# ---- mac_tile_sched_flat ----
===== src/rtl/mac_tile_sched_pkg.sv =====
// Shared constants, mode encodings and sequencer states for the 16x16 MAC tile.
// The MAC array imports NUM_COLS/COL_W from here as well.
package mac_tile_sched_pkg;

    localparam int unsigned NUM_COLS = 16;
    localparam int unsigned COL_W    = $clog2(NUM_COLS);
    localparam int unsigned KSTEP_W  = 8;
    localparam int unsigned ADDR_W   = 12;

    localparam logic [1:0] MODE_INT8     = 2'b00;
    localparam logic [1:0] MODE_INT4     = 2'b01;
    localparam logic [1:0] MODE_INT4_VSQ = 2'b10;

    typedef enum logic [2:0] {
        ST_IDLE,
        ST_ISSUE,
        ST_WAIT_LAST,
        ST_DRAIN,
        ST_DONE
    } state_t;

    function automatic logic mode_legal(input logic [1:0] mode);
        return (mode == MODE_INT8) || (mode == MODE_INT4) || (mode == MODE_INT4_VSQ);
    endfunction

endpackage


===== src/rtl/mac_tile_sched_if.sv =====
// Config, operand-buffer, MAC-array and writeback signals of the tile sequencer.
// master = sequencer side, slave = surrounding datapath/control.
interface mac_tile_sched_if #(
    parameter int unsigned NUM_COLS = 16,
    parameter int unsigned KSTEP_W  = 8,
    parameter int unsigned ADDR_W   = 12
);
    localparam int unsigned COL_W = $clog2(NUM_COLS);

    logic               cfg_valid;
    logic               cfg_ready;
    logic [KSTEP_W-1:0] cfg_k_steps;
    logic [1:0]         cfg_mode;
    logic               buf_rd_en;
    logic               buf_gnt;
    logic [ADDR_W-1:0]  buf_addr_a;
    logic [ADDR_W-1:0]  buf_addr_b;
    logic               mac_en;
    logic [COL_W-1:0]   mac_col;
    logic               mac_clear;
    logic               is_int8_mode;
    logic               is_int4_mode;
    logic               is_vsq;
    logic               out_valid;
    logic               out_ready;
    logic [COL_W-1:0]   out_col;
    logic               busy;
    logic               done;
    logic               err_cfg;

    modport master (
        input  cfg_valid, cfg_k_steps, cfg_mode, buf_gnt, out_ready,
        output cfg_ready, buf_rd_en, buf_addr_a, buf_addr_b, mac_en, mac_col, mac_clear,
               is_int8_mode, is_int4_mode, is_vsq, out_valid, out_col, busy, done, err_cfg
    );

    modport slave (
        output cfg_valid, cfg_k_steps, cfg_mode, buf_gnt, out_ready,
        input  cfg_ready, buf_rd_en, buf_addr_a, buf_addr_b, mac_en, mac_col, mac_clear,
               is_int8_mode, is_int4_mode, is_vsq, out_valid, out_col, busy, done, err_cfg
    );

endinterface


===== src/rtl/mac_tile_addr_gen.sv =====
// k/col walk for one tile job: advances on each granted read, flags the final
// (k_steps-1, NUM_COLS-1) request and forms the A/B operand-buffer addresses.
module mac_tile_addr_gen #(
    parameter int unsigned NUM_COLS = 16,
    parameter int unsigned KSTEP_W  = 8,
    parameter int unsigned ADDR_W   = 12
) (
    input  logic                       clk,
    input  logic                       rst,
    input  logic                       load,
    input  logic [KSTEP_W-1:0]         k_steps,
    input  logic                       adv,
    output logic [KSTEP_W-1:0]         k,
    output logic [$clog2(NUM_COLS)-1:0] col,
    output logic                       last,
    output logic [ADDR_W-1:0]          addr_a,
    output logic [ADDR_W-1:0]          addr_b
);
    localparam int unsigned COL_W = $clog2(NUM_COLS);
    localparam logic [COL_W-1:0] COL_MAX = COL_W'(NUM_COLS - 1);

    logic [KSTEP_W-1:0] k_steps_q;

    always_ff @(posedge clk or posedge rst) begin
        if (rst) begin
            k_steps_q <= '0;
            k         <= '0;
            col       <= '0;
        end else if (load) begin
            k_steps_q <= k_steps;
            k         <= '0;
            col       <= '0;
        end else if (adv) begin
            col <= col + 1'b1;
            if (col == COL_MAX)
                k <= k + 1'b1;
        end
    end

    assign last = (k == k_steps_q - 1'b1) && (col == COL_MAX);

    // NUM_COLS is a power of two, so k*NUM_COLS + col is a shift plus insert; wraps at ADDR_W
    assign addr_a = ADDR_W'(k);
    assign addr_b = (ADDR_W'(k) << COL_W) + ADDR_W'(col);

endmodule


===== src/rtl/mac_tile_sched.sv =====
// Tile sequencer: accepts a job, issues K x NUM_COLS operand reads with MAC
// strobes one cycle later, then drains NUM_COLS accumulator columns to writeback.
module mac_tile_sched #(
    parameter int unsigned NUM_COLS = 16,
    parameter int unsigned KSTEP_W  = 8,
    parameter int unsigned ADDR_W   = 12
) (
    input  logic            clk,
    input  logic            rst,
    mac_tile_sched_if.master bus
);
    localparam int unsigned COL_W = $clog2(NUM_COLS);
    localparam logic [COL_W-1:0] COL_MAX = COL_W'(NUM_COLS - 1);

    import mac_tile_sched_pkg::*;

    state_t             state, nxt;
    logic [1:0]         mode_q;
    logic [KSTEP_W-1:0] k;
    logic [COL_W-1:0]   col;
    logic               last;
    logic [ADDR_W-1:0]  addr_a, addr_b;
    logic               cfg_fire, cfg_ok, rd_fire, out_fire;

    assign cfg_fire = (state == ST_IDLE) && bus.cfg_valid;
    assign cfg_ok   = (bus.cfg_k_steps != '0) && mode_legal(bus.cfg_mode);
    assign rd_fire  = (state == ST_ISSUE) && bus.buf_gnt;
    assign out_fire = (state == ST_DRAIN) && bus.out_ready;

    mac_tile_addr_gen #(
        .NUM_COLS(NUM_COLS),
        .KSTEP_W (KSTEP_W),
        .ADDR_W  (ADDR_W)
    ) u_addr_gen (
        .clk    (clk),
        .rst    (rst),
        .load   (cfg_fire && cfg_ok),
        .k_steps(bus.cfg_k_steps),
        .adv    (rd_fire),
        .k      (k),
        .col    (col),
        .last   (last),
        .addr_a (addr_a),
        .addr_b (addr_b)
    );

    always_ff @(posedge clk or posedge rst) begin
        if (rst)
            state <= ST_IDLE;
        else
            state <= nxt;
    end

    always_comb begin
        nxt           = state;
        bus.cfg_ready = 1'b0;
        bus.buf_rd_en = 1'b0;
        bus.out_valid = 1'b0;
        bus.done      = 1'b0;
        case (state)
            ST_IDLE: begin
                bus.cfg_ready = 1'b1;
                if (bus.cfg_valid && cfg_ok)
                    nxt = ST_ISSUE;
            end
            ST_ISSUE: begin
                bus.buf_rd_en = 1'b1;
                if (bus.buf_gnt && last)
                    nxt = ST_WAIT_LAST;
            end
            ST_WAIT_LAST: nxt = ST_DRAIN;
            ST_DRAIN: begin
                bus.out_valid = 1'b1;
                if (bus.out_ready && (bus.out_col == COL_MAX))
                    nxt = ST_DONE;
            end
            ST_DONE: begin
                bus.done = 1'b1;
                nxt      = ST_IDLE;
            end
            default: nxt = ST_IDLE;
        endcase
    end

    // MAC strobes mirror the granted read one cycle later (fixed buffer latency)
    always_ff @(posedge clk or posedge rst) begin
        if (rst) begin
            mode_q        <= '0;
            bus.mac_en    <= 1'b0;
            bus.mac_col   <= '0;
            bus.mac_clear <= 1'b0;
            bus.err_cfg   <= 1'b0;
            bus.out_col   <= '0;
        end else begin
            bus.mac_en    <= rd_fire;
            bus.mac_clear <= rd_fire && (k == '0);
            bus.err_cfg   <= cfg_fire && !cfg_ok;
            if (rd_fire)
                bus.mac_col <= col;
            if (cfg_fire && cfg_ok)
                mode_q <= bus.cfg_mode;
            if (state == ST_WAIT_LAST)
                bus.out_col <= '0;
            else if (out_fire)
                bus.out_col <= bus.out_col + 1'b1;
        end
    end

    assign bus.busy         = (state != ST_IDLE);
    assign bus.is_int8_mode = bus.busy && (mode_q == MODE_INT8);
    assign bus.is_int4_mode = bus.busy && ((mode_q == MODE_INT4) || (mode_q == MODE_INT4_VSQ));
    assign bus.is_vsq       = bus.busy && (mode_q == MODE_INT4_VSQ);
    assign bus.buf_addr_a   = (state == ST_ISSUE) ? addr_a : '0;
    assign bus.buf_addr_b   = (state == ST_ISSUE) ? addr_b : '0;

endmodule


===== src/flat_wrapper.sv =====
// flat-port wrapper written by rule: the top's interface ports become plain ports
module mac_tile_sched_flat import mac_tile_sched_pkg::*;
#(
    parameter int unsigned NUM_COLS = 16,
    parameter int unsigned KSTEP_W  = 8,
    parameter int unsigned ADDR_W   = 12
)
  (clk, rst, bus_cfg_valid, bus_cfg_k_steps, bus_cfg_mode, bus_buf_gnt, bus_out_ready, bus_cfg_ready, bus_buf_rd_en, bus_buf_addr_a, bus_buf_addr_b, bus_mac_en, bus_mac_col, bus_mac_clear, bus_is_int8_mode, bus_is_int4_mode, bus_is_vsq, bus_out_valid, bus_out_col, bus_busy, bus_done, bus_err_cfg);
  mac_tile_sched_if #(.NUM_COLS(NUM_COLS), .KSTEP_W(KSTEP_W), .ADDR_W(ADDR_W)) bus_i ();
  input  logic clk;
  input  logic rst;
  input wire logic [$bits(bus_i.cfg_valid)-1:0] bus_cfg_valid;
  input wire logic [$bits(bus_i.cfg_k_steps)-1:0] bus_cfg_k_steps;
  input wire logic [$bits(bus_i.cfg_mode)-1:0] bus_cfg_mode;
  input wire logic [$bits(bus_i.buf_gnt)-1:0] bus_buf_gnt;
  input wire logic [$bits(bus_i.out_ready)-1:0] bus_out_ready;
  output wire logic [$bits(bus_i.cfg_ready)-1:0] bus_cfg_ready;
  output wire logic [$bits(bus_i.buf_rd_en)-1:0] bus_buf_rd_en;
  output wire logic [$bits(bus_i.buf_addr_a)-1:0] bus_buf_addr_a;
  output wire logic [$bits(bus_i.buf_addr_b)-1:0] bus_buf_addr_b;
  output wire logic [$bits(bus_i.mac_en)-1:0] bus_mac_en;
  output wire logic [$bits(bus_i.mac_col)-1:0] bus_mac_col;
  output wire logic [$bits(bus_i.mac_clear)-1:0] bus_mac_clear;
  output wire logic [$bits(bus_i.is_int8_mode)-1:0] bus_is_int8_mode;
  output wire logic [$bits(bus_i.is_int4_mode)-1:0] bus_is_int4_mode;
  output wire logic [$bits(bus_i.is_vsq)-1:0] bus_is_vsq;
  output wire logic [$bits(bus_i.out_valid)-1:0] bus_out_valid;
  output wire logic [$bits(bus_i.out_col)-1:0] bus_out_col;
  output wire logic [$bits(bus_i.busy)-1:0] bus_busy;
  output wire logic [$bits(bus_i.done)-1:0] bus_done;
  output wire logic [$bits(bus_i.err_cfg)-1:0] bus_err_cfg;
  assign bus_i.cfg_valid = bus_cfg_valid;
  assign bus_i.cfg_k_steps = bus_cfg_k_steps;
  assign bus_i.cfg_mode = bus_cfg_mode;
  assign bus_i.buf_gnt = bus_buf_gnt;
  assign bus_i.out_ready = bus_out_ready;
  assign bus_cfg_ready = bus_i.cfg_ready;
  assign bus_buf_rd_en = bus_i.buf_rd_en;
  assign bus_buf_addr_a = bus_i.buf_addr_a;
  assign bus_buf_addr_b = bus_i.buf_addr_b;
  assign bus_mac_en = bus_i.mac_en;
  assign bus_mac_col = bus_i.mac_col;
  assign bus_mac_clear = bus_i.mac_clear;
  assign bus_is_int8_mode = bus_i.is_int8_mode;
  assign bus_is_int4_mode = bus_i.is_int4_mode;
  assign bus_is_vsq = bus_i.is_vsq;
  assign bus_out_valid = bus_i.out_valid;
  assign bus_out_col = bus_i.out_col;
  assign bus_busy = bus_i.busy;
  assign bus_done = bus_i.done;
  assign bus_err_cfg = bus_i.err_cfg;
  mac_tile_sched #(.NUM_COLS(NUM_COLS), .KSTEP_W(KSTEP_W), .ADDR_W(ADDR_W)) u_core (.clk(clk), .rst(rst), .bus(bus_i));
endmodule

===== config.mk =====
export PLATFORM = sky130hd
export DESIGN_NAME = mac_tile_sched_flat
export DESIGN_NICKNAME = d
export VERILOG_FILES = /design/src/rtl/mac_tile_sched_pkg.sv /design/src/rtl/mac_tile_sched_if.sv /design/src/rtl/mac_tile_addr_gen.sv /design/src/rtl/mac_tile_sched.sv /design/src/flat_wrapper.sv
export SDC_FILE = /design/constraint.sdc
export NUM_CORES = 1
export LEC_CHECK = 0
export CAP_MARGIN = 20
export CELL_PAD_IN_SITES_DETAIL_PLACEMENT = 1
export CELL_PAD_IN_SITES_GLOBAL_PLACEMENT = 2
export CORE_MARGIN = 3
export CORE_UTILIZATION = 30
export CTS_BUF_LIST = sky130_fd_sc_hd__clkbuf_8
export CTS_CLUSTER_DIAMETER = 30
export DETAILED_ROUTE_END_ITERATION = 6
export GPL_ROUTABILITY_DRIVEN = 0
export PLACE_DENSITY_LB_ADDON = 0.1
export SLEW_MARGIN = 40
export SYNTH_ARGS = -nofsm -noshare
export SYNTH_HDL_FRONTEND = slang
export SYNTH_SLANG_ARGS = --single-unit
export TNS_END_PERCENT = 20

===== constraint.sdc =====
create_clock -name clk -period 2.3 [get_ports clk]
set_clock_uncertainty 0.15 [all_clocks]
set_input_delay 0.23 -clock clk [delete_from_list [all_inputs] [get_ports clk]]
set_output_delay 0.23 -clock clk [all_outputs]
set_load 0.02 [all_outputs]

# ---- rr_grant_arbiter ----
**src/rtl/rr_arb_pkg.sv**
```systemverilog
// Shared types and helpers for the round-robin grant arbiter.
package rr_arb_pkg;

  typedef enum logic {
    IDLE  = 1'b0,
    OFFER = 1'b1
  } arb_state_e;

  localparam int unsigned N_DEF    = 32;
  localparam int unsigned IDXW_DEF = $clog2(N_DEF);

  // Binary index of the set bit in a one-hot vector; all-zero maps to 0.
  function automatic logic [IDXW_DEF-1:0] onehot_to_idx(input logic [N_DEF-1:0] oh);
    logic [IDXW_DEF-1:0] idx;
    idx = '0;
    for (int i = 0; i < N_DEF; i++) begin
      if (oh[i]) idx |= IDXW_DEF'(i);
    end
    return idx;
  endfunction

endpackage

```
**src/rtl/lsb_isolate.sv**
```systemverilog
// Lowest-set-bit isolator: one-hot of the lowest set bit of in_i (bit 0 highest priority).
module lsb_isolate #(
  parameter int N = 32
) (
  input  logic [N-1:0] in_i,
  output logic [N-1:0] onehot_o
);

  // Two's complement negate keeps only the lowest set bit when ANDed back.
  assign onehot_o = in_i & (~in_i + N'(1));

endmodule

```
**src/rtl/rr_grant_arbiter.sv**
```systemverilog
// Round-robin arbiter with a registered one-hot grant behind a valid/ready handshake.
// Optional macro GNT_LOCK_EN adds a lock input that holds the grant across accepts.
module rr_grant_arbiter
  import rr_arb_pkg::*;
#(
  parameter int N    = 32,
  parameter int IDXW = $clog2(N)
) (
  input  logic            clk,
  input  logic            rst_n,
  input  logic [N-1:0]    req,
  output logic [N-1:0]    gnt,
  output logic [IDXW-1:0] gnt_idx,
  output logic            gnt_valid,
`ifdef GNT_LOCK_EN
  input  logic            lock,
`endif
  input  logic            gnt_ready
);

  arb_state_e      state_q, state_d;
  logic [N-1:0]    gnt_q, gnt_d;
  logic [IDXW-1:0] gnt_idx_q, gnt_idx_d;
  logic            gnt_valid_q, gnt_valid_d;
  logic [IDXW-1:0] ptr_q, ptr_d;

  logic            accept;
  logic            lock_act;
  logic [IDXW-1:0] ptr_eff;
  logic [N-1:0]    hi_mask;
  logic [N-1:0]    masked;
  logic [N-1:0]    pick_m, pick_r, pick;
  logic [N-1:0]    pick_ext_n;
  logic [N_DEF-1:0]    pick_ext;
  logic [IDXW_DEF-1:0] pick_idx_full;
  logic [IDXW-1:0] pick_idx;

`ifdef GNT_LOCK_EN
  assign lock_act = lock;
`else
  assign lock_act = 1'b0;
`endif

  assign accept  = (state_q == OFFER) && gnt_ready;
  // An accept moves the pointer this cycle, so the back-to-back pick must already see it.
  assign ptr_eff = accept ? gnt_idx_q : ptr_q;

  always_comb begin
    hi_mask = '0;
    for (int k = 0; k < N; k++) begin
      hi_mask[k] = (k > int'(ptr_eff));
    end
  end

  assign masked = req & hi_mask;

  lsb_isolate #(.N(N)) u_iso_masked (
    .in_i     (masked),
    .onehot_o (pick_m)
  );

  lsb_isolate #(.N(N)) u_iso_req (
    .in_i     (req),
    .onehot_o (pick_r)
  );

  assign pick          = (|masked) ? pick_m : pick_r;
  assign pick_ext_n    = pick;
  assign pick_ext      = N_DEF'(pick_ext_n);
  assign pick_idx_full = onehot_to_idx(pick_ext);
  assign pick_idx      = pick_idx_full[IDXW-1:0];

  always_comb begin
    state_d     = state_q;
    gnt_d       = gnt_q;
    gnt_idx_d   = gnt_idx_q;
    gnt_valid_d = gnt_valid_q;
    ptr_d       = ptr_q;

    unique case (state_q)
      IDLE: begin
        if (|req) begin
          gnt_d       = pick;
          gnt_idx_d   = pick_idx;
          gnt_valid_d = 1'b1;
          state_d     = OFFER;
        end
      end
      OFFER: begin
        if (gnt_ready && !lock_act) begin
          ptr_d = gnt_idx_q;
          if (|req) begin
            gnt_d     = pick;
            gnt_idx_d = pick_idx;
          end else begin
            gnt_d       = '0;
            gnt_idx_d   = '0;
            gnt_valid_d = 1'b0;
            state_d     = IDLE;
          end
        end
      end
      default: state_d = IDLE;
    endcase
  end

  always_ff @(posedge clk or negedge rst_n) begin
    if (!rst_n) begin
      state_q     <= IDLE;
      gnt_q       <= '0;
      gnt_idx_q   <= '0;
      gnt_valid_q <= 1'b0;
      ptr_q       <= IDXW'(N - 1);
    end else begin
      state_q     <= state_d;
      gnt_q       <= gnt_d;
      gnt_idx_q   <= gnt_idx_d;
      gnt_valid_q <= gnt_valid_d;
      ptr_q       <= ptr_d;
    end
  end

  assign gnt       = gnt_q;
  assign gnt_idx   = gnt_idx_q;
  assign gnt_valid = gnt_valid_q;

endmodule

```
**config.mk**
```make
export PLATFORM = sky130hd
export DESIGN_NAME = rr_grant_arbiter
export DESIGN_NICKNAME = d
export VERILOG_FILES = /design/src/rtl/rr_arb_pkg.sv /design/src/rtl/lsb_isolate.sv /design/src/rtl/rr_grant_arbiter.sv
export SDC_FILE = /design/constraint.sdc
export NUM_CORES = 1
export LEC_CHECK = 0
export CAP_MARGIN = 20
export CELL_PAD_IN_SITES_DETAIL_PLACEMENT = 1
export CELL_PAD_IN_SITES_GLOBAL_PLACEMENT = 1
export CORE_MARGIN = 2
export CORE_UTILIZATION = 38
export CTS_CLUSTER_DIAMETER = 30
export DETAILED_ROUTE_END_ITERATION = 10
export GPL_TIMING_DRIVEN = 0
export PLACE_DENSITY_LB_ADDON = 0.1
export SETUP_SLACK_MARGIN = 0.3
export SYNTH_ARGS = -nofsm -noshare
export SYNTH_HDL_FRONTEND = slang
export SYNTH_SLANG_ARGS = --single-unit
```
**constraint.sdc**
```tcl
create_clock -name clk -period 4 [get_ports clk]
set_clock_uncertainty 0.1 [all_clocks]
set_input_delay 0.8 -clock clk [delete_from_list [all_inputs] [get_ports clk]]
set_output_delay 0.8 -clock clk [all_outputs]
set_load 0.05 [all_outputs]
```
==> rr_grant_arbiter/class_map.png <==
Bar = 20 um.
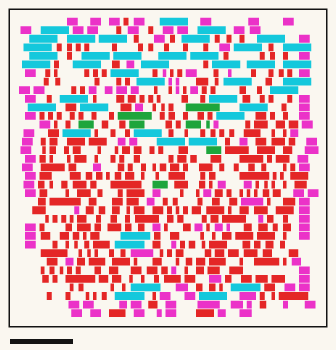
Key: remaining buffers and delay cells = magenta [cells 114, share of their area 21%]; remaining logic cells = red [cells 374, share of their area 54%]; sequential cells = cyan [cells 43, share of their area 22%]; clock drivers and dummy loads = green [cells 8, share of their area 2.7%]

==> results_slide.txt, rr_grant_arbiter <==
Key Metrics from the Run

Run status
  – Status: complete, no violations

Layout
  – Finished Layout Cells: 650
  – Share of layout cells above drive strength 1: 0.2375
  – Logic share of the area: 0.5153
  – Storage element area: 1082 sq um
  – Most frequent cells in the layout: clkdlybuf4s50_1 (68), nand3_1 (57), dfrtp_1 (38), nand2_1 (35), o21ai_0 (33)

Power and ir drop
  – Leak Pwr: 2.004 nW
  – Sequential power: 0.542 mW
  – Combinational share of power: 0.454

Timing
  – Fmax achieved: 273.6 MHz
  – Final Hold Viols: 0
  – Crit share post-route: 0.9136
  – Worst-Margin Slew: 0.7585 ns
  – TNS Setup: 0 ns
  – Slew HR: 0.4930

Logic synthesis
  – FFs w/ async S/R, synth: 1.000
  – Ys flop type: dfrtp_1
  – Mux area share: 0.002844
  – Most frequent cells after synthesis: nand3_1 (62), o21ai_0 (39), dfrtp_1 (38)
  – Yosys warns: 0
  – And+or+nand+nor area frac: 0.3715
  – Number of enable flip-flop cells: 0
  – Top cells by area: dfrtp_1 (27%), nand3_1 (8.8%), o21ai_0 (5.5%)

Setup path
  – Top cell family by delay on the critical path: simple AND/OR/NAND/NOR gates
  – Worst Setup EP: gnt_idx[2]$_DFFE_PN0P_
  – CP startpoint: gnt_ready

Placement
  – PortBufs: 72

Drt
  – WL per Instance: 24.01 um
  – Final ANT Viol Nets: 0
  – Drt pass-1 iters: 5

CTS
  – CTS tree: yes
  – Clock Sinks: 43
  – Total setup buffers inserted after CTS: 14
  – Maximum clock path buffer count: 2
  – Clk latency late pin: 0.31 ns
  – Clock H-tree levels: 2
  – Hold_buf cts: 0

Global routing
  – Congestion Overflow GR: 0
  – GRT Max-Usage Layer: met2

Die
  – CORE AREA: 9109 sq um

Hold path
  – Worst Hold Class: in -> async
==> mac_tile_sched_flat/class_map.png <==
Bar = 20 um.
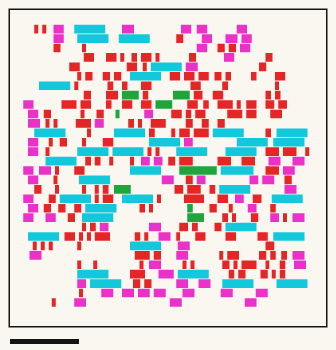
Key: remaining logic cells = red [cells 179, share of their area 42%]; remaining buffers and delay cells = magenta [cells 65, share of their area 22%]; clock drivers and dummy loads = green [cells 8, share of their area 3.9%]; sequential cells = cyan [cells 36, share of their area 33%]

==> results_slide.txt, mac_tile_sched_flat <==
Key Metrics from the Run

Run status
  – Status: complete, no violations

Global routing
  – Met3 global-route usage: 0.03065

Power and ir drop
  – Clk pwr share: 0.198
  – Sequential power: 0.980 mW
  – Top pwr grp: combinational logic

Layout
  – NumNets Final: 309
  – Most numerous logic cell after layout: dfrtp_1
  – MI comb area: 1107 sq um

Setup path
  – WP buf/inv: 2
  – CP Depth: 3
  – FF-to-FF End: u_core.state[0]$_DFFE_PP0P_

Drt
  – Met3 routed WL: 181 um
  – Top Layer Used: met4
  – Final WL: 5.766 mm

Timing
  – Fin. max-slew vios: 0
  – Final setup vio count: 0

Die
  – Chip area: 8319 sq um
  – Well Taps: 96

Hold path
  – Worst Hold Class: in -> async

Logic synthesis
  – AO/OA Area Share: 0.09362
  – Mapped Cells: 235

Placement
  – Pre-CTS setup slack: 0.1439 ns

CTS
  – Clock H-tree levels: 2

Run
  – Tool Warnings: 28

==> layout pictures side by side <==
I/O nets highlighted.
shot_01.png
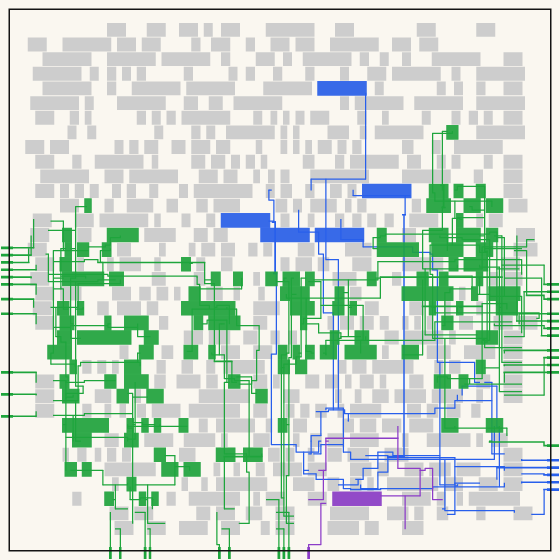
shot_02.png
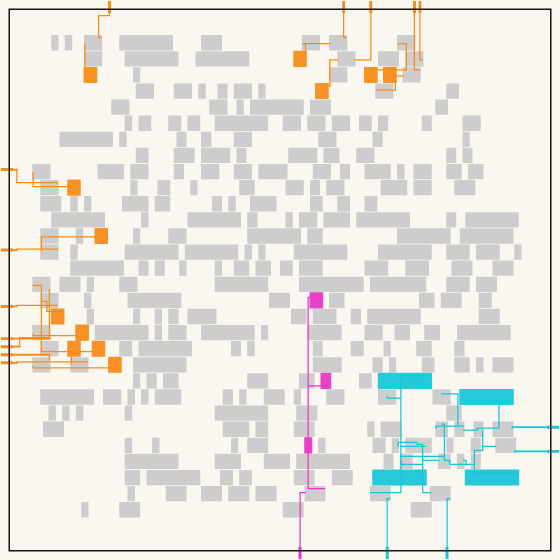
- most cells: shot_01.png
- shot_02.png = mac_tile_sched_flat
- shot_01.png = rr_grant_arbiter


# ---- frame_color_detect ----
==> frame_color_detect/congestion_map.png <==
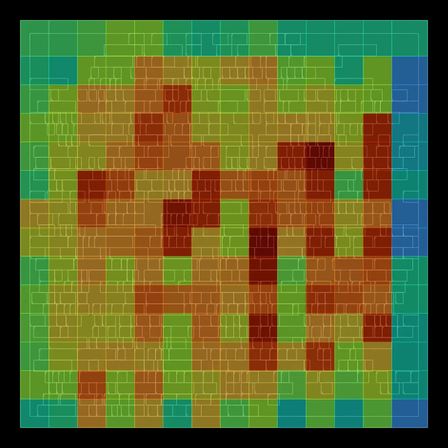

$ cat src/rtl/frame_color_detect.sv
// Sweeps the stored RGB332 frame once per start request, counts red/green/blue
// pixels and reports the dominant colour once the sweep is complete.
module frame_color_detect #(
  parameter int SCREEN_X  = 160,
  parameter int SCREEN_Y  = 120,
  parameter int AW        = 15,
  parameter int THRESHOLD = 1920
) (
  input  logic          clk,
  input  logic          rst,
  input  logic          start,
  output logic [AW-1:0] mem_addr,
  input  logic [7:0]    mem_data,
  output logic          busy,
  output logic          done,
  output logic [1:0]    color,
  output logic [AW-1:0] cnt_red,
  output logic [AW-1:0] cnt_green,
  output logic [AW-1:0] cnt_blue
);

  localparam int            NPIX      = SCREEN_X * SCREEN_Y;
  localparam logic [AW-1:0] LAST_ADDR = AW'(NPIX - 1);
  localparam logic [31:0]   THR       = 32'(THRESHOLD);

  typedef enum logic [2:0] {
    IDLE   = 3'd0,
    READ   = 3'd1,
    DRAIN  = 3'd2,
    DECIDE = 3'd3,
    DONE   = 3'd4
  } state_t;

  typedef enum logic [1:0] {
    CLS_NONE  = 2'b00,
    CLS_RED   = 2'b01,
    CLS_GREEN = 2'b10,
    CLS_BLUE  = 2'b11
  } cls_t;

  state_t        state;
  logic          valid;
  cls_t          pix_cls;
  cls_t          win_cls;
  logic [AW-1:0] win_cnt;
  logic [1:0]    dec_color;

  logic [2:0] pix_r, pix_g;
  logic [1:0] pix_b;

  assign pix_r = mem_data[7:5];
  assign pix_g = mem_data[4:2];
  assign pix_b = mem_data[1:0];

  // The three colour classes have disjoint field ranges, so at most one matches.
  always_comb begin
    // NOTE: default assignment first so no path through the block leaves
    // pix_cls unassigned, which would otherwise infer a latch.
    pix_cls = CLS_NONE;
    if (pix_r >= 3'd5 && pix_g <= 3'd3 && pix_b <= 2'd1)
      pix_cls = CLS_RED;
    else if (pix_g >= 3'd5 && pix_r <= 3'd3 && pix_b <= 2'd1)
      pix_cls = CLS_GREEN;
    else if (pix_b == 2'd3 && pix_r <= 3'd3 && pix_g <= 3'd3)
      pix_cls = CLS_BLUE;
  end

  // Strict greater-than keeps the earlier colour on ties: red > green > blue.
  always_comb begin
    win_cls = CLS_RED;
    win_cnt = cnt_red;
    if (cnt_green > win_cnt) begin
      win_cls = CLS_GREEN;
      win_cnt = cnt_green;
    end
    if (cnt_blue > win_cnt) begin
      win_cls = CLS_BLUE;
      win_cnt = cnt_blue;
    end
    dec_color = ({{(32-AW){1'b0}}, win_cnt} >= THR) ? win_cls : CLS_NONE;
  end

  always_ff @(posedge clk or negedge rst) begin
    if (!rst) begin
      state     <= IDLE;
      mem_addr  <= '0;
      busy      <= 1'b0;
      done      <= 1'b0;
      color     <= CLS_NONE;
      valid     <= 1'b0;
      cnt_red   <= '0;
      cnt_green <= '0;
      cnt_blue  <= '0;
    end else begin
      // NOTE: non-blocking assignments throughout, so every register here
      // samples the pre-edge values of the others regardless of statement order.
      done  <= 1'b0;
      valid <= (state == READ);

      case (state)
        IDLE: begin
          mem_addr <= '0;
          if (start) begin
            state     <= READ;
            busy      <= 1'b1;
            cnt_red   <= '0;
            cnt_green <= '0;
            cnt_blue  <= '0;
          end
        end
        READ: begin
          if (mem_addr == LAST_ADDR) begin
            state    <= DRAIN;
            mem_addr <= '0;
          end else begin
            mem_addr <= mem_addr + AW'(1);
          end
        end
        DRAIN:  state <= DECIDE;
        DECIDE: begin
          state <= DONE;
          color <= dec_color;
          busy  <= 1'b0;
          done  <= 1'b1;
        end
        DONE:    state <= IDLE;
        default: state <= IDLE;
      endcase

      // Data returned for the previous READ address; never set while IDLE,
      // so it cannot collide with the clear on start.
      if (valid) begin
        case (pix_cls)
          CLS_RED:   cnt_red   <= cnt_red + AW'(1);
          CLS_GREEN: cnt_green <= cnt_green + AW'(1);
          CLS_BLUE:  cnt_blue  <= cnt_blue + AW'(1);
          default:   ;
        endcase
      end
    end
  end

endmodule

$ cat config.mk
export PLATFORM = sky130hd
export DESIGN_NAME = frame_color_detect
export DESIGN_NICKNAME = d
export VERILOG_FILES = /design/src/rtl/frame_color_detect.sv
export SDC_FILE = /design/constraint.sdc
export NUM_CORES = 1
export LEC_CHECK = 0
export CAP_MARGIN = 15
export CORE_MARGIN = 2
export CORE_UTILIZATION = 49
export DETAILED_ROUTE_END_ITERATION = 8
export MAX_ROUTING_LAYER = met4
export PLACE_DENSITY = 0.78
export SYNTH_ARGS = -nofsm -noshare
export SYNTH_HDL_FRONTEND = slang
export SYNTH_SLANG_ARGS = --single-unit
$ cat constraint.sdc
create_clock -name clk -period 4.2 [get_ports clk]
set_clock_uncertainty 0.15 [all_clocks]
set_input_delay 0.84 -clock clk [delete_from_list [all_inputs] [get_ports clk]]
set_output_delay 0.84 -clock clk [all_outputs]
set_load 0.03 [all_outputs]
# ---- mem_port_arbiter ----
--- src/rtl/mem_port_arbiter.sv ---
// Two-port memory arbiter: shares one memory port between instruction fetch (I)
// and data load/store (D) with round-robin tie-breaking and a busy timeout.
module mem_port_arbiter #(
    parameter int unsigned TIMEOUT = 255
) (
    input  logic        clk,
    input  logic        nRst,
    input  logic        i_req,
    input  logic [31:0] i_adr,
    output logic        i_ack,
    output logic [31:0] i_rdata,
    input  logic        d_req,
    input  logic        d_read,
    input  logic        d_write,
    input  logic [3:0]  d_sel,
    input  logic [31:0] d_adr,
    input  logic [31:0] d_wdata,
    output logic        d_ack,
    output logic [31:0] d_rdata,
    output logic        err,
    input  logic        mem_busy,
    input  logic [31:0] data_from_mem,
    output logic        read_to_mem,
    output logic        write_to_mem,
    output logic [3:0]  sel_to_mem,
    output logic [31:0] adr_to_mem,
    output logic [31:0] data_to_mem
);

    typedef enum logic [1:0] {IDLE, ISSUE, WAIT, DONE} state_t;

    localparam logic [7:0] TIMEOUT_M1 = 8'(TIMEOUT - 1);

    state_t      state_q;
    logic        lastGrantD_q;
    logic        iAck_q;
    logic        dAck_q;
    logic        err_q;
    logic        readToMem_q;
    logic        writeToMem_q;
    logic [3:0]  selToMem_q;
    logic [31:0] adrToMem_q;
    logic [31:0] dataToMem_q;
    logic [31:0] iRdata_q;
    logic [31:0] dRdata_q;
    logic [7:0]  timeoutCnt_q;

    logic        anyReq_d;
    logic        pickD_d;
    logic        dNoop_d;
    logic        finish_d;

    always_comb begin
        anyReq_d = i_req | d_req;
        pickD_d  = d_req & (~i_req | ~lastGrantD_q);
        dNoop_d  = ~d_read & ~d_write;
        finish_d = ~mem_busy | (timeoutCnt_q == TIMEOUT_M1);
    end

    // The *_to_mem registers double as the latched command: loaded on grant,
    // held through ISSUE/WAIT and cleared on the way into DONE.
    always_ff @(posedge clk or negedge nRst) begin
        if (!nRst) begin
            state_q      <= IDLE;
            lastGrantD_q <= 1'b1;
            iAck_q       <= 1'b0;
            dAck_q       <= 1'b0;
            err_q        <= 1'b0;
            readToMem_q  <= 1'b0;
            writeToMem_q <= 1'b0;
            selToMem_q   <= '0;
            adrToMem_q   <= '0;
            dataToMem_q  <= '0;
            iRdata_q     <= '0;
            dRdata_q     <= '0;
            timeoutCnt_q <= '0;
        end else begin
            case (state_q)
                IDLE: begin
                    if (anyReq_d) begin
                        lastGrantD_q <= pickD_d;
                        if (pickD_d && dNoop_d) begin
                            dAck_q   <= 1'b1;
                            dRdata_q <= '0;
                            state_q  <= DONE;
                        end else if (pickD_d) begin
                            readToMem_q  <= d_read & ~d_write;
                            writeToMem_q <= d_write;
                            selToMem_q   <= d_sel;
                            adrToMem_q   <= d_adr;
                            dataToMem_q  <= d_wdata;
                            state_q      <= ISSUE;
                        end else begin
                            readToMem_q  <= 1'b1;
                            writeToMem_q <= 1'b0;
                            selToMem_q   <= 4'b1111;
                            adrToMem_q   <= i_adr;
                            dataToMem_q  <= '0;
                            state_q      <= ISSUE;
                        end
                    end
                end
                ISSUE: begin
                    state_q <= WAIT;
                end
                WAIT: begin
                    // A still-busy memory at this point means the timeout fired.
                    if (finish_d) begin
                        if (lastGrantD_q) begin
                            dRdata_q <= mem_busy ? '0 : data_from_mem;
                        end else begin
                            iRdata_q <= mem_busy ? '0 : data_from_mem;
                        end
                        iAck_q       <= ~lastGrantD_q;
                        dAck_q       <= lastGrantD_q;
                        err_q        <= mem_busy;
                        readToMem_q  <= 1'b0;
                        writeToMem_q <= 1'b0;
                        selToMem_q   <= '0;
                        adrToMem_q   <= '0;
                        dataToMem_q  <= '0;
                        state_q      <= DONE;
                    end
                    if (mem_busy) begin
                        timeoutCnt_q <= timeoutCnt_q + 8'd1;
                    end
                end
                DONE: begin
                    iAck_q       <= 1'b0;
                    dAck_q       <= 1'b0;
                    err_q        <= 1'b0;
                    timeoutCnt_q <= '0;
                    state_q      <= IDLE;
                end
                default: begin
                    state_q <= IDLE;
                end
            endcase
        end
    end

    assign i_ack        = iAck_q;
    assign d_ack        = dAck_q;
    assign err          = err_q;
    assign i_rdata      = iRdata_q;
    assign d_rdata      = dRdata_q;
    assign read_to_mem  = readToMem_q;
    assign write_to_mem = writeToMem_q;
    assign sel_to_mem   = selToMem_q;
    assign adr_to_mem   = adrToMem_q;
    assign data_to_mem  = dataToMem_q;

endmodule
--- config.mk ---
export PLATFORM = sky130hd
export DESIGN_NAME = mem_port_arbiter
export DESIGN_NICKNAME = d
export VERILOG_FILES = /design/src/rtl/mem_port_arbiter.sv
export SDC_FILE = /design/constraint.sdc
export NUM_CORES = 1
export LEC_CHECK = 0
export CAP_MARGIN = 20
export CORE_MARGIN = 3
export CORE_UTILIZATION = 39
export DETAILED_ROUTE_END_ITERATION = 8
export GPL_TIMING_DRIVEN = 1
export PLACE_DENSITY = 0.76
export SKIP_CTS_REPAIR_TIMING = 1
export SLEW_MARGIN = 20
export SYNTH_ARGS = -nofsm -noshare
export SYNTH_HDL_FRONTEND = slang
export SYNTH_SLANG_ARGS = --single-unit
--- constraint.sdc ---
create_clock -name clk -period 2.1 [get_ports clk]
set_input_delay 0.21 -clock clk [delete_from_list [all_inputs] [get_ports clk]]
set_output_delay 0.21 -clock clk [all_outputs]
set_load 0.02 [all_outputs]
==> frame_color_detect/port_trees.png <==
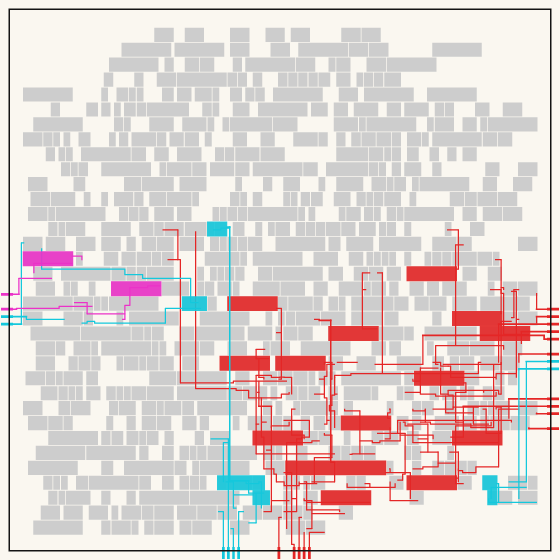
Key: `cnt_red` = red [direction output, edge 10 right, 5 bottom, end cells 15, buffers 31, wire 1100 um]; `color` = magenta [direction output, edge left, end cells 2, buffers 2, wire 60.4 um]; `mem_data` = cyan [direction input, edge 4 bottom, 2 left, 2 right, end cells 10, buffers 8, wire 304 um]

==> frame_color_detect/class_map.png <==
Bar = 20 um.
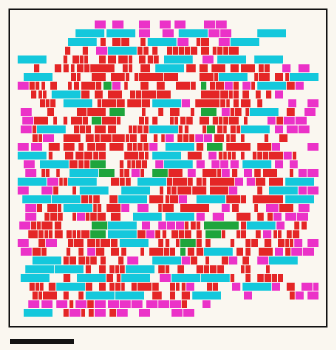
Key: remaining buffers and delay cells = magenta [cells 133, share of their area 20%]; sequential cells = cyan [cells 68, share of their area 29%]; remaining logic cells = red [cells 430, share of their area 47%]; clock drivers and dummy loads = green [cells 16, share of their area 3.5%]

## Picture notes: frame_color_detect/congestion_map.png
met3 global-route usage: 0.04724
global-route track usage on met2: 0.4244

==> results_slide.txt, frame_color_detect <==
Key Metrics from the Run

Setup path
  – CP Depth: 18
  – Critical Path, Cell by Cell: ha_1 -> nand4_1 -> buf_4 -> nor4_4 -> buf_4 -> a21oi_4 -> buf_4 -> nor2_1 -> a21oi_1 -> ha_1 -> nand4_4 -> nor3_4 -> nand3_2 -> or3_1 -> a21oi_2 -> nor3b_1 -> o311a_1 -> nor3_2
  – Worst EP required: 4.32 ns
  – CP startpoint: cnt_green[8]$_DFF_PN0_
  – Worst setup EP type: flop
  – Top cell family by delay on the critical path: simple AND/OR/NAND/NOR gates

Drt
  – Final WL: 12.93 mm

Power and ir drop
  – Maximum VDD drop: 0.4101 mV
  – Top pwr grp: combinational logic
  – Combinational power: 1.12 mW
  – Leak Pwr: 2.635 nW
  – Switching Share: 0.3902

Global routing
  – Grt met1 use: 0.3541

Timing
  – TNS Setup: 0 ns
  – Final setup vio count: 0
  – Min Hold Slack: 0.3452 ns
  – Worst-Margin Slew: 0.9130 ns

Logic synthesis
  – Mapped Cells: 514
  – Synth Net Count: 558
  – Yosys warns: 0
  – Most common cell in the netlist: dfrtp_1
  – Yosys chip area: 4363 sq um
  – Top-area cell share: 0.3900
  – Most frequent cells after synthesis: dfrtp_1 (68), o21ai_0 (65), nand2_1 (57)
  – Ys flop type: dfrtp_1

Die
  – Pre-Place Util: 0.5027
  – Ports: 75
  – Well Taps: 108
  – Die y size: 98.36 um
  – CORE AREA: 8678 sq um

Placement
  – Post-Place Cell Area: 5530 sq um
  – GP Congestion: 0.9421
  – Pre-CTS setup slack: -0.08652 ns

Layout
  – Signal buf overhead: 0.1991
  – Storage element area: 1702 sq um
  – FILL cells: 689
  – Most frequent cells in the layout: clkdlybuf4s50_1 (73), dfrtp_1 (68), o21ai_0 (65), buf_4 (58), nand2_1 (57)

Run status
  – Status: complete, no violations

CTS
  – CTS tree: yes
  – Clock H-tree levels: 3
  – Post-CTS sizing: 1
  – Maximum clock path buffer count: 2
==> mem_port_arbiter/class_map.png <==
Bar = 50 um.
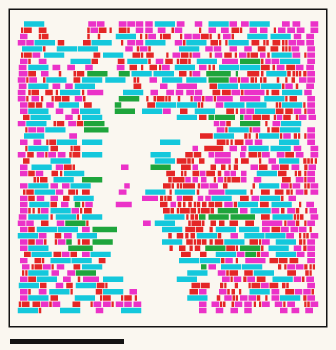
Key: remaining logic cells = red [cells 454, share of their area 27%]; sequential cells = cyan [cells 148, share of their area 35%]; clock drivers and dummy loads = green [cells 32, share of their area 6.3%]; remaining buffers and delay cells = magenta [cells 318, share of their area 31%]

==> mem_port_arbiter/sizing.png <==
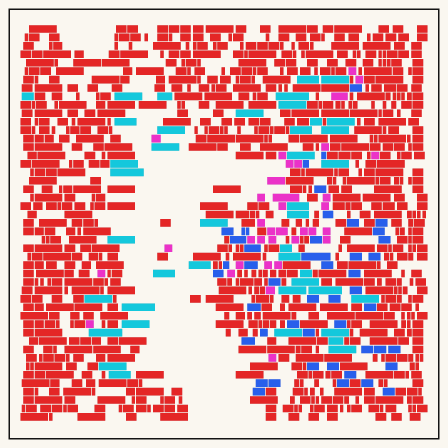
Key: x3 and x4 = magenta [cells 35, share 3.7%]; x2 = blue [cells 47, share 4.9%]; x6 and larger = cyan [cells 42, share 4.4%]; x1 and smaller = red [cells 828, share 87%]

==> results_slide.txt, mem_port_arbiter <==
Key Metrics from the Run

Logic synthesis
  – Yosys warns: 0
  – Top cells by area: dfrtp_1 (54%), mux2i_1 (10%), nand2_1 (7.6%)
  – AO/OA Area Share: 0.09165
  – Most frequent cells after synthesis: dfrtp_1 (147), nand2_1 (138), inv_1 (73)
  – Yosys chip area: 6799 sq um
  – Mux area share: 0.1662
  – Synth Net Count: 785
  – And+or+nand+nor area frac: 0.1043
  – Ys cells: 640

Layout
  – Registers: 148
  – Largest class: flip-flops and latches
  – MI comb area: 2614 sq um
  – Signal buf overhead: 0.3042
  – Antenna diode count: 0
  – NumNets Final: 1084
  – Most numerous logic cell after layout: clkdlybuf4s50_1

Placement
  – PortBufs: 275
  – Inst Count DP: 1124

Setup path
  – CP Class: reg -> reg
  – R2R setup slack: 0.01 ns
  – CP Depth: 8

Power and ir drop
  – Clock Power: 3.39 mW
  – Top pwr grp: combinational logic
  – P_sw: 6.217 mW

Global routing
  – Initial antenna violation count: 0
  – Via count of the first global-routing pass: 5939

Die
  – Pre-Place Util: 0.4043

Drt
  – Met3 routed WL: 1.895 mm
  – Top Layer Used: met4

Timing
  – Post-route minimum period: 2.089 ns
  – Max Clock Skew: 0.01487 ns

Run status
  – Status: complete, no violations

CTS
  – Clock H-tree levels: 4
  – Root Buffer: clkbuf_16
  – Maximum clock path buffer count: 2

==> layout pictures side by side <==
Routed metal per tile.
image #1
Bar = 20 um. 20 x 20 tiles, from dark purple (low) to yellow (high), scaled to the fullest tile. Values are wire area over tile area, all layers added.
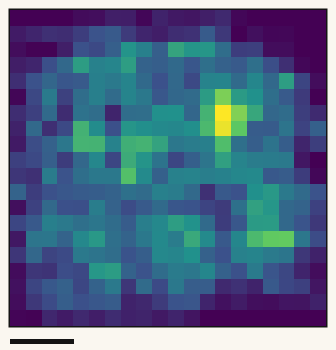
image #2
Bar = 50 um. 28 x 28 tiles, from dark purple (low) to yellow (high), scaled to the fullest tile. Values are wire area over tile area, all layers added.
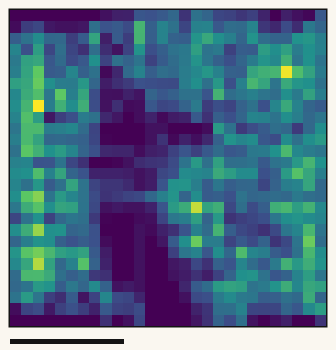
For frame_color_detect, see image #1.
For mem_port_arbiter, see image #2.


# ---- packet_buffer_cntr ----
==> packet_buffer_cntr/port_trees.png <==
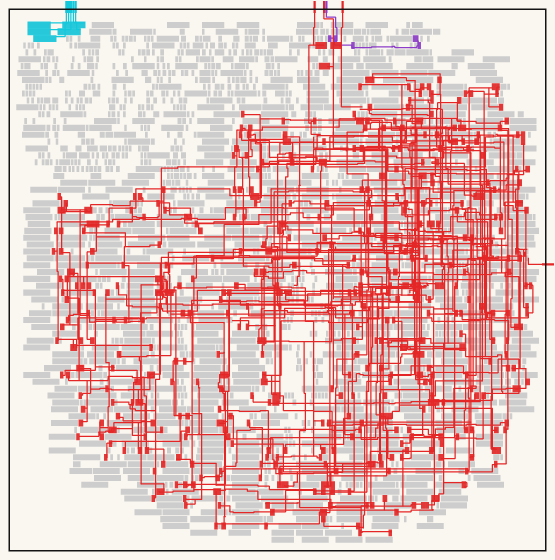

### src/rtl/packet_buffer_pkg.sv
// Shared constants, index/length types and slot states for the packet buffer.
package packet_buffer_pkg;

  localparam int unsigned PB_DATA_W = 8;
  localparam int unsigned PB_DEPTH  = 16;
  localparam int unsigned PB_SLOTS  = 4;

  localparam int unsigned PB_SLOT_W = $clog2(PB_SLOTS);
  localparam int unsigned PB_IDX_W  = $clog2(PB_DEPTH);
  localparam int unsigned PB_LEN_W  = $clog2(PB_DEPTH + 1);

  typedef logic [PB_SLOT_W-1:0] slot_ptr_t;
  typedef logic [PB_IDX_W-1:0]  word_idx_t;
  typedef logic [PB_LEN_W-1:0]  len_t;

  typedef enum logic [1:0] {
    FREE    = 2'd0,
    WRITING = 2'd1,
    READY   = 2'd2
  } slot_state_e;

endpackage

### src/rtl/packet_buffer_ram.sv
// Slot memory: one synchronous write port, one registered read port that can be
// forced to zero for out-of-packet reads. Contents are not cleared by reset.
module packet_buffer_ram #(
  parameter int unsigned DATA_W = 8,
  parameter int unsigned ADDR_W = 6
) (
  input  logic              clock,
  input  logic              reset,
  input  logic              i_we,
  input  logic [ADDR_W-1:0] i_waddr,
  input  logic [DATA_W-1:0] i_wdata,
  input  logic [ADDR_W-1:0] i_raddr,
  input  logic              i_rd_zero,
  output logic [DATA_W-1:0] o_rdata
);

  localparam int unsigned WORDS = 1 << ADDR_W;

  logic [DATA_W-1:0] r_mem [WORDS];
  logic [DATA_W-1:0] r_rdata;

  always_ff @(posedge clock) begin
    if (i_we) r_mem[i_waddr] <= i_wdata;
  end

  always_ff @(posedge clock or negedge reset) begin
    if (!reset)         r_rdata <= '0;
    else if (i_rd_zero) r_rdata <= '0;
    else                r_rdata <= r_mem[i_raddr];
  end

  assign o_rdata = r_rdata;

endmodule

### src/rtl/packet_buffer_cntr.sv
// Packet FIFO of fixed-size slots: slot allocation, lengths and read/write pointers.
// Optional `level` output (READY slots awaiting the reader) under PACKET_BUFFER_LEVEL_EN.
module packet_buffer_cntr
  import packet_buffer_pkg::*;
#(
  parameter int unsigned DATA_W = PB_DATA_W,
  parameter int unsigned DEPTH  = PB_DEPTH,
  parameter int unsigned SLOTS  = PB_SLOTS
) (
  input  logic                       clock,
  input  logic                       reset,
  input  logic                       wr_next,
  input  logic                       wr_en,
  input  logic [$clog2(DEPTH)-1:0]   wr_idx,
  input  logic [DATA_W-1:0]          wr_data,
  output logic                       wr_open,
  output logic [$clog2(DEPTH+1)-1:0] wr_len,
  output logic                       wr_full,
  input  logic                       rd_next,
  input  logic [$clog2(DEPTH)-1:0]   rd_idx,
  output logic                       rd_valid,
  output logic [$clog2(DEPTH+1)-1:0] rd_len,
`ifdef PACKET_BUFFER_LEVEL_EN
  output logic [$clog2(SLOTS+1)-1:0] level,
`endif
  output logic [DATA_W-1:0]          rd_data
);

  localparam int unsigned SW = $clog2(SLOTS);
  localparam int unsigned IW = $clog2(DEPTH);
  localparam int unsigned LW = $clog2(DEPTH + 1);
  localparam int unsigned OW = $clog2(SLOTS + 1);

  slot_state_e   r_state     [SLOTS];
  slot_state_e   w_state_nxt [SLOTS];
  logic [LW-1:0] r_len       [SLOTS];
  logic [LW-1:0] w_len_nxt   [SLOTS];

  logic [SW-1:0] r_alloc_ptr, w_alloc_nxt;
  logic [SW-1:0] r_sel_ptr,   w_sel_nxt;
  logic [SW-1:0] r_wr_slot,   w_wr_slot_nxt;
  logic [SW-1:0] r_rd_slot,   w_rd_slot_nxt;
  logic [OW-1:0] r_occ,       w_occ_nxt;
  logic [OW-1:0] r_pend,      w_pend_nxt;
  logic          r_wr_open,   w_wr_open_nxt;
  logic          r_rd_valid,  w_rd_valid_nxt;
  logic [LW-1:0] r_wr_len,    w_wr_len_nxt;
  logic [LW-1:0] r_rd_len,    w_rd_len_nxt;

  logic          w_wr_fire;
  logic          w_release;
  logic          w_can_alloc;
  logic          w_rd_zero;
  logic [LW-1:0] w_wr_end;

  assign w_wr_fire = wr_en && r_wr_open && !wr_next;
  assign w_release = rd_next && r_rd_valid;
  assign w_wr_end  = LW'(wr_idx) + LW'(1);
  // The slot released this edge is the one the allocator reaches next when full.
  assign w_can_alloc = (r_state[r_alloc_ptr] == FREE) ||
                       (w_release && (r_rd_slot == r_alloc_ptr));
  assign w_rd_zero = !r_rd_valid || (LW'(rd_idx) >= r_rd_len);

  always_comb begin
    w_state_nxt    = r_state;
    w_len_nxt      = r_len;
    w_alloc_nxt    = r_alloc_ptr;
    w_sel_nxt      = r_sel_ptr;
    w_wr_slot_nxt  = r_wr_slot;
    w_rd_slot_nxt  = r_rd_slot;
    w_occ_nxt      = r_occ;
    w_pend_nxt     = r_pend;
    w_wr_open_nxt  = r_wr_open;
    w_rd_valid_nxt = r_rd_valid;
    w_rd_len_nxt   = r_rd_len;
    w_wr_len_nxt   = '0;

    if (w_wr_fire && (w_wr_end > r_len[r_wr_slot]))
      w_len_nxt[r_wr_slot] = w_wr_end;

    if (w_release) begin
      w_state_nxt[r_rd_slot] = FREE;
      w_occ_nxt              = w_occ_nxt - OW'(1);
    end

    // Reader picks from slots pending before this edge; a WRITING pick is force-closed.
    if (rd_next) begin
      if (r_pend != '0) begin
        w_rd_valid_nxt = 1'b1;
        w_rd_slot_nxt  = r_sel_ptr;
        w_rd_len_nxt   = w_len_nxt[r_sel_ptr];
        w_sel_nxt      = r_sel_ptr + SW'(1);
        w_pend_nxt     = w_pend_nxt - OW'(1);
        if (r_state[r_sel_ptr] == WRITING) begin
          w_state_nxt[r_sel_ptr] = READY;
          w_wr_open_nxt          = 1'b0;
        end
      end else begin
        w_rd_valid_nxt = 1'b0;
        w_rd_len_nxt   = '0;
      end
    end

    if (wr_next) begin
      if (r_wr_open) w_state_nxt[r_wr_slot] = READY;
      w_wr_open_nxt = 1'b0;
      if (w_can_alloc) begin
        w_state_nxt[r_alloc_ptr] = WRITING;
        w_len_nxt[r_alloc_ptr]   = '0;
        w_wr_slot_nxt            = r_alloc_ptr;
        w_alloc_nxt              = r_alloc_ptr + SW'(1);
        w_pend_nxt               = w_pend_nxt + OW'(1);
        w_occ_nxt                = w_occ_nxt + OW'(1);
        w_wr_open_nxt            = 1'b1;
      end
    end

    if (w_wr_open_nxt) w_wr_len_nxt = w_len_nxt[w_wr_slot_nxt];
  end

  always_ff @(posedge clock or negedge reset) begin
    if (!reset) begin
      for (int s = 0; s < SLOTS; s++) begin
        r_state[s] <= FREE;
        r_len[s]   <= '0;
      end
      r_alloc_ptr <= '0;
      r_sel_ptr   <= '0;
      r_wr_slot   <= '0;
      r_rd_slot   <= '0;
      r_occ       <= '0;
      r_pend      <= '0;
      r_wr_open   <= 1'b0;
      r_rd_valid  <= 1'b0;
      r_wr_len    <= '0;
      r_rd_len    <= '0;
    end else begin
      r_state     <= w_state_nxt;
      r_len       <= w_len_nxt;
      r_alloc_ptr <= w_alloc_nxt;
      r_sel_ptr   <= w_sel_nxt;
      r_wr_slot   <= w_wr_slot_nxt;
      r_rd_slot   <= w_rd_slot_nxt;
      r_occ       <= w_occ_nxt;
      r_pend      <= w_pend_nxt;
      r_wr_open   <= w_wr_open_nxt;
      r_rd_valid  <= w_rd_valid_nxt;
      r_wr_len    <= w_wr_len_nxt;
      r_rd_len    <= w_rd_len_nxt;
    end
  end

`ifdef PACKET_BUFFER_LEVEL_EN
  // The open write slot is always among the pending ones, so READY-pending = pending - open.
  logic [OW-1:0] r_level;

  always_ff @(posedge clock or negedge reset) begin
    if (!reset) r_level <= '0;
    else        r_level <= w_pend_nxt - OW'(w_wr_open_nxt);
  end

  assign level = r_level;
`endif

  assign wr_open  = r_wr_open;
  assign wr_len   = r_wr_len;
  assign wr_full  = (r_occ == OW'(SLOTS));
  assign rd_valid = r_rd_valid;
  assign rd_len   = r_rd_len;

  packet_buffer_ram #(
    .DATA_W (DATA_W),
    .ADDR_W (SW + IW)
  ) u_ram (
    .clock     (clock),
    .reset     (reset),
    .i_we      (w_wr_fire),
    .i_waddr   ({r_wr_slot, wr_idx}),
    .i_wdata   (wr_data),
    .i_raddr   ({r_rd_slot, rd_idx}),
    .i_rd_zero (w_rd_zero),
    .o_rdata   (rd_data)
  );

endmodule

### config.mk
export PLATFORM = sky130hd
export DESIGN_NAME = packet_buffer_cntr
export DESIGN_NICKNAME = d
export VERILOG_FILES = /design/src/rtl/packet_buffer_pkg.sv /design/src/rtl/packet_buffer_ram.sv /design/src/rtl/packet_buffer_cntr.sv
export SDC_FILE = /design/constraint.sdc
export NUM_CORES = 1
export LEC_CHECK = 0
export ABC_AREA = 1
export CAP_MARGIN = 0
export CORE_AREA = 2 2 210 212
export DETAILED_ROUTE_END_ITERATION = 10
export DIE_AREA = 0 0 212 214
export DONT_BUFFER_PORTS = 1
export GPL_TIMING_DRIVEN = 0
export PLACE_DENSITY = 0.72
export SETUP_SLACK_MARGIN = 0.4
export SLEW_MARGIN = 25
export SYNTH_ARGS = -nofsm -noshare
export SYNTH_HDL_FRONTEND = slang
export SYNTH_SLANG_ARGS = --single-unit
### constraint.sdc
create_clock -name clock -period 7.85 [get_ports clock]
set_input_delay 1.57 -clock clock [delete_from_list [all_inputs] [get_ports clock]]
set_output_delay 1.57 -clock clock [all_outputs]
set_load 0.02 [all_outputs]
# ---- ff_ram_wb_arb ----
`config.mk`:
```
export PLATFORM = sky130hd
export DESIGN_NAME = ff_ram_wb_arb
export DESIGN_NICKNAME = d
export VERILOG_FILES = /design/src/rtl/ff_ram_wb_pkg.sv /design/src/rtl/ff_ram_rr_arb.sv /design/src/rtl/ff_ram_wb_arb.sv
export SDC_FILE = /design/constraint.sdc
export NUM_CORES = 1
export LEC_CHECK = 0
export ABC_AREA = 0
export CORE_MARGIN = 5
export CORE_UTILIZATION = 41
export DETAILED_ROUTE_END_ITERATION = 8
export PLACE_DENSITY = 0.78
export SYNTH_ARGS = -nofsm -noshare
export SYNTH_HDL_FRONTEND = slang
export SYNTH_SLANG_ARGS = --single-unit
```
`constraint.sdc`:
```
create_clock -name clk0 -period 2.4 [get_ports clk0]
set_input_delay 0.48 -clock clk0 [delete_from_list [all_inputs] [get_ports clk0]]
set_output_delay 0.48 -clock clk0 [all_outputs]
set_load 0.02 [all_outputs]
```
`src/rtl/ff_ram_wb_pkg.sv`:
```
// Shared types and constants for the two-master Wishbone front-end of the byte-wide ff_ram.
package ff_ram_wb_pkg;

    localparam int unsigned LANES  = 4;
    localparam int unsigned LANE_W = 2;
    localparam int unsigned BYTE_W = 8;
    localparam int unsigned WORD_W = 32;

    localparam logic GNT_M0 = 1'b0;
    localparam logic GNT_M1 = 1'b1;

    typedef enum logic [2:0] {
        IDLE,
        WRITE,
        READ,
        DRAIN,
        ACK
    } state_t;

endpackage

```
`src/rtl/ff_ram_rr_arb.sv`:
```
// Two-way round-robin arbiter; purely combinational, one-hot grant, idle when en is low.
module ff_ram_rr_arb
    import ff_ram_wb_pkg::*;
(
    input  logic [1:0] req,
    input  logic       last_grant,
    input  logic       en,
    output logic [1:0] gnt
);

    // On a tie, the master that did not win last time goes first.
    always_comb begin
        gnt = 2'b00;
        if (en) begin
            if (req == 2'b11) begin
                gnt = (last_grant == GNT_M1) ? 2'b01 : 2'b10;
            end else begin
                gnt = req;
            end
        end
    end

endmodule

```
`src/rtl/ff_ram_wb_arb.sv`:
```
// Arbitrates two 32-bit Wishbone-style masters onto one byte-wide ff_ram, splitting
// each word access into four byte accesses and assembling read data into rdt.
module ff_ram_wb_arb
    import ff_ram_wb_pkg::*;
#(
    parameter int unsigned aw = 10
) (
    input  logic          clk0,
    input  logic          reset,
    input  logic [aw-1:0] m0_adr,
    input  logic [31:0]   m0_dat,
    input  logic [3:0]    m0_sel,
    input  logic          m0_we,
    input  logic          m0_cyc,
    output logic          m0_ack,
    input  logic [aw-1:0] m1_adr,
    input  logic [31:0]   m1_dat,
    input  logic [3:0]    m1_sel,
    input  logic          m1_we,
    input  logic          m1_cyc,
    output logic          m1_ack,
    output logic [31:0]   rdt,
    output logic          ram_csb0,
    output logic [aw-1:0] ram_addr0,
    output logic [7:0]    ram_din0,
    output logic          ram_csb1,
    output logic [aw-1:0] ram_addr1,
    input  logic [7:0]    ram_dout1
);

    localparam int unsigned WA_W = aw - LANE_W;
    localparam logic [LANE_W-1:0] LAST_LANE = LANE_W'(LANES - 1);

    state_t              state_q, state_d;
    logic [LANE_W-1:0]   lane_q, lane_d;
    logic [WA_W-1:0]     wadr_q, wadr_d;
    logic [WORD_W-1:0]   dat_q, dat_d;
    logic [WORD_W-1:0]   rdt_q, rdt_d;
    logic [LANES-1:0]    sel_q, sel_d;
    logic                we_q, we_d;
    logic                last_grant_q, last_grant_d;
    logic                m0_ack_q, m0_ack_d;
    logic                m1_ack_q, m1_ack_d;
    logic [1:0]          gnt;
    logic [LANE_W-1:0]   cap_lane;
    logic                unused_adr_lsbs;

    // Byte-within-word bits of the master addresses are replaced by the lane counter.
    assign unused_adr_lsbs = ^{m0_adr[LANE_W-1:0], m1_adr[LANE_W-1:0]};

    ff_ram_rr_arb u_arb (
        .req        ({m1_cyc, m0_cyc}),
        .last_grant (last_grant_q),
        .en         (state_q == IDLE),
        .gnt        (gnt)
    );

    // RAM data lags the address by one cycle; in DRAIN the lane has wrapped to 0, so this is lane 3.
    assign cap_lane = lane_q - LANE_W'(1);

    always_comb begin
        state_d      = state_q;
        lane_d       = lane_q;
        wadr_d       = wadr_q;
        dat_d        = dat_q;
        sel_d        = sel_q;
        we_d         = we_q;
        last_grant_d = last_grant_q;
        rdt_d        = rdt_q;
        m0_ack_d     = 1'b0;
        m1_ack_d     = 1'b0;

        unique case (state_q)
            IDLE: begin
                if (gnt != 2'b00) begin
                    last_grant_d = gnt[1] ? GNT_M1 : GNT_M0;
                    wadr_d       = gnt[1] ? m1_adr[aw-1:LANE_W] : m0_adr[aw-1:LANE_W];
                    dat_d        = gnt[1] ? m1_dat : m0_dat;
                    sel_d        = gnt[1] ? m1_sel : m0_sel;
                    we_d         = gnt[1] ? m1_we  : m0_we;
                    lane_d       = '0;
                    state_d      = (gnt[1] ? m1_we : m0_we) ? WRITE : READ;
                end
            end
            WRITE: begin
                lane_d = lane_q + LANE_W'(1);
                if (lane_q == LAST_LANE) begin
                    state_d = ACK;
                end
            end
            READ: begin
                lane_d = lane_q + LANE_W'(1);
                if (lane_q != '0) begin
                    rdt_d[{cap_lane, 3'b000} +: BYTE_W] = ram_dout1;
                end
                if (lane_q == LAST_LANE) begin
                    state_d = DRAIN;
                end
            end
            DRAIN: begin
                rdt_d[{cap_lane, 3'b000} +: BYTE_W] = ram_dout1;
                state_d = ACK;
            end
            ACK: begin
                state_d = IDLE;
            end
            default: begin
                state_d = IDLE;
            end
        endcase

        m0_ack_d = (state_d == ACK) && (last_grant_q == GNT_M0);
        m1_ack_d = (state_d == ACK) && (last_grant_q == GNT_M1);
    end

    always_ff @(posedge clk0) begin
        if (reset) begin
            state_q      <= IDLE;
            lane_q       <= '0;
            wadr_q       <= '0;
            dat_q        <= '0;
            sel_q        <= '0;
            we_q         <= 1'b0;
            last_grant_q <= GNT_M1;
            rdt_q        <= '0;
            m0_ack_q     <= 1'b0;
            m1_ack_q     <= 1'b0;
        end else begin
            state_q      <= state_d;
            lane_q       <= lane_d;
            wadr_q       <= wadr_d;
            dat_q        <= dat_d;
            sel_q        <= sel_d;
            we_q         <= we_d;
            last_grant_q <= last_grant_d;
            rdt_q        <= rdt_d;
            m0_ack_q     <= m0_ack_d;
            m1_ack_q     <= m1_ack_d;
        end
    end

    // RAM strobes depend only on registered state so master inputs cannot glitch them.
    assign ram_addr0 = {wadr_q, lane_q};
    assign ram_din0  = dat_q[{lane_q, 3'b000} +: BYTE_W];
    assign ram_csb0  = !((state_q == WRITE) && sel_q[lane_q]);
    assign ram_addr1 = {wadr_q, lane_q};
    assign ram_csb1  = (state_q != READ);

    assign m0_ack = m0_ack_q;
    assign m1_ack = m1_ack_q;
    assign rdt    = rdt_q;

endmodule
```
# ---- decode_stage ----
<file path="src/rtl/decode_stage.sv">
// RV32I decode stage: decodes LUI/ADDI/ADD/SUB, reads operands from a 32x32 register file
// with writeback bypass, and presents a registered ALU bundle behind a valid/ready handshake.
module decode_stage #(
  parameter int XLEN           = 32,
  parameter int CLEAR_ON_RESET = 1
) (
  input  logic            clk,
  input  logic            rst,
  input  logic            in_valid,
  output logic            in_ready,
  input  logic [31:0]     instr,
  output logic            out_valid,
  input  logic            out_ready,
  output logic            is_lui,
  output logic            is_i_type,
  output logic [3:0]      alu_ops,
  output logic [XLEN-1:0] rs1_data,
  output logic [XLEN-1:0] rs2_data,
  output logic [XLEN-1:0] imm,
  output logic [4:0]      rd_addr,
  output logic            rd_we,
  output logic            illegal,
  input  logic            wb_en,
  input  logic [4:0]      wb_addr,
  input  logic [XLEN-1:0] wb_data
);

  localparam logic [6:0] OPC_LUI    = 7'b0110111;
  localparam logic [6:0] OPC_OP_IMM = 7'b0010011;
  localparam logic [6:0] OPC_OP     = 7'b0110011;

  logic [XLEN-1:0] regs [0:31];

  logic [4:0]      rs1_addr_p0, rs2_addr_p0, rd_addr_p0;
  logic            is_lui_p0, is_i_type_p0, illegal_p0, rd_we_p0;
  logic [3:0]      alu_ops_p0;
  logic [XLEN-1:0] imm_p0, rs1_data_p0, rs2_data_p0;
  logic            accept_p0, wb_live_p0;

  logic            vld_p1;
  logic [4:0]      rs1_addr_p1, rs2_addr_p1, rd_addr_p1;
  logic            is_lui_p1, is_i_type_p1, illegal_p1, rd_we_p1;
  logic [3:0]      alu_ops_p1;
  logic [XLEN-1:0] imm_p1, rs1_data_p1, rs2_data_p1;

  // Reads see a same-cycle writeback; x0 is hardwired to zero.
  function automatic logic [XLEN-1:0] bypass_read(input logic [4:0] addr, input logic [XLEN-1:0] stored,
                                                  input logic wb_hit, input logic [XLEN-1:0] wdata);
    if (addr == 5'd0)  return '0;
    else if (wb_hit)   return wdata;
    else               return stored;
  endfunction

  assign in_ready   = !vld_p1 || out_ready;
  assign accept_p0  = in_valid && in_ready;
  assign wb_live_p0 = wb_en && (wb_addr != 5'd0);

  // Stage p0: combinational decode and register-file read of the incoming instruction
  always_comb begin
    rs1_addr_p0  = instr[19:15];
    rs2_addr_p0  = instr[24:20];
    rd_addr_p0   = instr[11:7];
    is_lui_p0    = 1'b0;
    is_i_type_p0 = 1'b0;
    illegal_p0   = 1'b0;
    alu_ops_p0   = 4'b0000;
    imm_p0       = '0;
    unique case (instr[6:0])
      OPC_LUI: begin
        is_lui_p0 = 1'b1;
        imm_p0    = {12'b0, instr[31:12]};
      end
      OPC_OP_IMM: begin
        if (instr[14:12] == 3'b000) begin
          is_i_type_p0 = 1'b1;
          imm_p0       = {{(XLEN-12){instr[31]}}, instr[31:20]};
        end else begin
          illegal_p0 = 1'b1;
        end
      end
      OPC_OP: begin
        if (instr[14:12] == 3'b000 && instr[31:25] == 7'b0000000)      alu_ops_p0 = 4'b0000;
        else if (instr[14:12] == 3'b000 && instr[31:25] == 7'b0100000) alu_ops_p0 = 4'b0001;
        else                                                           illegal_p0 = 1'b1;
      end
      default: illegal_p0 = 1'b1;
    endcase
    if (illegal_p0) alu_ops_p0 = 4'b1111;
    rd_we_p0    = !illegal_p0 && (rd_addr_p0 != 5'd0);
    rs1_data_p0 = bypass_read(rs1_addr_p0, regs[rs1_addr_p0],
                              wb_live_p0 && (wb_addr == rs1_addr_p0), wb_data);
    rs2_data_p0 = bypass_read(rs2_addr_p0, regs[rs2_addr_p0],
                              wb_live_p0 && (wb_addr == rs2_addr_p0), wb_data);
  end

  always_ff @(posedge clk) begin
    if (rst) begin
      if (CLEAR_ON_RESET != 0) begin
        for (int i = 0; i < 32; i++) regs[i] <= '0;
      end
    end else if (wb_live_p0) begin
      regs[wb_addr] <= wb_data;
    end
  end

  // Stage p1: registered output bundle
  always_ff @(posedge clk) begin
    if (rst) begin
      vld_p1       <= 1'b0;
      rs1_addr_p1  <= '0;
      rs2_addr_p1  <= '0;
      rd_addr_p1   <= '0;
      is_lui_p1    <= 1'b0;
      is_i_type_p1 <= 1'b0;
      illegal_p1   <= 1'b0;
      rd_we_p1     <= 1'b0;
      alu_ops_p1   <= '0;
      imm_p1       <= '0;
      rs1_data_p1  <= '0;
      rs2_data_p1  <= '0;
    end else if (accept_p0) begin
      vld_p1       <= 1'b1;
      rs1_addr_p1  <= rs1_addr_p0;
      rs2_addr_p1  <= rs2_addr_p0;
      rd_addr_p1   <= rd_addr_p0;
      is_lui_p1    <= is_lui_p0;
      is_i_type_p1 <= is_i_type_p0;
      illegal_p1   <= illegal_p0;
      rd_we_p1     <= rd_we_p0;
      alu_ops_p1   <= alu_ops_p0;
      imm_p1       <= imm_p0;
      rs1_data_p1  <= rs1_data_p0;
      rs2_data_p1  <= rs2_data_p0;
    end else begin
      if (out_ready) vld_p1 <= 1'b0;
      // A held bundle tracks writebacks to its source registers so it never issues stale operands.
      if (vld_p1 && !out_ready && wb_live_p0) begin
        if (wb_addr == rs1_addr_p1) rs1_data_p1 <= wb_data;
        if (wb_addr == rs2_addr_p1) rs2_data_p1 <= wb_data;
      end
    end
  end

  assign out_valid = vld_p1;
  assign is_lui    = is_lui_p1;
  assign is_i_type = is_i_type_p1;
  assign alu_ops   = alu_ops_p1;
  assign rs1_data  = rs1_data_p1;
  assign rs2_data  = rs2_data_p1;
  assign imm       = imm_p1;
  assign rd_addr   = rd_addr_p1;
  assign rd_we     = rd_we_p1;
  assign illegal   = illegal_p1;

endmodule

</file>
<file path="config.mk">
export PLATFORM = sky130hd
export DESIGN_NAME = decode_stage
export DESIGN_NICKNAME = d
export VERILOG_FILES = /design/src/rtl/decode_stage.sv
export SDC_FILE = /design/constraint.sdc
export NUM_CORES = 2
export LEC_CHECK = 0
export CAP_MARGIN = 5
export CORE_ASPECT_RATIO = 0.9
export CORE_MARGIN = 5
export CORE_UTILIZATION = 40
export DETAILED_ROUTE_END_ITERATION = 8
export PLACE_DENSITY_LB_ADDON = 0.25
export SYNTH_ARGS = -nofsm -noshare
export SYNTH_HDL_FRONTEND = slang
export SYNTH_SLANG_ARGS = --single-unit
</file>
<file path="constraint.sdc">
create_clock -name clk -period 7.45 [get_ports clk]
set_input_delay 1.49 -clock clk [delete_from_list [all_inputs] [get_ports clk]]
set_output_delay 1.49 -clock clk [all_outputs]
set_load 0.03 [all_outputs]
</file>
# ---- i2c_req_arbiter ----
[config.mk]
export PLATFORM = sky130hd
export DESIGN_NAME = i2c_req_arbiter
export DESIGN_NICKNAME = d
export VERILOG_FILES = /design/src/rtl/i2c_arb_pkg.sv /design/src/rtl/i2c_req_arbiter_rr_pick.sv /design/src/rtl/i2c_req_arbiter.sv
export SDC_FILE = /design/constraint.sdc
export NUM_CORES = 1
export LEC_CHECK = 0
export ABC_AREA = 1
export CORE_ASPECT_RATIO = 1.1
export CORE_UTILIZATION = 40
export DETAILED_ROUTE_END_ITERATION = 8
export PLACE_DENSITY = 0.79
export SLEW_MARGIN = 30
export SYNTH_ARGS = -nofsm -noshare
export SYNTH_HDL_FRONTEND = slang
export SYNTH_HIERARCHICAL = 1
export SYNTH_SLANG_ARGS = --single-unit
[constraint.sdc]
create_clock -name sys_clk -period 1.6 [get_ports sys_clk]
set_input_delay 0.24 -clock sys_clk [delete_from_list [all_inputs] [get_ports sys_clk]]
set_output_delay 0.24 -clock sys_clk [all_outputs]
set_load 0.01 [all_outputs]
[src/rtl/i2c_arb_pkg.sv]
// Shared definitions for the I2C request arbiter.
// State encoding, default bus-hang timeout and width helper.
package i2c_arb_pkg;

  typedef enum logic [1:0] {
    S_IDLE  = 2'd0,
    S_ISSUE = 2'd1,
    S_BUSY  = 2'd2
  } arb_state_e;

  localparam int unsigned TIMEOUT_DEF = 1000000;

  function automatic int unsigned arb_clog2(
    input int unsigned n
  );
    int unsigned r;
    r = 0;
    while ((64'd1 << r) < 64'(n)) r = r + 1;
    return r;
  endfunction

endpackage

[src/rtl/i2c_req_arbiter_rr_pick.sv]
// Combinational round-robin picker: first set request
// at or above ptr_i, wrapping modulo N.
module rr_pick #(
  parameter int unsigned N  = 2,
  parameter int unsigned PW = 1
) (
  input  logic [N-1:0]  req_i,
  input  logic [PW-1:0] ptr_i,
  output logic [N-1:0]  gnt_o,
  output logic          valid_o
);

  int unsigned idx;
  logic        found;

  always_comb begin
    gnt_o = '0;
    found = 1'b0;
    idx   = 0;
    for (int unsigned k = 0; k < N; k++) begin
      idx = int'(ptr_i) + k;
      if (idx >= N) idx = idx - N;
      if (!found && req_i[idx]) begin
        gnt_o[idx] = 1'b1;
        found      = 1'b1;
      end
    end
  end

  assign valid_o = found;

endmodule

[src/rtl/i2c_req_arbiter.sv]
// Shares one i2c_dri master between CH_NUM requesters:
// latched requests, round-robin grant held until done/timeout.
module i2c_req_arbiter
  import i2c_arb_pkg::*;
#(
  parameter int unsigned CH_NUM  = 2,
  parameter int unsigned WIDTH   = 8,
  parameter int unsigned TIMEOUT = TIMEOUT_DEF
) (
  input  logic                    sys_clk,
  input  logic                    sys_rst_n,
  input  logic [CH_NUM-1:0]       ch_exec,
  input  logic [CH_NUM-1:0]       ch_bit_ctrl,
  input  logic [CH_NUM-1:0]       ch_rh_wl,
  input  logic [CH_NUM*16-1:0]    ch_addr,
  input  logic [CH_NUM*8-1:0]     ch_data_w,
  input  logic [CH_NUM*WIDTH-1:0] ch_reg_num,
  output logic [7:0]              ch_data_r,
  output logic [CH_NUM-1:0]       ch_done,
  output logic [CH_NUM-1:0]       ch_err,
  output logic                    i2c_exec,
  output logic                    i2c_bit_ctrl,
  output logic                    i2c_rh_wl,
  output logic [15:0]             i2c_addr,
  output logic [7:0]              i2c_data_w,
  output logic [WIDTH-1:0]        i2c_reg_num,
  input  logic [7:0]              i2c_data_r,
  input  logic                    i2c_done,
  output logic                    arb_busy,
  output logic [CH_NUM-1:0]       arb_grant
);

  localparam int unsigned PW =
    (arb_clog2(CH_NUM) < 1) ? 1 : arb_clog2(CH_NUM);
  localparam int unsigned CW =
    (arb_clog2(TIMEOUT) < 1) ? 1 : arb_clog2(TIMEOUT);
  localparam logic [CW-1:0] CNT_LAST = CW'(TIMEOUT - 1);
  localparam logic [PW-1:0] IDX_LAST = PW'(CH_NUM - 1);

  arb_state_e        state_q;
  logic [CH_NUM-1:0] pend_q, pend_d;
  logic [PW-1:0]     ptr_q, ptr_nxt;
  logic [PW-1:0]     gidx_q;
  logic [CW-1:0]     cnt_q;
  logic [CH_NUM-1:0] grant_q;
  logic [CH_NUM-1:0] done_q;
  logic [CH_NUM-1:0] err_q;
  logic              exec_q;
  logic              bitc_q;
  logic              rhwl_q;
  logic [15:0]       addr_q;
  logic [7:0]        dw_q;
  logic [WIDTH-1:0]  rn_q;
  logic [7:0]        dr_q;

  logic [CH_NUM-1:0] pick_gnt;
  logic              pick_vld;

  logic [PW-1:0]     sel_idx;
  logic              sel_bitc;
  logic              sel_rhwl;
  logic [15:0]       sel_addr;
  logic [7:0]        sel_dw;
  logic [WIDTH-1:0]  sel_rn;

  logic              in_busy;
  logic              hit_done;
  logic              hit_to;
  logic              fin;

  rr_pick #(
    .N  (CH_NUM),
    .PW (PW)
  ) u_pick (
    .req_i   (pend_q),
    .ptr_i   (ptr_q),
    .gnt_o   (pick_gnt),
    .valid_o (pick_vld)
  );

  // One-hot select of the picked channel's fields
  always_comb begin
    sel_idx  = '0;
    sel_bitc = 1'b0;
    sel_rhwl = 1'b0;
    sel_addr = '0;
    sel_dw   = '0;
    sel_rn   = '0;
    for (int i = 0; i < int'(CH_NUM); i++) begin
      if (pick_gnt[i]) begin
        sel_idx  = PW'(i);
        sel_bitc = ch_bit_ctrl[i];
        sel_rhwl = ch_rh_wl[i];
        sel_addr = ch_addr[16*i +: 16];
        sel_dw   = ch_data_w[8*i +: 8];
        sel_rn   = ch_reg_num[WIDTH*i +: WIDTH];
      end
    end
  end

  assign in_busy  = (state_q == S_BUSY);
  assign hit_done = in_busy && i2c_done;
  assign hit_to   = in_busy && !i2c_done
                 && (cnt_q == CNT_LAST);
  assign fin      = hit_done || hit_to;

  // A new request on the finishing edge survives the clear
  assign pend_d = (pend_q & ~(fin ? grant_q : '0))
                | ch_exec;

  assign ptr_nxt = (gidx_q == IDX_LAST) ? '0
                 : gidx_q + PW'(1);

  always_ff @(posedge sys_clk or negedge sys_rst_n) begin
    if (!sys_rst_n) begin
      state_q <= S_IDLE;
      pend_q  <= '0;
      ptr_q   <= '0;
      gidx_q  <= '0;
      cnt_q   <= '0;
      grant_q <= '0;
      done_q  <= '0;
      err_q   <= '0;
      exec_q  <= 1'b0;
      bitc_q  <= 1'b0;
      rhwl_q  <= 1'b0;
      addr_q  <= '0;
      dw_q    <= '0;
      rn_q    <= '0;
      dr_q    <= '0;
    end else begin
      pend_q <= pend_d;
      done_q <= '0;
      err_q  <= '0;
      exec_q <= 1'b0;
      unique case (state_q)
        S_IDLE: begin
          if (pick_vld) begin
            grant_q <= pick_gnt;
            gidx_q  <= sel_idx;
            bitc_q  <= sel_bitc;
            rhwl_q  <= sel_rhwl;
            addr_q  <= sel_addr;
            dw_q    <= sel_dw;
            rn_q    <= sel_rn;
            exec_q  <= 1'b1;
            state_q <= S_ISSUE;
          end
        end
        S_ISSUE: begin
          cnt_q   <= '0;
          state_q <= S_BUSY;
        end
        S_BUSY: begin
          cnt_q <= cnt_q + CW'(1);
          if (fin) begin
            done_q  <= grant_q;
            err_q   <= hit_to ? grant_q : '0;
            if (hit_done) dr_q <= i2c_data_r;
            ptr_q   <= ptr_nxt;
            grant_q <= '0;
            state_q <= S_IDLE;
          end
        end
        default: state_q <= S_IDLE;
      endcase
    end
  end

  assign ch_data_r    = dr_q;
  assign ch_done      = done_q;
  assign ch_err       = err_q;
  assign i2c_exec     = exec_q;
  assign i2c_bit_ctrl = bitc_q;
  assign i2c_rh_wl    = rhwl_q;
  assign i2c_addr     = addr_q;
  assign i2c_data_w   = dw_q;
  assign i2c_reg_num  = rn_q;
  assign arb_busy     = (state_q != S_IDLE);
  assign arb_grant    = grant_q;

endmodule


==> notes/layouts.md <==
Pictures saved along the way, in no particular order.

Routed metal per tile.
picture 1
Bar = 20 um. 19 x 20 tiles, from dark purple (low) to yellow (high), scaled to the fullest tile. Values are wire area over tile area, all layers added.
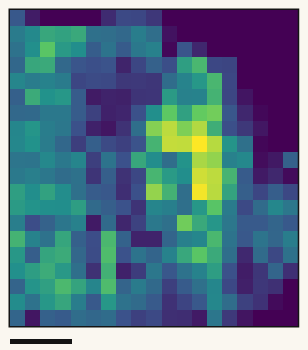
picture 2
Bar = 20 um. 23 x 23 tiles, from dark purple (low) to yellow (high), scaled to the fullest tile. Values are wire area over tile area, all layers added.
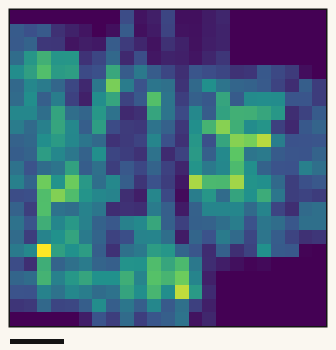
picture 3
Bar = 50 um. 21 x 21 tiles, from dark purple (low) to yellow (high), scaled to the fullest tile. Values are wire area over tile area, all layers added.
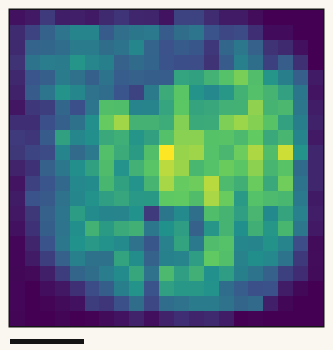
picture 4
Bar = 100 um. 21 x 19 tiles, from dark purple (low) to yellow (high), scaled to the fullest tile. Values are wire area over tile area, all layers added.
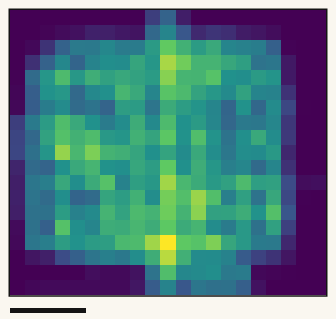
- largest die: picture 4
- smallest die: picture 1
- picture 3 = packet_buffer_cntr
- picture 4 = decode_stage
- picture 1 = i2c_req_arbiter
- picture 2 = ff_ram_wb_arb

Key to picture 2:
16% of the tiles are nearly empty. The mean over all tiles is 0.17. The emptiest ninth of the die: lower right. 16% of the tiles are over half the peak. The fullest tile reaches 0.59.

==> decode_stage/port_trees.png <==
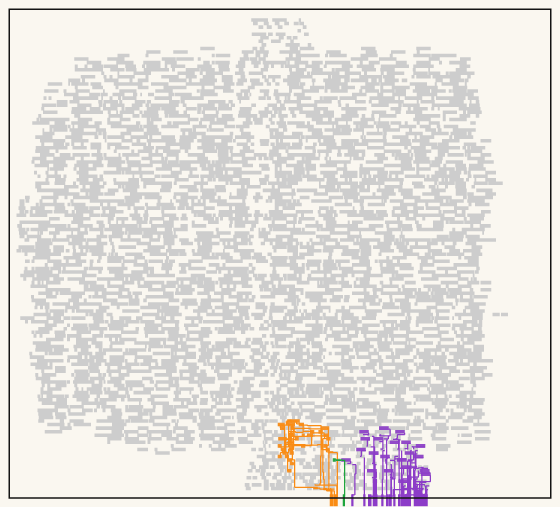
Key: `out_ready` = green [direction input, edge bottom, end cells 1, buffers 1, wire 40.6 um]; `wb_addr` = orange [direction input, edge bottom, end cells 38, buffers 5, wire 718 um]; `imm` = purple [direction output, edge bottom, end cells 21, buffers 32, wire 1090 um]

==> results_slide.txt, decode_stage <==
Key Metrics from the Run

Run status
  – Status: complete, no violations

Logic synthesis
  – AO/OA Area Share: 0.07208
  – Flops after synth: 1130
  – Distinct cells, synth: 52
  – FFs w/ async S/R, synth: 0
  – Yosys chip area: 58740 sq um
  – XORs/XNORs by Area: 0.002833
  – Ys cells: 3932

Setup path
  – Cell mode on critical path: clkdlybuf4s50_1
  – Critical path's largest stage delay: 0.66 ns
  – WP buf/inv: 3
  – Slowest cell on the critical path: clkdlybuf4s50_1
  – WP data arrival: 3.30 ns
  – Critical Path, Cell by Cell: clkdlybuf4s50_1 -> nor2b_1 -> inv_1 -> clkdlybuf4s50_1
  – CP max FO: 6
  – Worst EP required: 5.96 ns

Power and ir drop
  – Power Density: 229.7 nW/um^2
  – Reg power frac: 0.488
  – Combinational power: 1.82 mW
  – Sequential power: 7.47 mW

CTS
  – Clk latency late pin: 0.76 ns

Layout
  – Largest class: flip-flops and latches
  – Most numerous logic cell after layout: edfxtp_1

Timing
  – TNS Setup: 0 ns
  – Max Clock Skew: 0.04192 ns
  – Slew HR: 0.1077
  – Final Hold Viols: 0
  – Crit share post-route: 0.6423

Die
  – Die y size: 373.5 um

Placement
  – Post-Place Cell Area: 62720 sq um
  – GP Congestion: 0.8249
  – Detailed Place HPWL: 110.6 mm

Global routing
  – First-pass GRT wire length: 272.7 mm
  – Congestion Overflow GR: 0

Hold path
  – Worst Hold Class: reg -> reg

Drt
  – Final ANT Viol Nets: 0
  – Length of routed met2 wiring: 90.25 mm
  – Vias: 36.50k
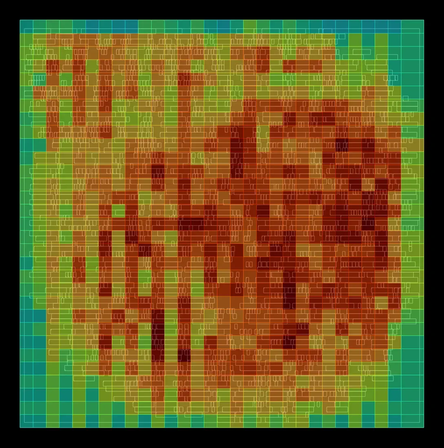
(packet_buffer_cntr/congestion_map.png)
gr usage total: 0.3684
met3 global-route usage: 0.1215

Notes on packet_buffer_cntr/port_trees.png above:
Key: `wr_len` = cyan [direction output, edge top, end cells 5, buffers 0, wire 61.2 um]; `rd_idx` = red [direction input, edge 3 top, 1 right, end cells 482, buffers 55, wire 15500 um]; `rd_next` = purple [direction input, edge top, end cells 5, buffers 0, wire 60.1 um]

==> results_slide.txt, packet_buffer_cntr <==
Key Metrics from the Run

Run status
  – Status: complete, no violations

Layout
  – Finished Layout Cells: 2888
  – Final instance area: 26860 sq um
  – Biggest regs: u_ram.r_mem x512, r_len x20
  – Most frequent cells in the layout: nand2_1 (636), edfxtp_1 (512), nand3_1 (277), nor2_1 (160), a21oi_1 (116)
  – Storage element area: 16930 sq um

Die
  – Chip area: 45370 sq um
  – Pre-Place Util: 0.5675
  – FP Rows: 76

Logic synthesis
  – Distinct cells, synth: 36
  – FFs w/ async S/R, synth: 0.1080
  – Sequential cell area fraction in the yosys report: 0.6955

CTS
  – CTS tree: yes
  – Num CTS Buffers: 57

Drt
  – Length of routed met2 wiring: 35.08 mm

Setup path
  – Crit path launch type: primary input
  – Critical path's largest stage delay: 0.55 ns

Power and ir drop
  – Switching Share: 0.3142
  – Combinational power: 1.57 mW
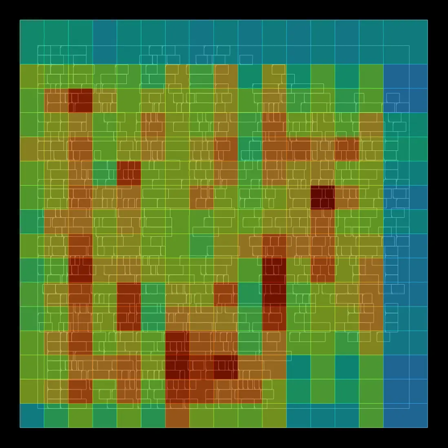
(ff_ram_wb_arb/congestion_map.png)
gr usage total: 0.2121
grt met1 use: 0.2550
met3 global-route usage: 0.06373
fin util: 0.6060

==> results_slide.txt, ff_ram_wb_arb <==
Key Metrics from the Run

Run status
  – Status: complete, no violations

Die
  – Pre-Place Util: 0.4220
  – Ports: 170
  – Die width: 116.1 um

Drt
  – Post-DR vias/cell: 5.749
  – Length of routed met2 wiring: 6.867 mm
  – Drt pass-1 iters: 5
  – Top Layer Used: met4

Run
  – Max-Cap Viols: 0

CTS
  – Maximum clock path buffer count: 2
  – Clock H-tree levels: 3
  – Hold_buf cts: 0

Power and ir drop
  – Combinational share of power: 0.439
  – Reg power frac: 0.319
  – Power Density: 817.8 nW/um^2
  – Leak Pwr: 2.311 nW
  – Sequential power: 1.73 mW

Logic synthesis
  – Mapped Cells: 505
  – Yosys warns: 0
  – Largest area contributor in the netlist: dfxtp_1
  – Sequential cell area fraction in the yosys report: 0.3644
  – And+or+nand+nor area frac: 0.1670
  – Yosys chip area: 4614 sq um
  – Top cells by area: dfxtp_1 (36%), o32ai_2 (14%), a21oi_1 (7.9%)
  – FFs w/ async S/R, synth: 0

Timing
  – TNS Setup: 0 ns
  – Final setup vio count: 0

Setup path
  – Critical Path, Cell by Cell: buf_12 -> mux4_2 -> dlygate4sd2_1
  – WP data arrival: 1.75 ns
  – Slowest cell on the critical path: mux4_2
  – RR Startpoint: lane_q[1]$_SDFFE_PP0P_
  – Top cell family by delay on the critical path: buffers and inverters

Layout
  – Signal buffers: 184
  – MI comb area: 2449 sq um
  – Largest class: multi-input combinational cells

Placement
  – GP Congestion: 0.8539

Global routing
  – Largest net degree at the start of global routing: 49
==> i2c_req_arbiter/port_trees.png <==
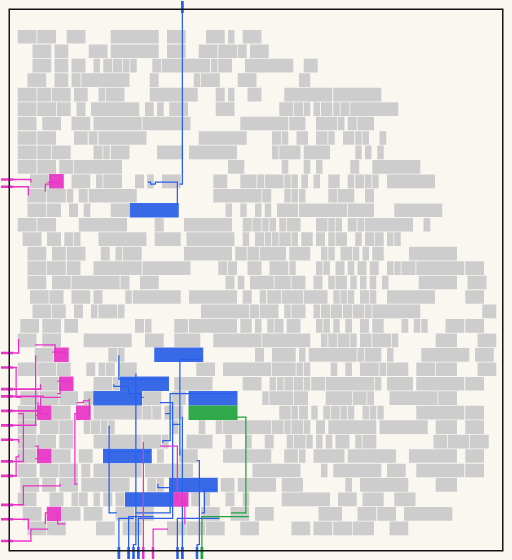
Key: `i2c_exec` = green [direction output, edge bottom, end cells 1, buffers 1, wire 37.3 um]; `i2c_reg_num` = blue [direction output, edge 7 bottom, 1 top, end cells 8, buffers 8, wire 304 um]; `ch_reg_num` = magenta [direction input, edge 14 left, 2 bottom, end cells 8, buffers 16, wire 204 um]

==> i2c_req_arbiter/class_map.png <==
Bar = 20 um.
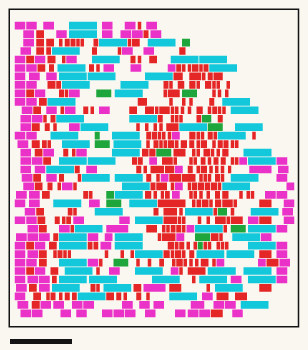
Key: clock drivers and dummy loads = green [cells 15, share of their area 3.2%]; remaining buffers and delay cells = magenta [cells 148, share of their area 28%]; remaining logic cells = red [cells 318, share of their area 33%]; sequential cells = cyan [cells 75, share of their area 36%]

==> results_slide.txt, i2c_req_arbiter <==
Key Metrics from the Run

Logic synthesis
  – Mapped Cells: 409
  – Most frequent cells after synthesis: nand2_1 (92), dfrtp_1 (75), o21ai_0 (35)
  – Cell area after synthesis: 3607 sq um
  – Most common cell in the netlist: nand2_1
  – Top-area cell share: 0.5203

Timing
  – Post-route minimum period: 1.523 ns
  – Final Hold Viols: 0

Setup path
  – CP max FO: 2
  – Worst setup EP type: primary output
  – CP Depth: 1

Run status
  – Status: complete, no violations

Layout
  – Most frequent cells in the layout: clkdlybuf4s50_1 (127), nand2_1 (90), dfrtp_1 (75), a22oi_1 (34), o21ai_0 (32)
  – Largest Register: cnt_q
  – NumNets Final: 638
  – Clock-cell share of area: 0.03084
  – Logic share of the area: 0.2945
  – Most numerous logic cell after layout: clkdlybuf4s50_1

Power and ir drop
  – Total power: 8.565 mW
  – P_int: 5.239 mW
  – Clock Power: 1.26 mW

Run
  – Max-Cap Viols: 0

Global routing
  – Global-route track usage on met2: 0.3373
  – GRT Max-Usage Layer: met2

Drt
  – Post-DR vias/cell: 5.028

CTS
  – Clock Sinks: 75
  – CTS tree: yes

Die
  – CORE AREA: 8583 sq um


==> layout pictures side by side <==
Placement by cell class.
Plate I
Bar = 100 um.
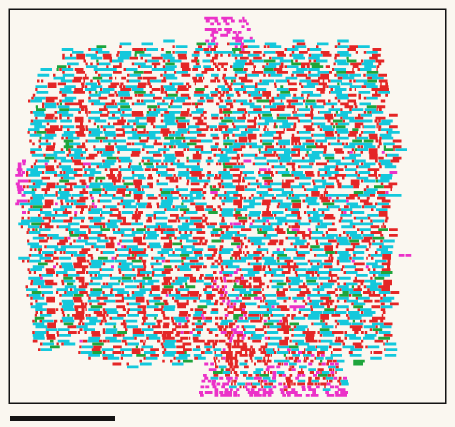
Plate II
Bar = 20 um.
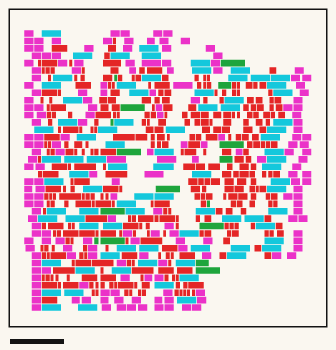
Plate III
Bar = 50 um.
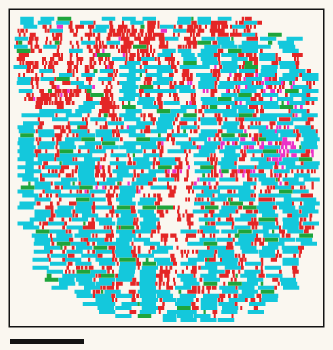
- largest die: Plate I
- lowest utilization: Plate I
Plate I: decode_stage
Plate II: ff_ram_wb_arb
Plate III: packet_buffer_cntr

Key to Plate I:
Key: sequential cells = cyan [cells 1130, share of their area 51%]; remaining logic cells = red [cells 2385, share of their area 38%]; clock drivers and dummy loads = green [cells 223, share of their area 6.0%]; remaining buffers and delay cells = magenta [cells 298, share of their area 4.4%]


==> layout pictures side by side <==
Sizing map.
(a)
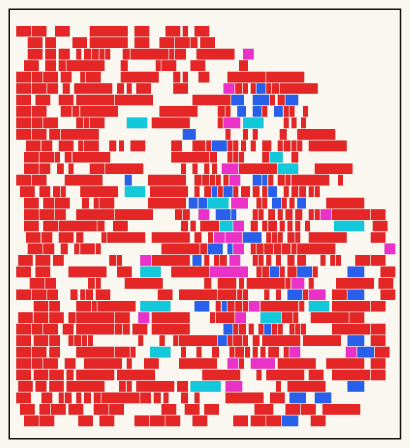
(b)
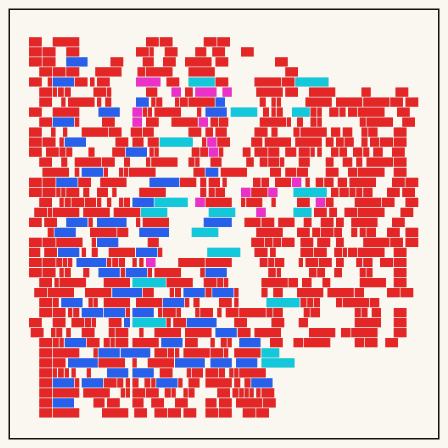
(c)
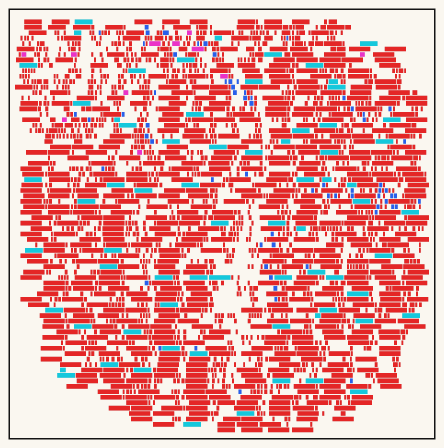
(d)
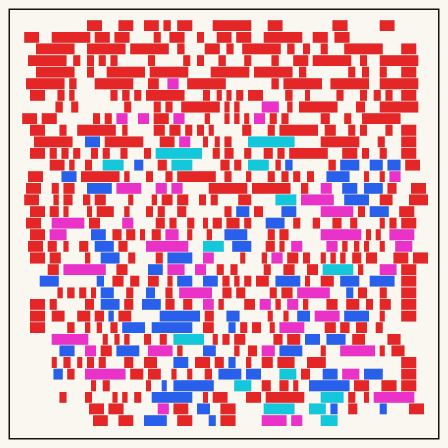
(e)
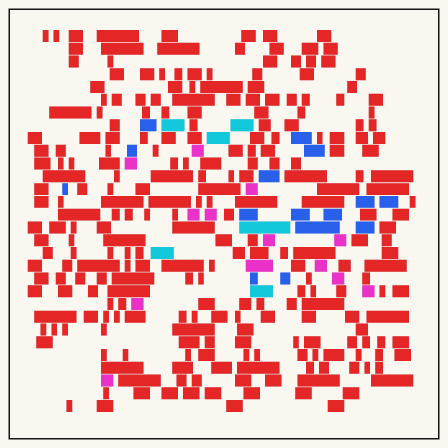
(f)
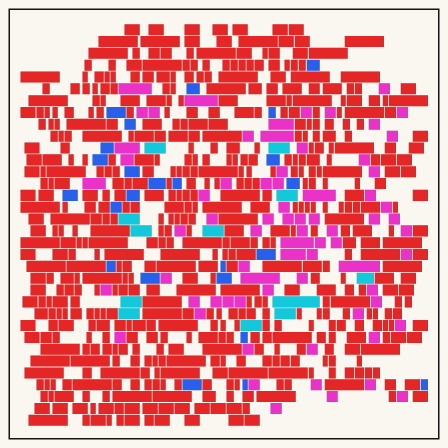
ff_ram_wb_arb -> (b)
mac_tile_sched_flat -> (e)
packet_buffer_cntr -> (c)
i2c_req_arbiter -> (a)
rr_grant_arbiter -> (d)
frame_color_detect -> (f)
Of these, most cells: (c)
Of these, fewest cells: (e)

Power is estimated from default activity; no workload was simulated.
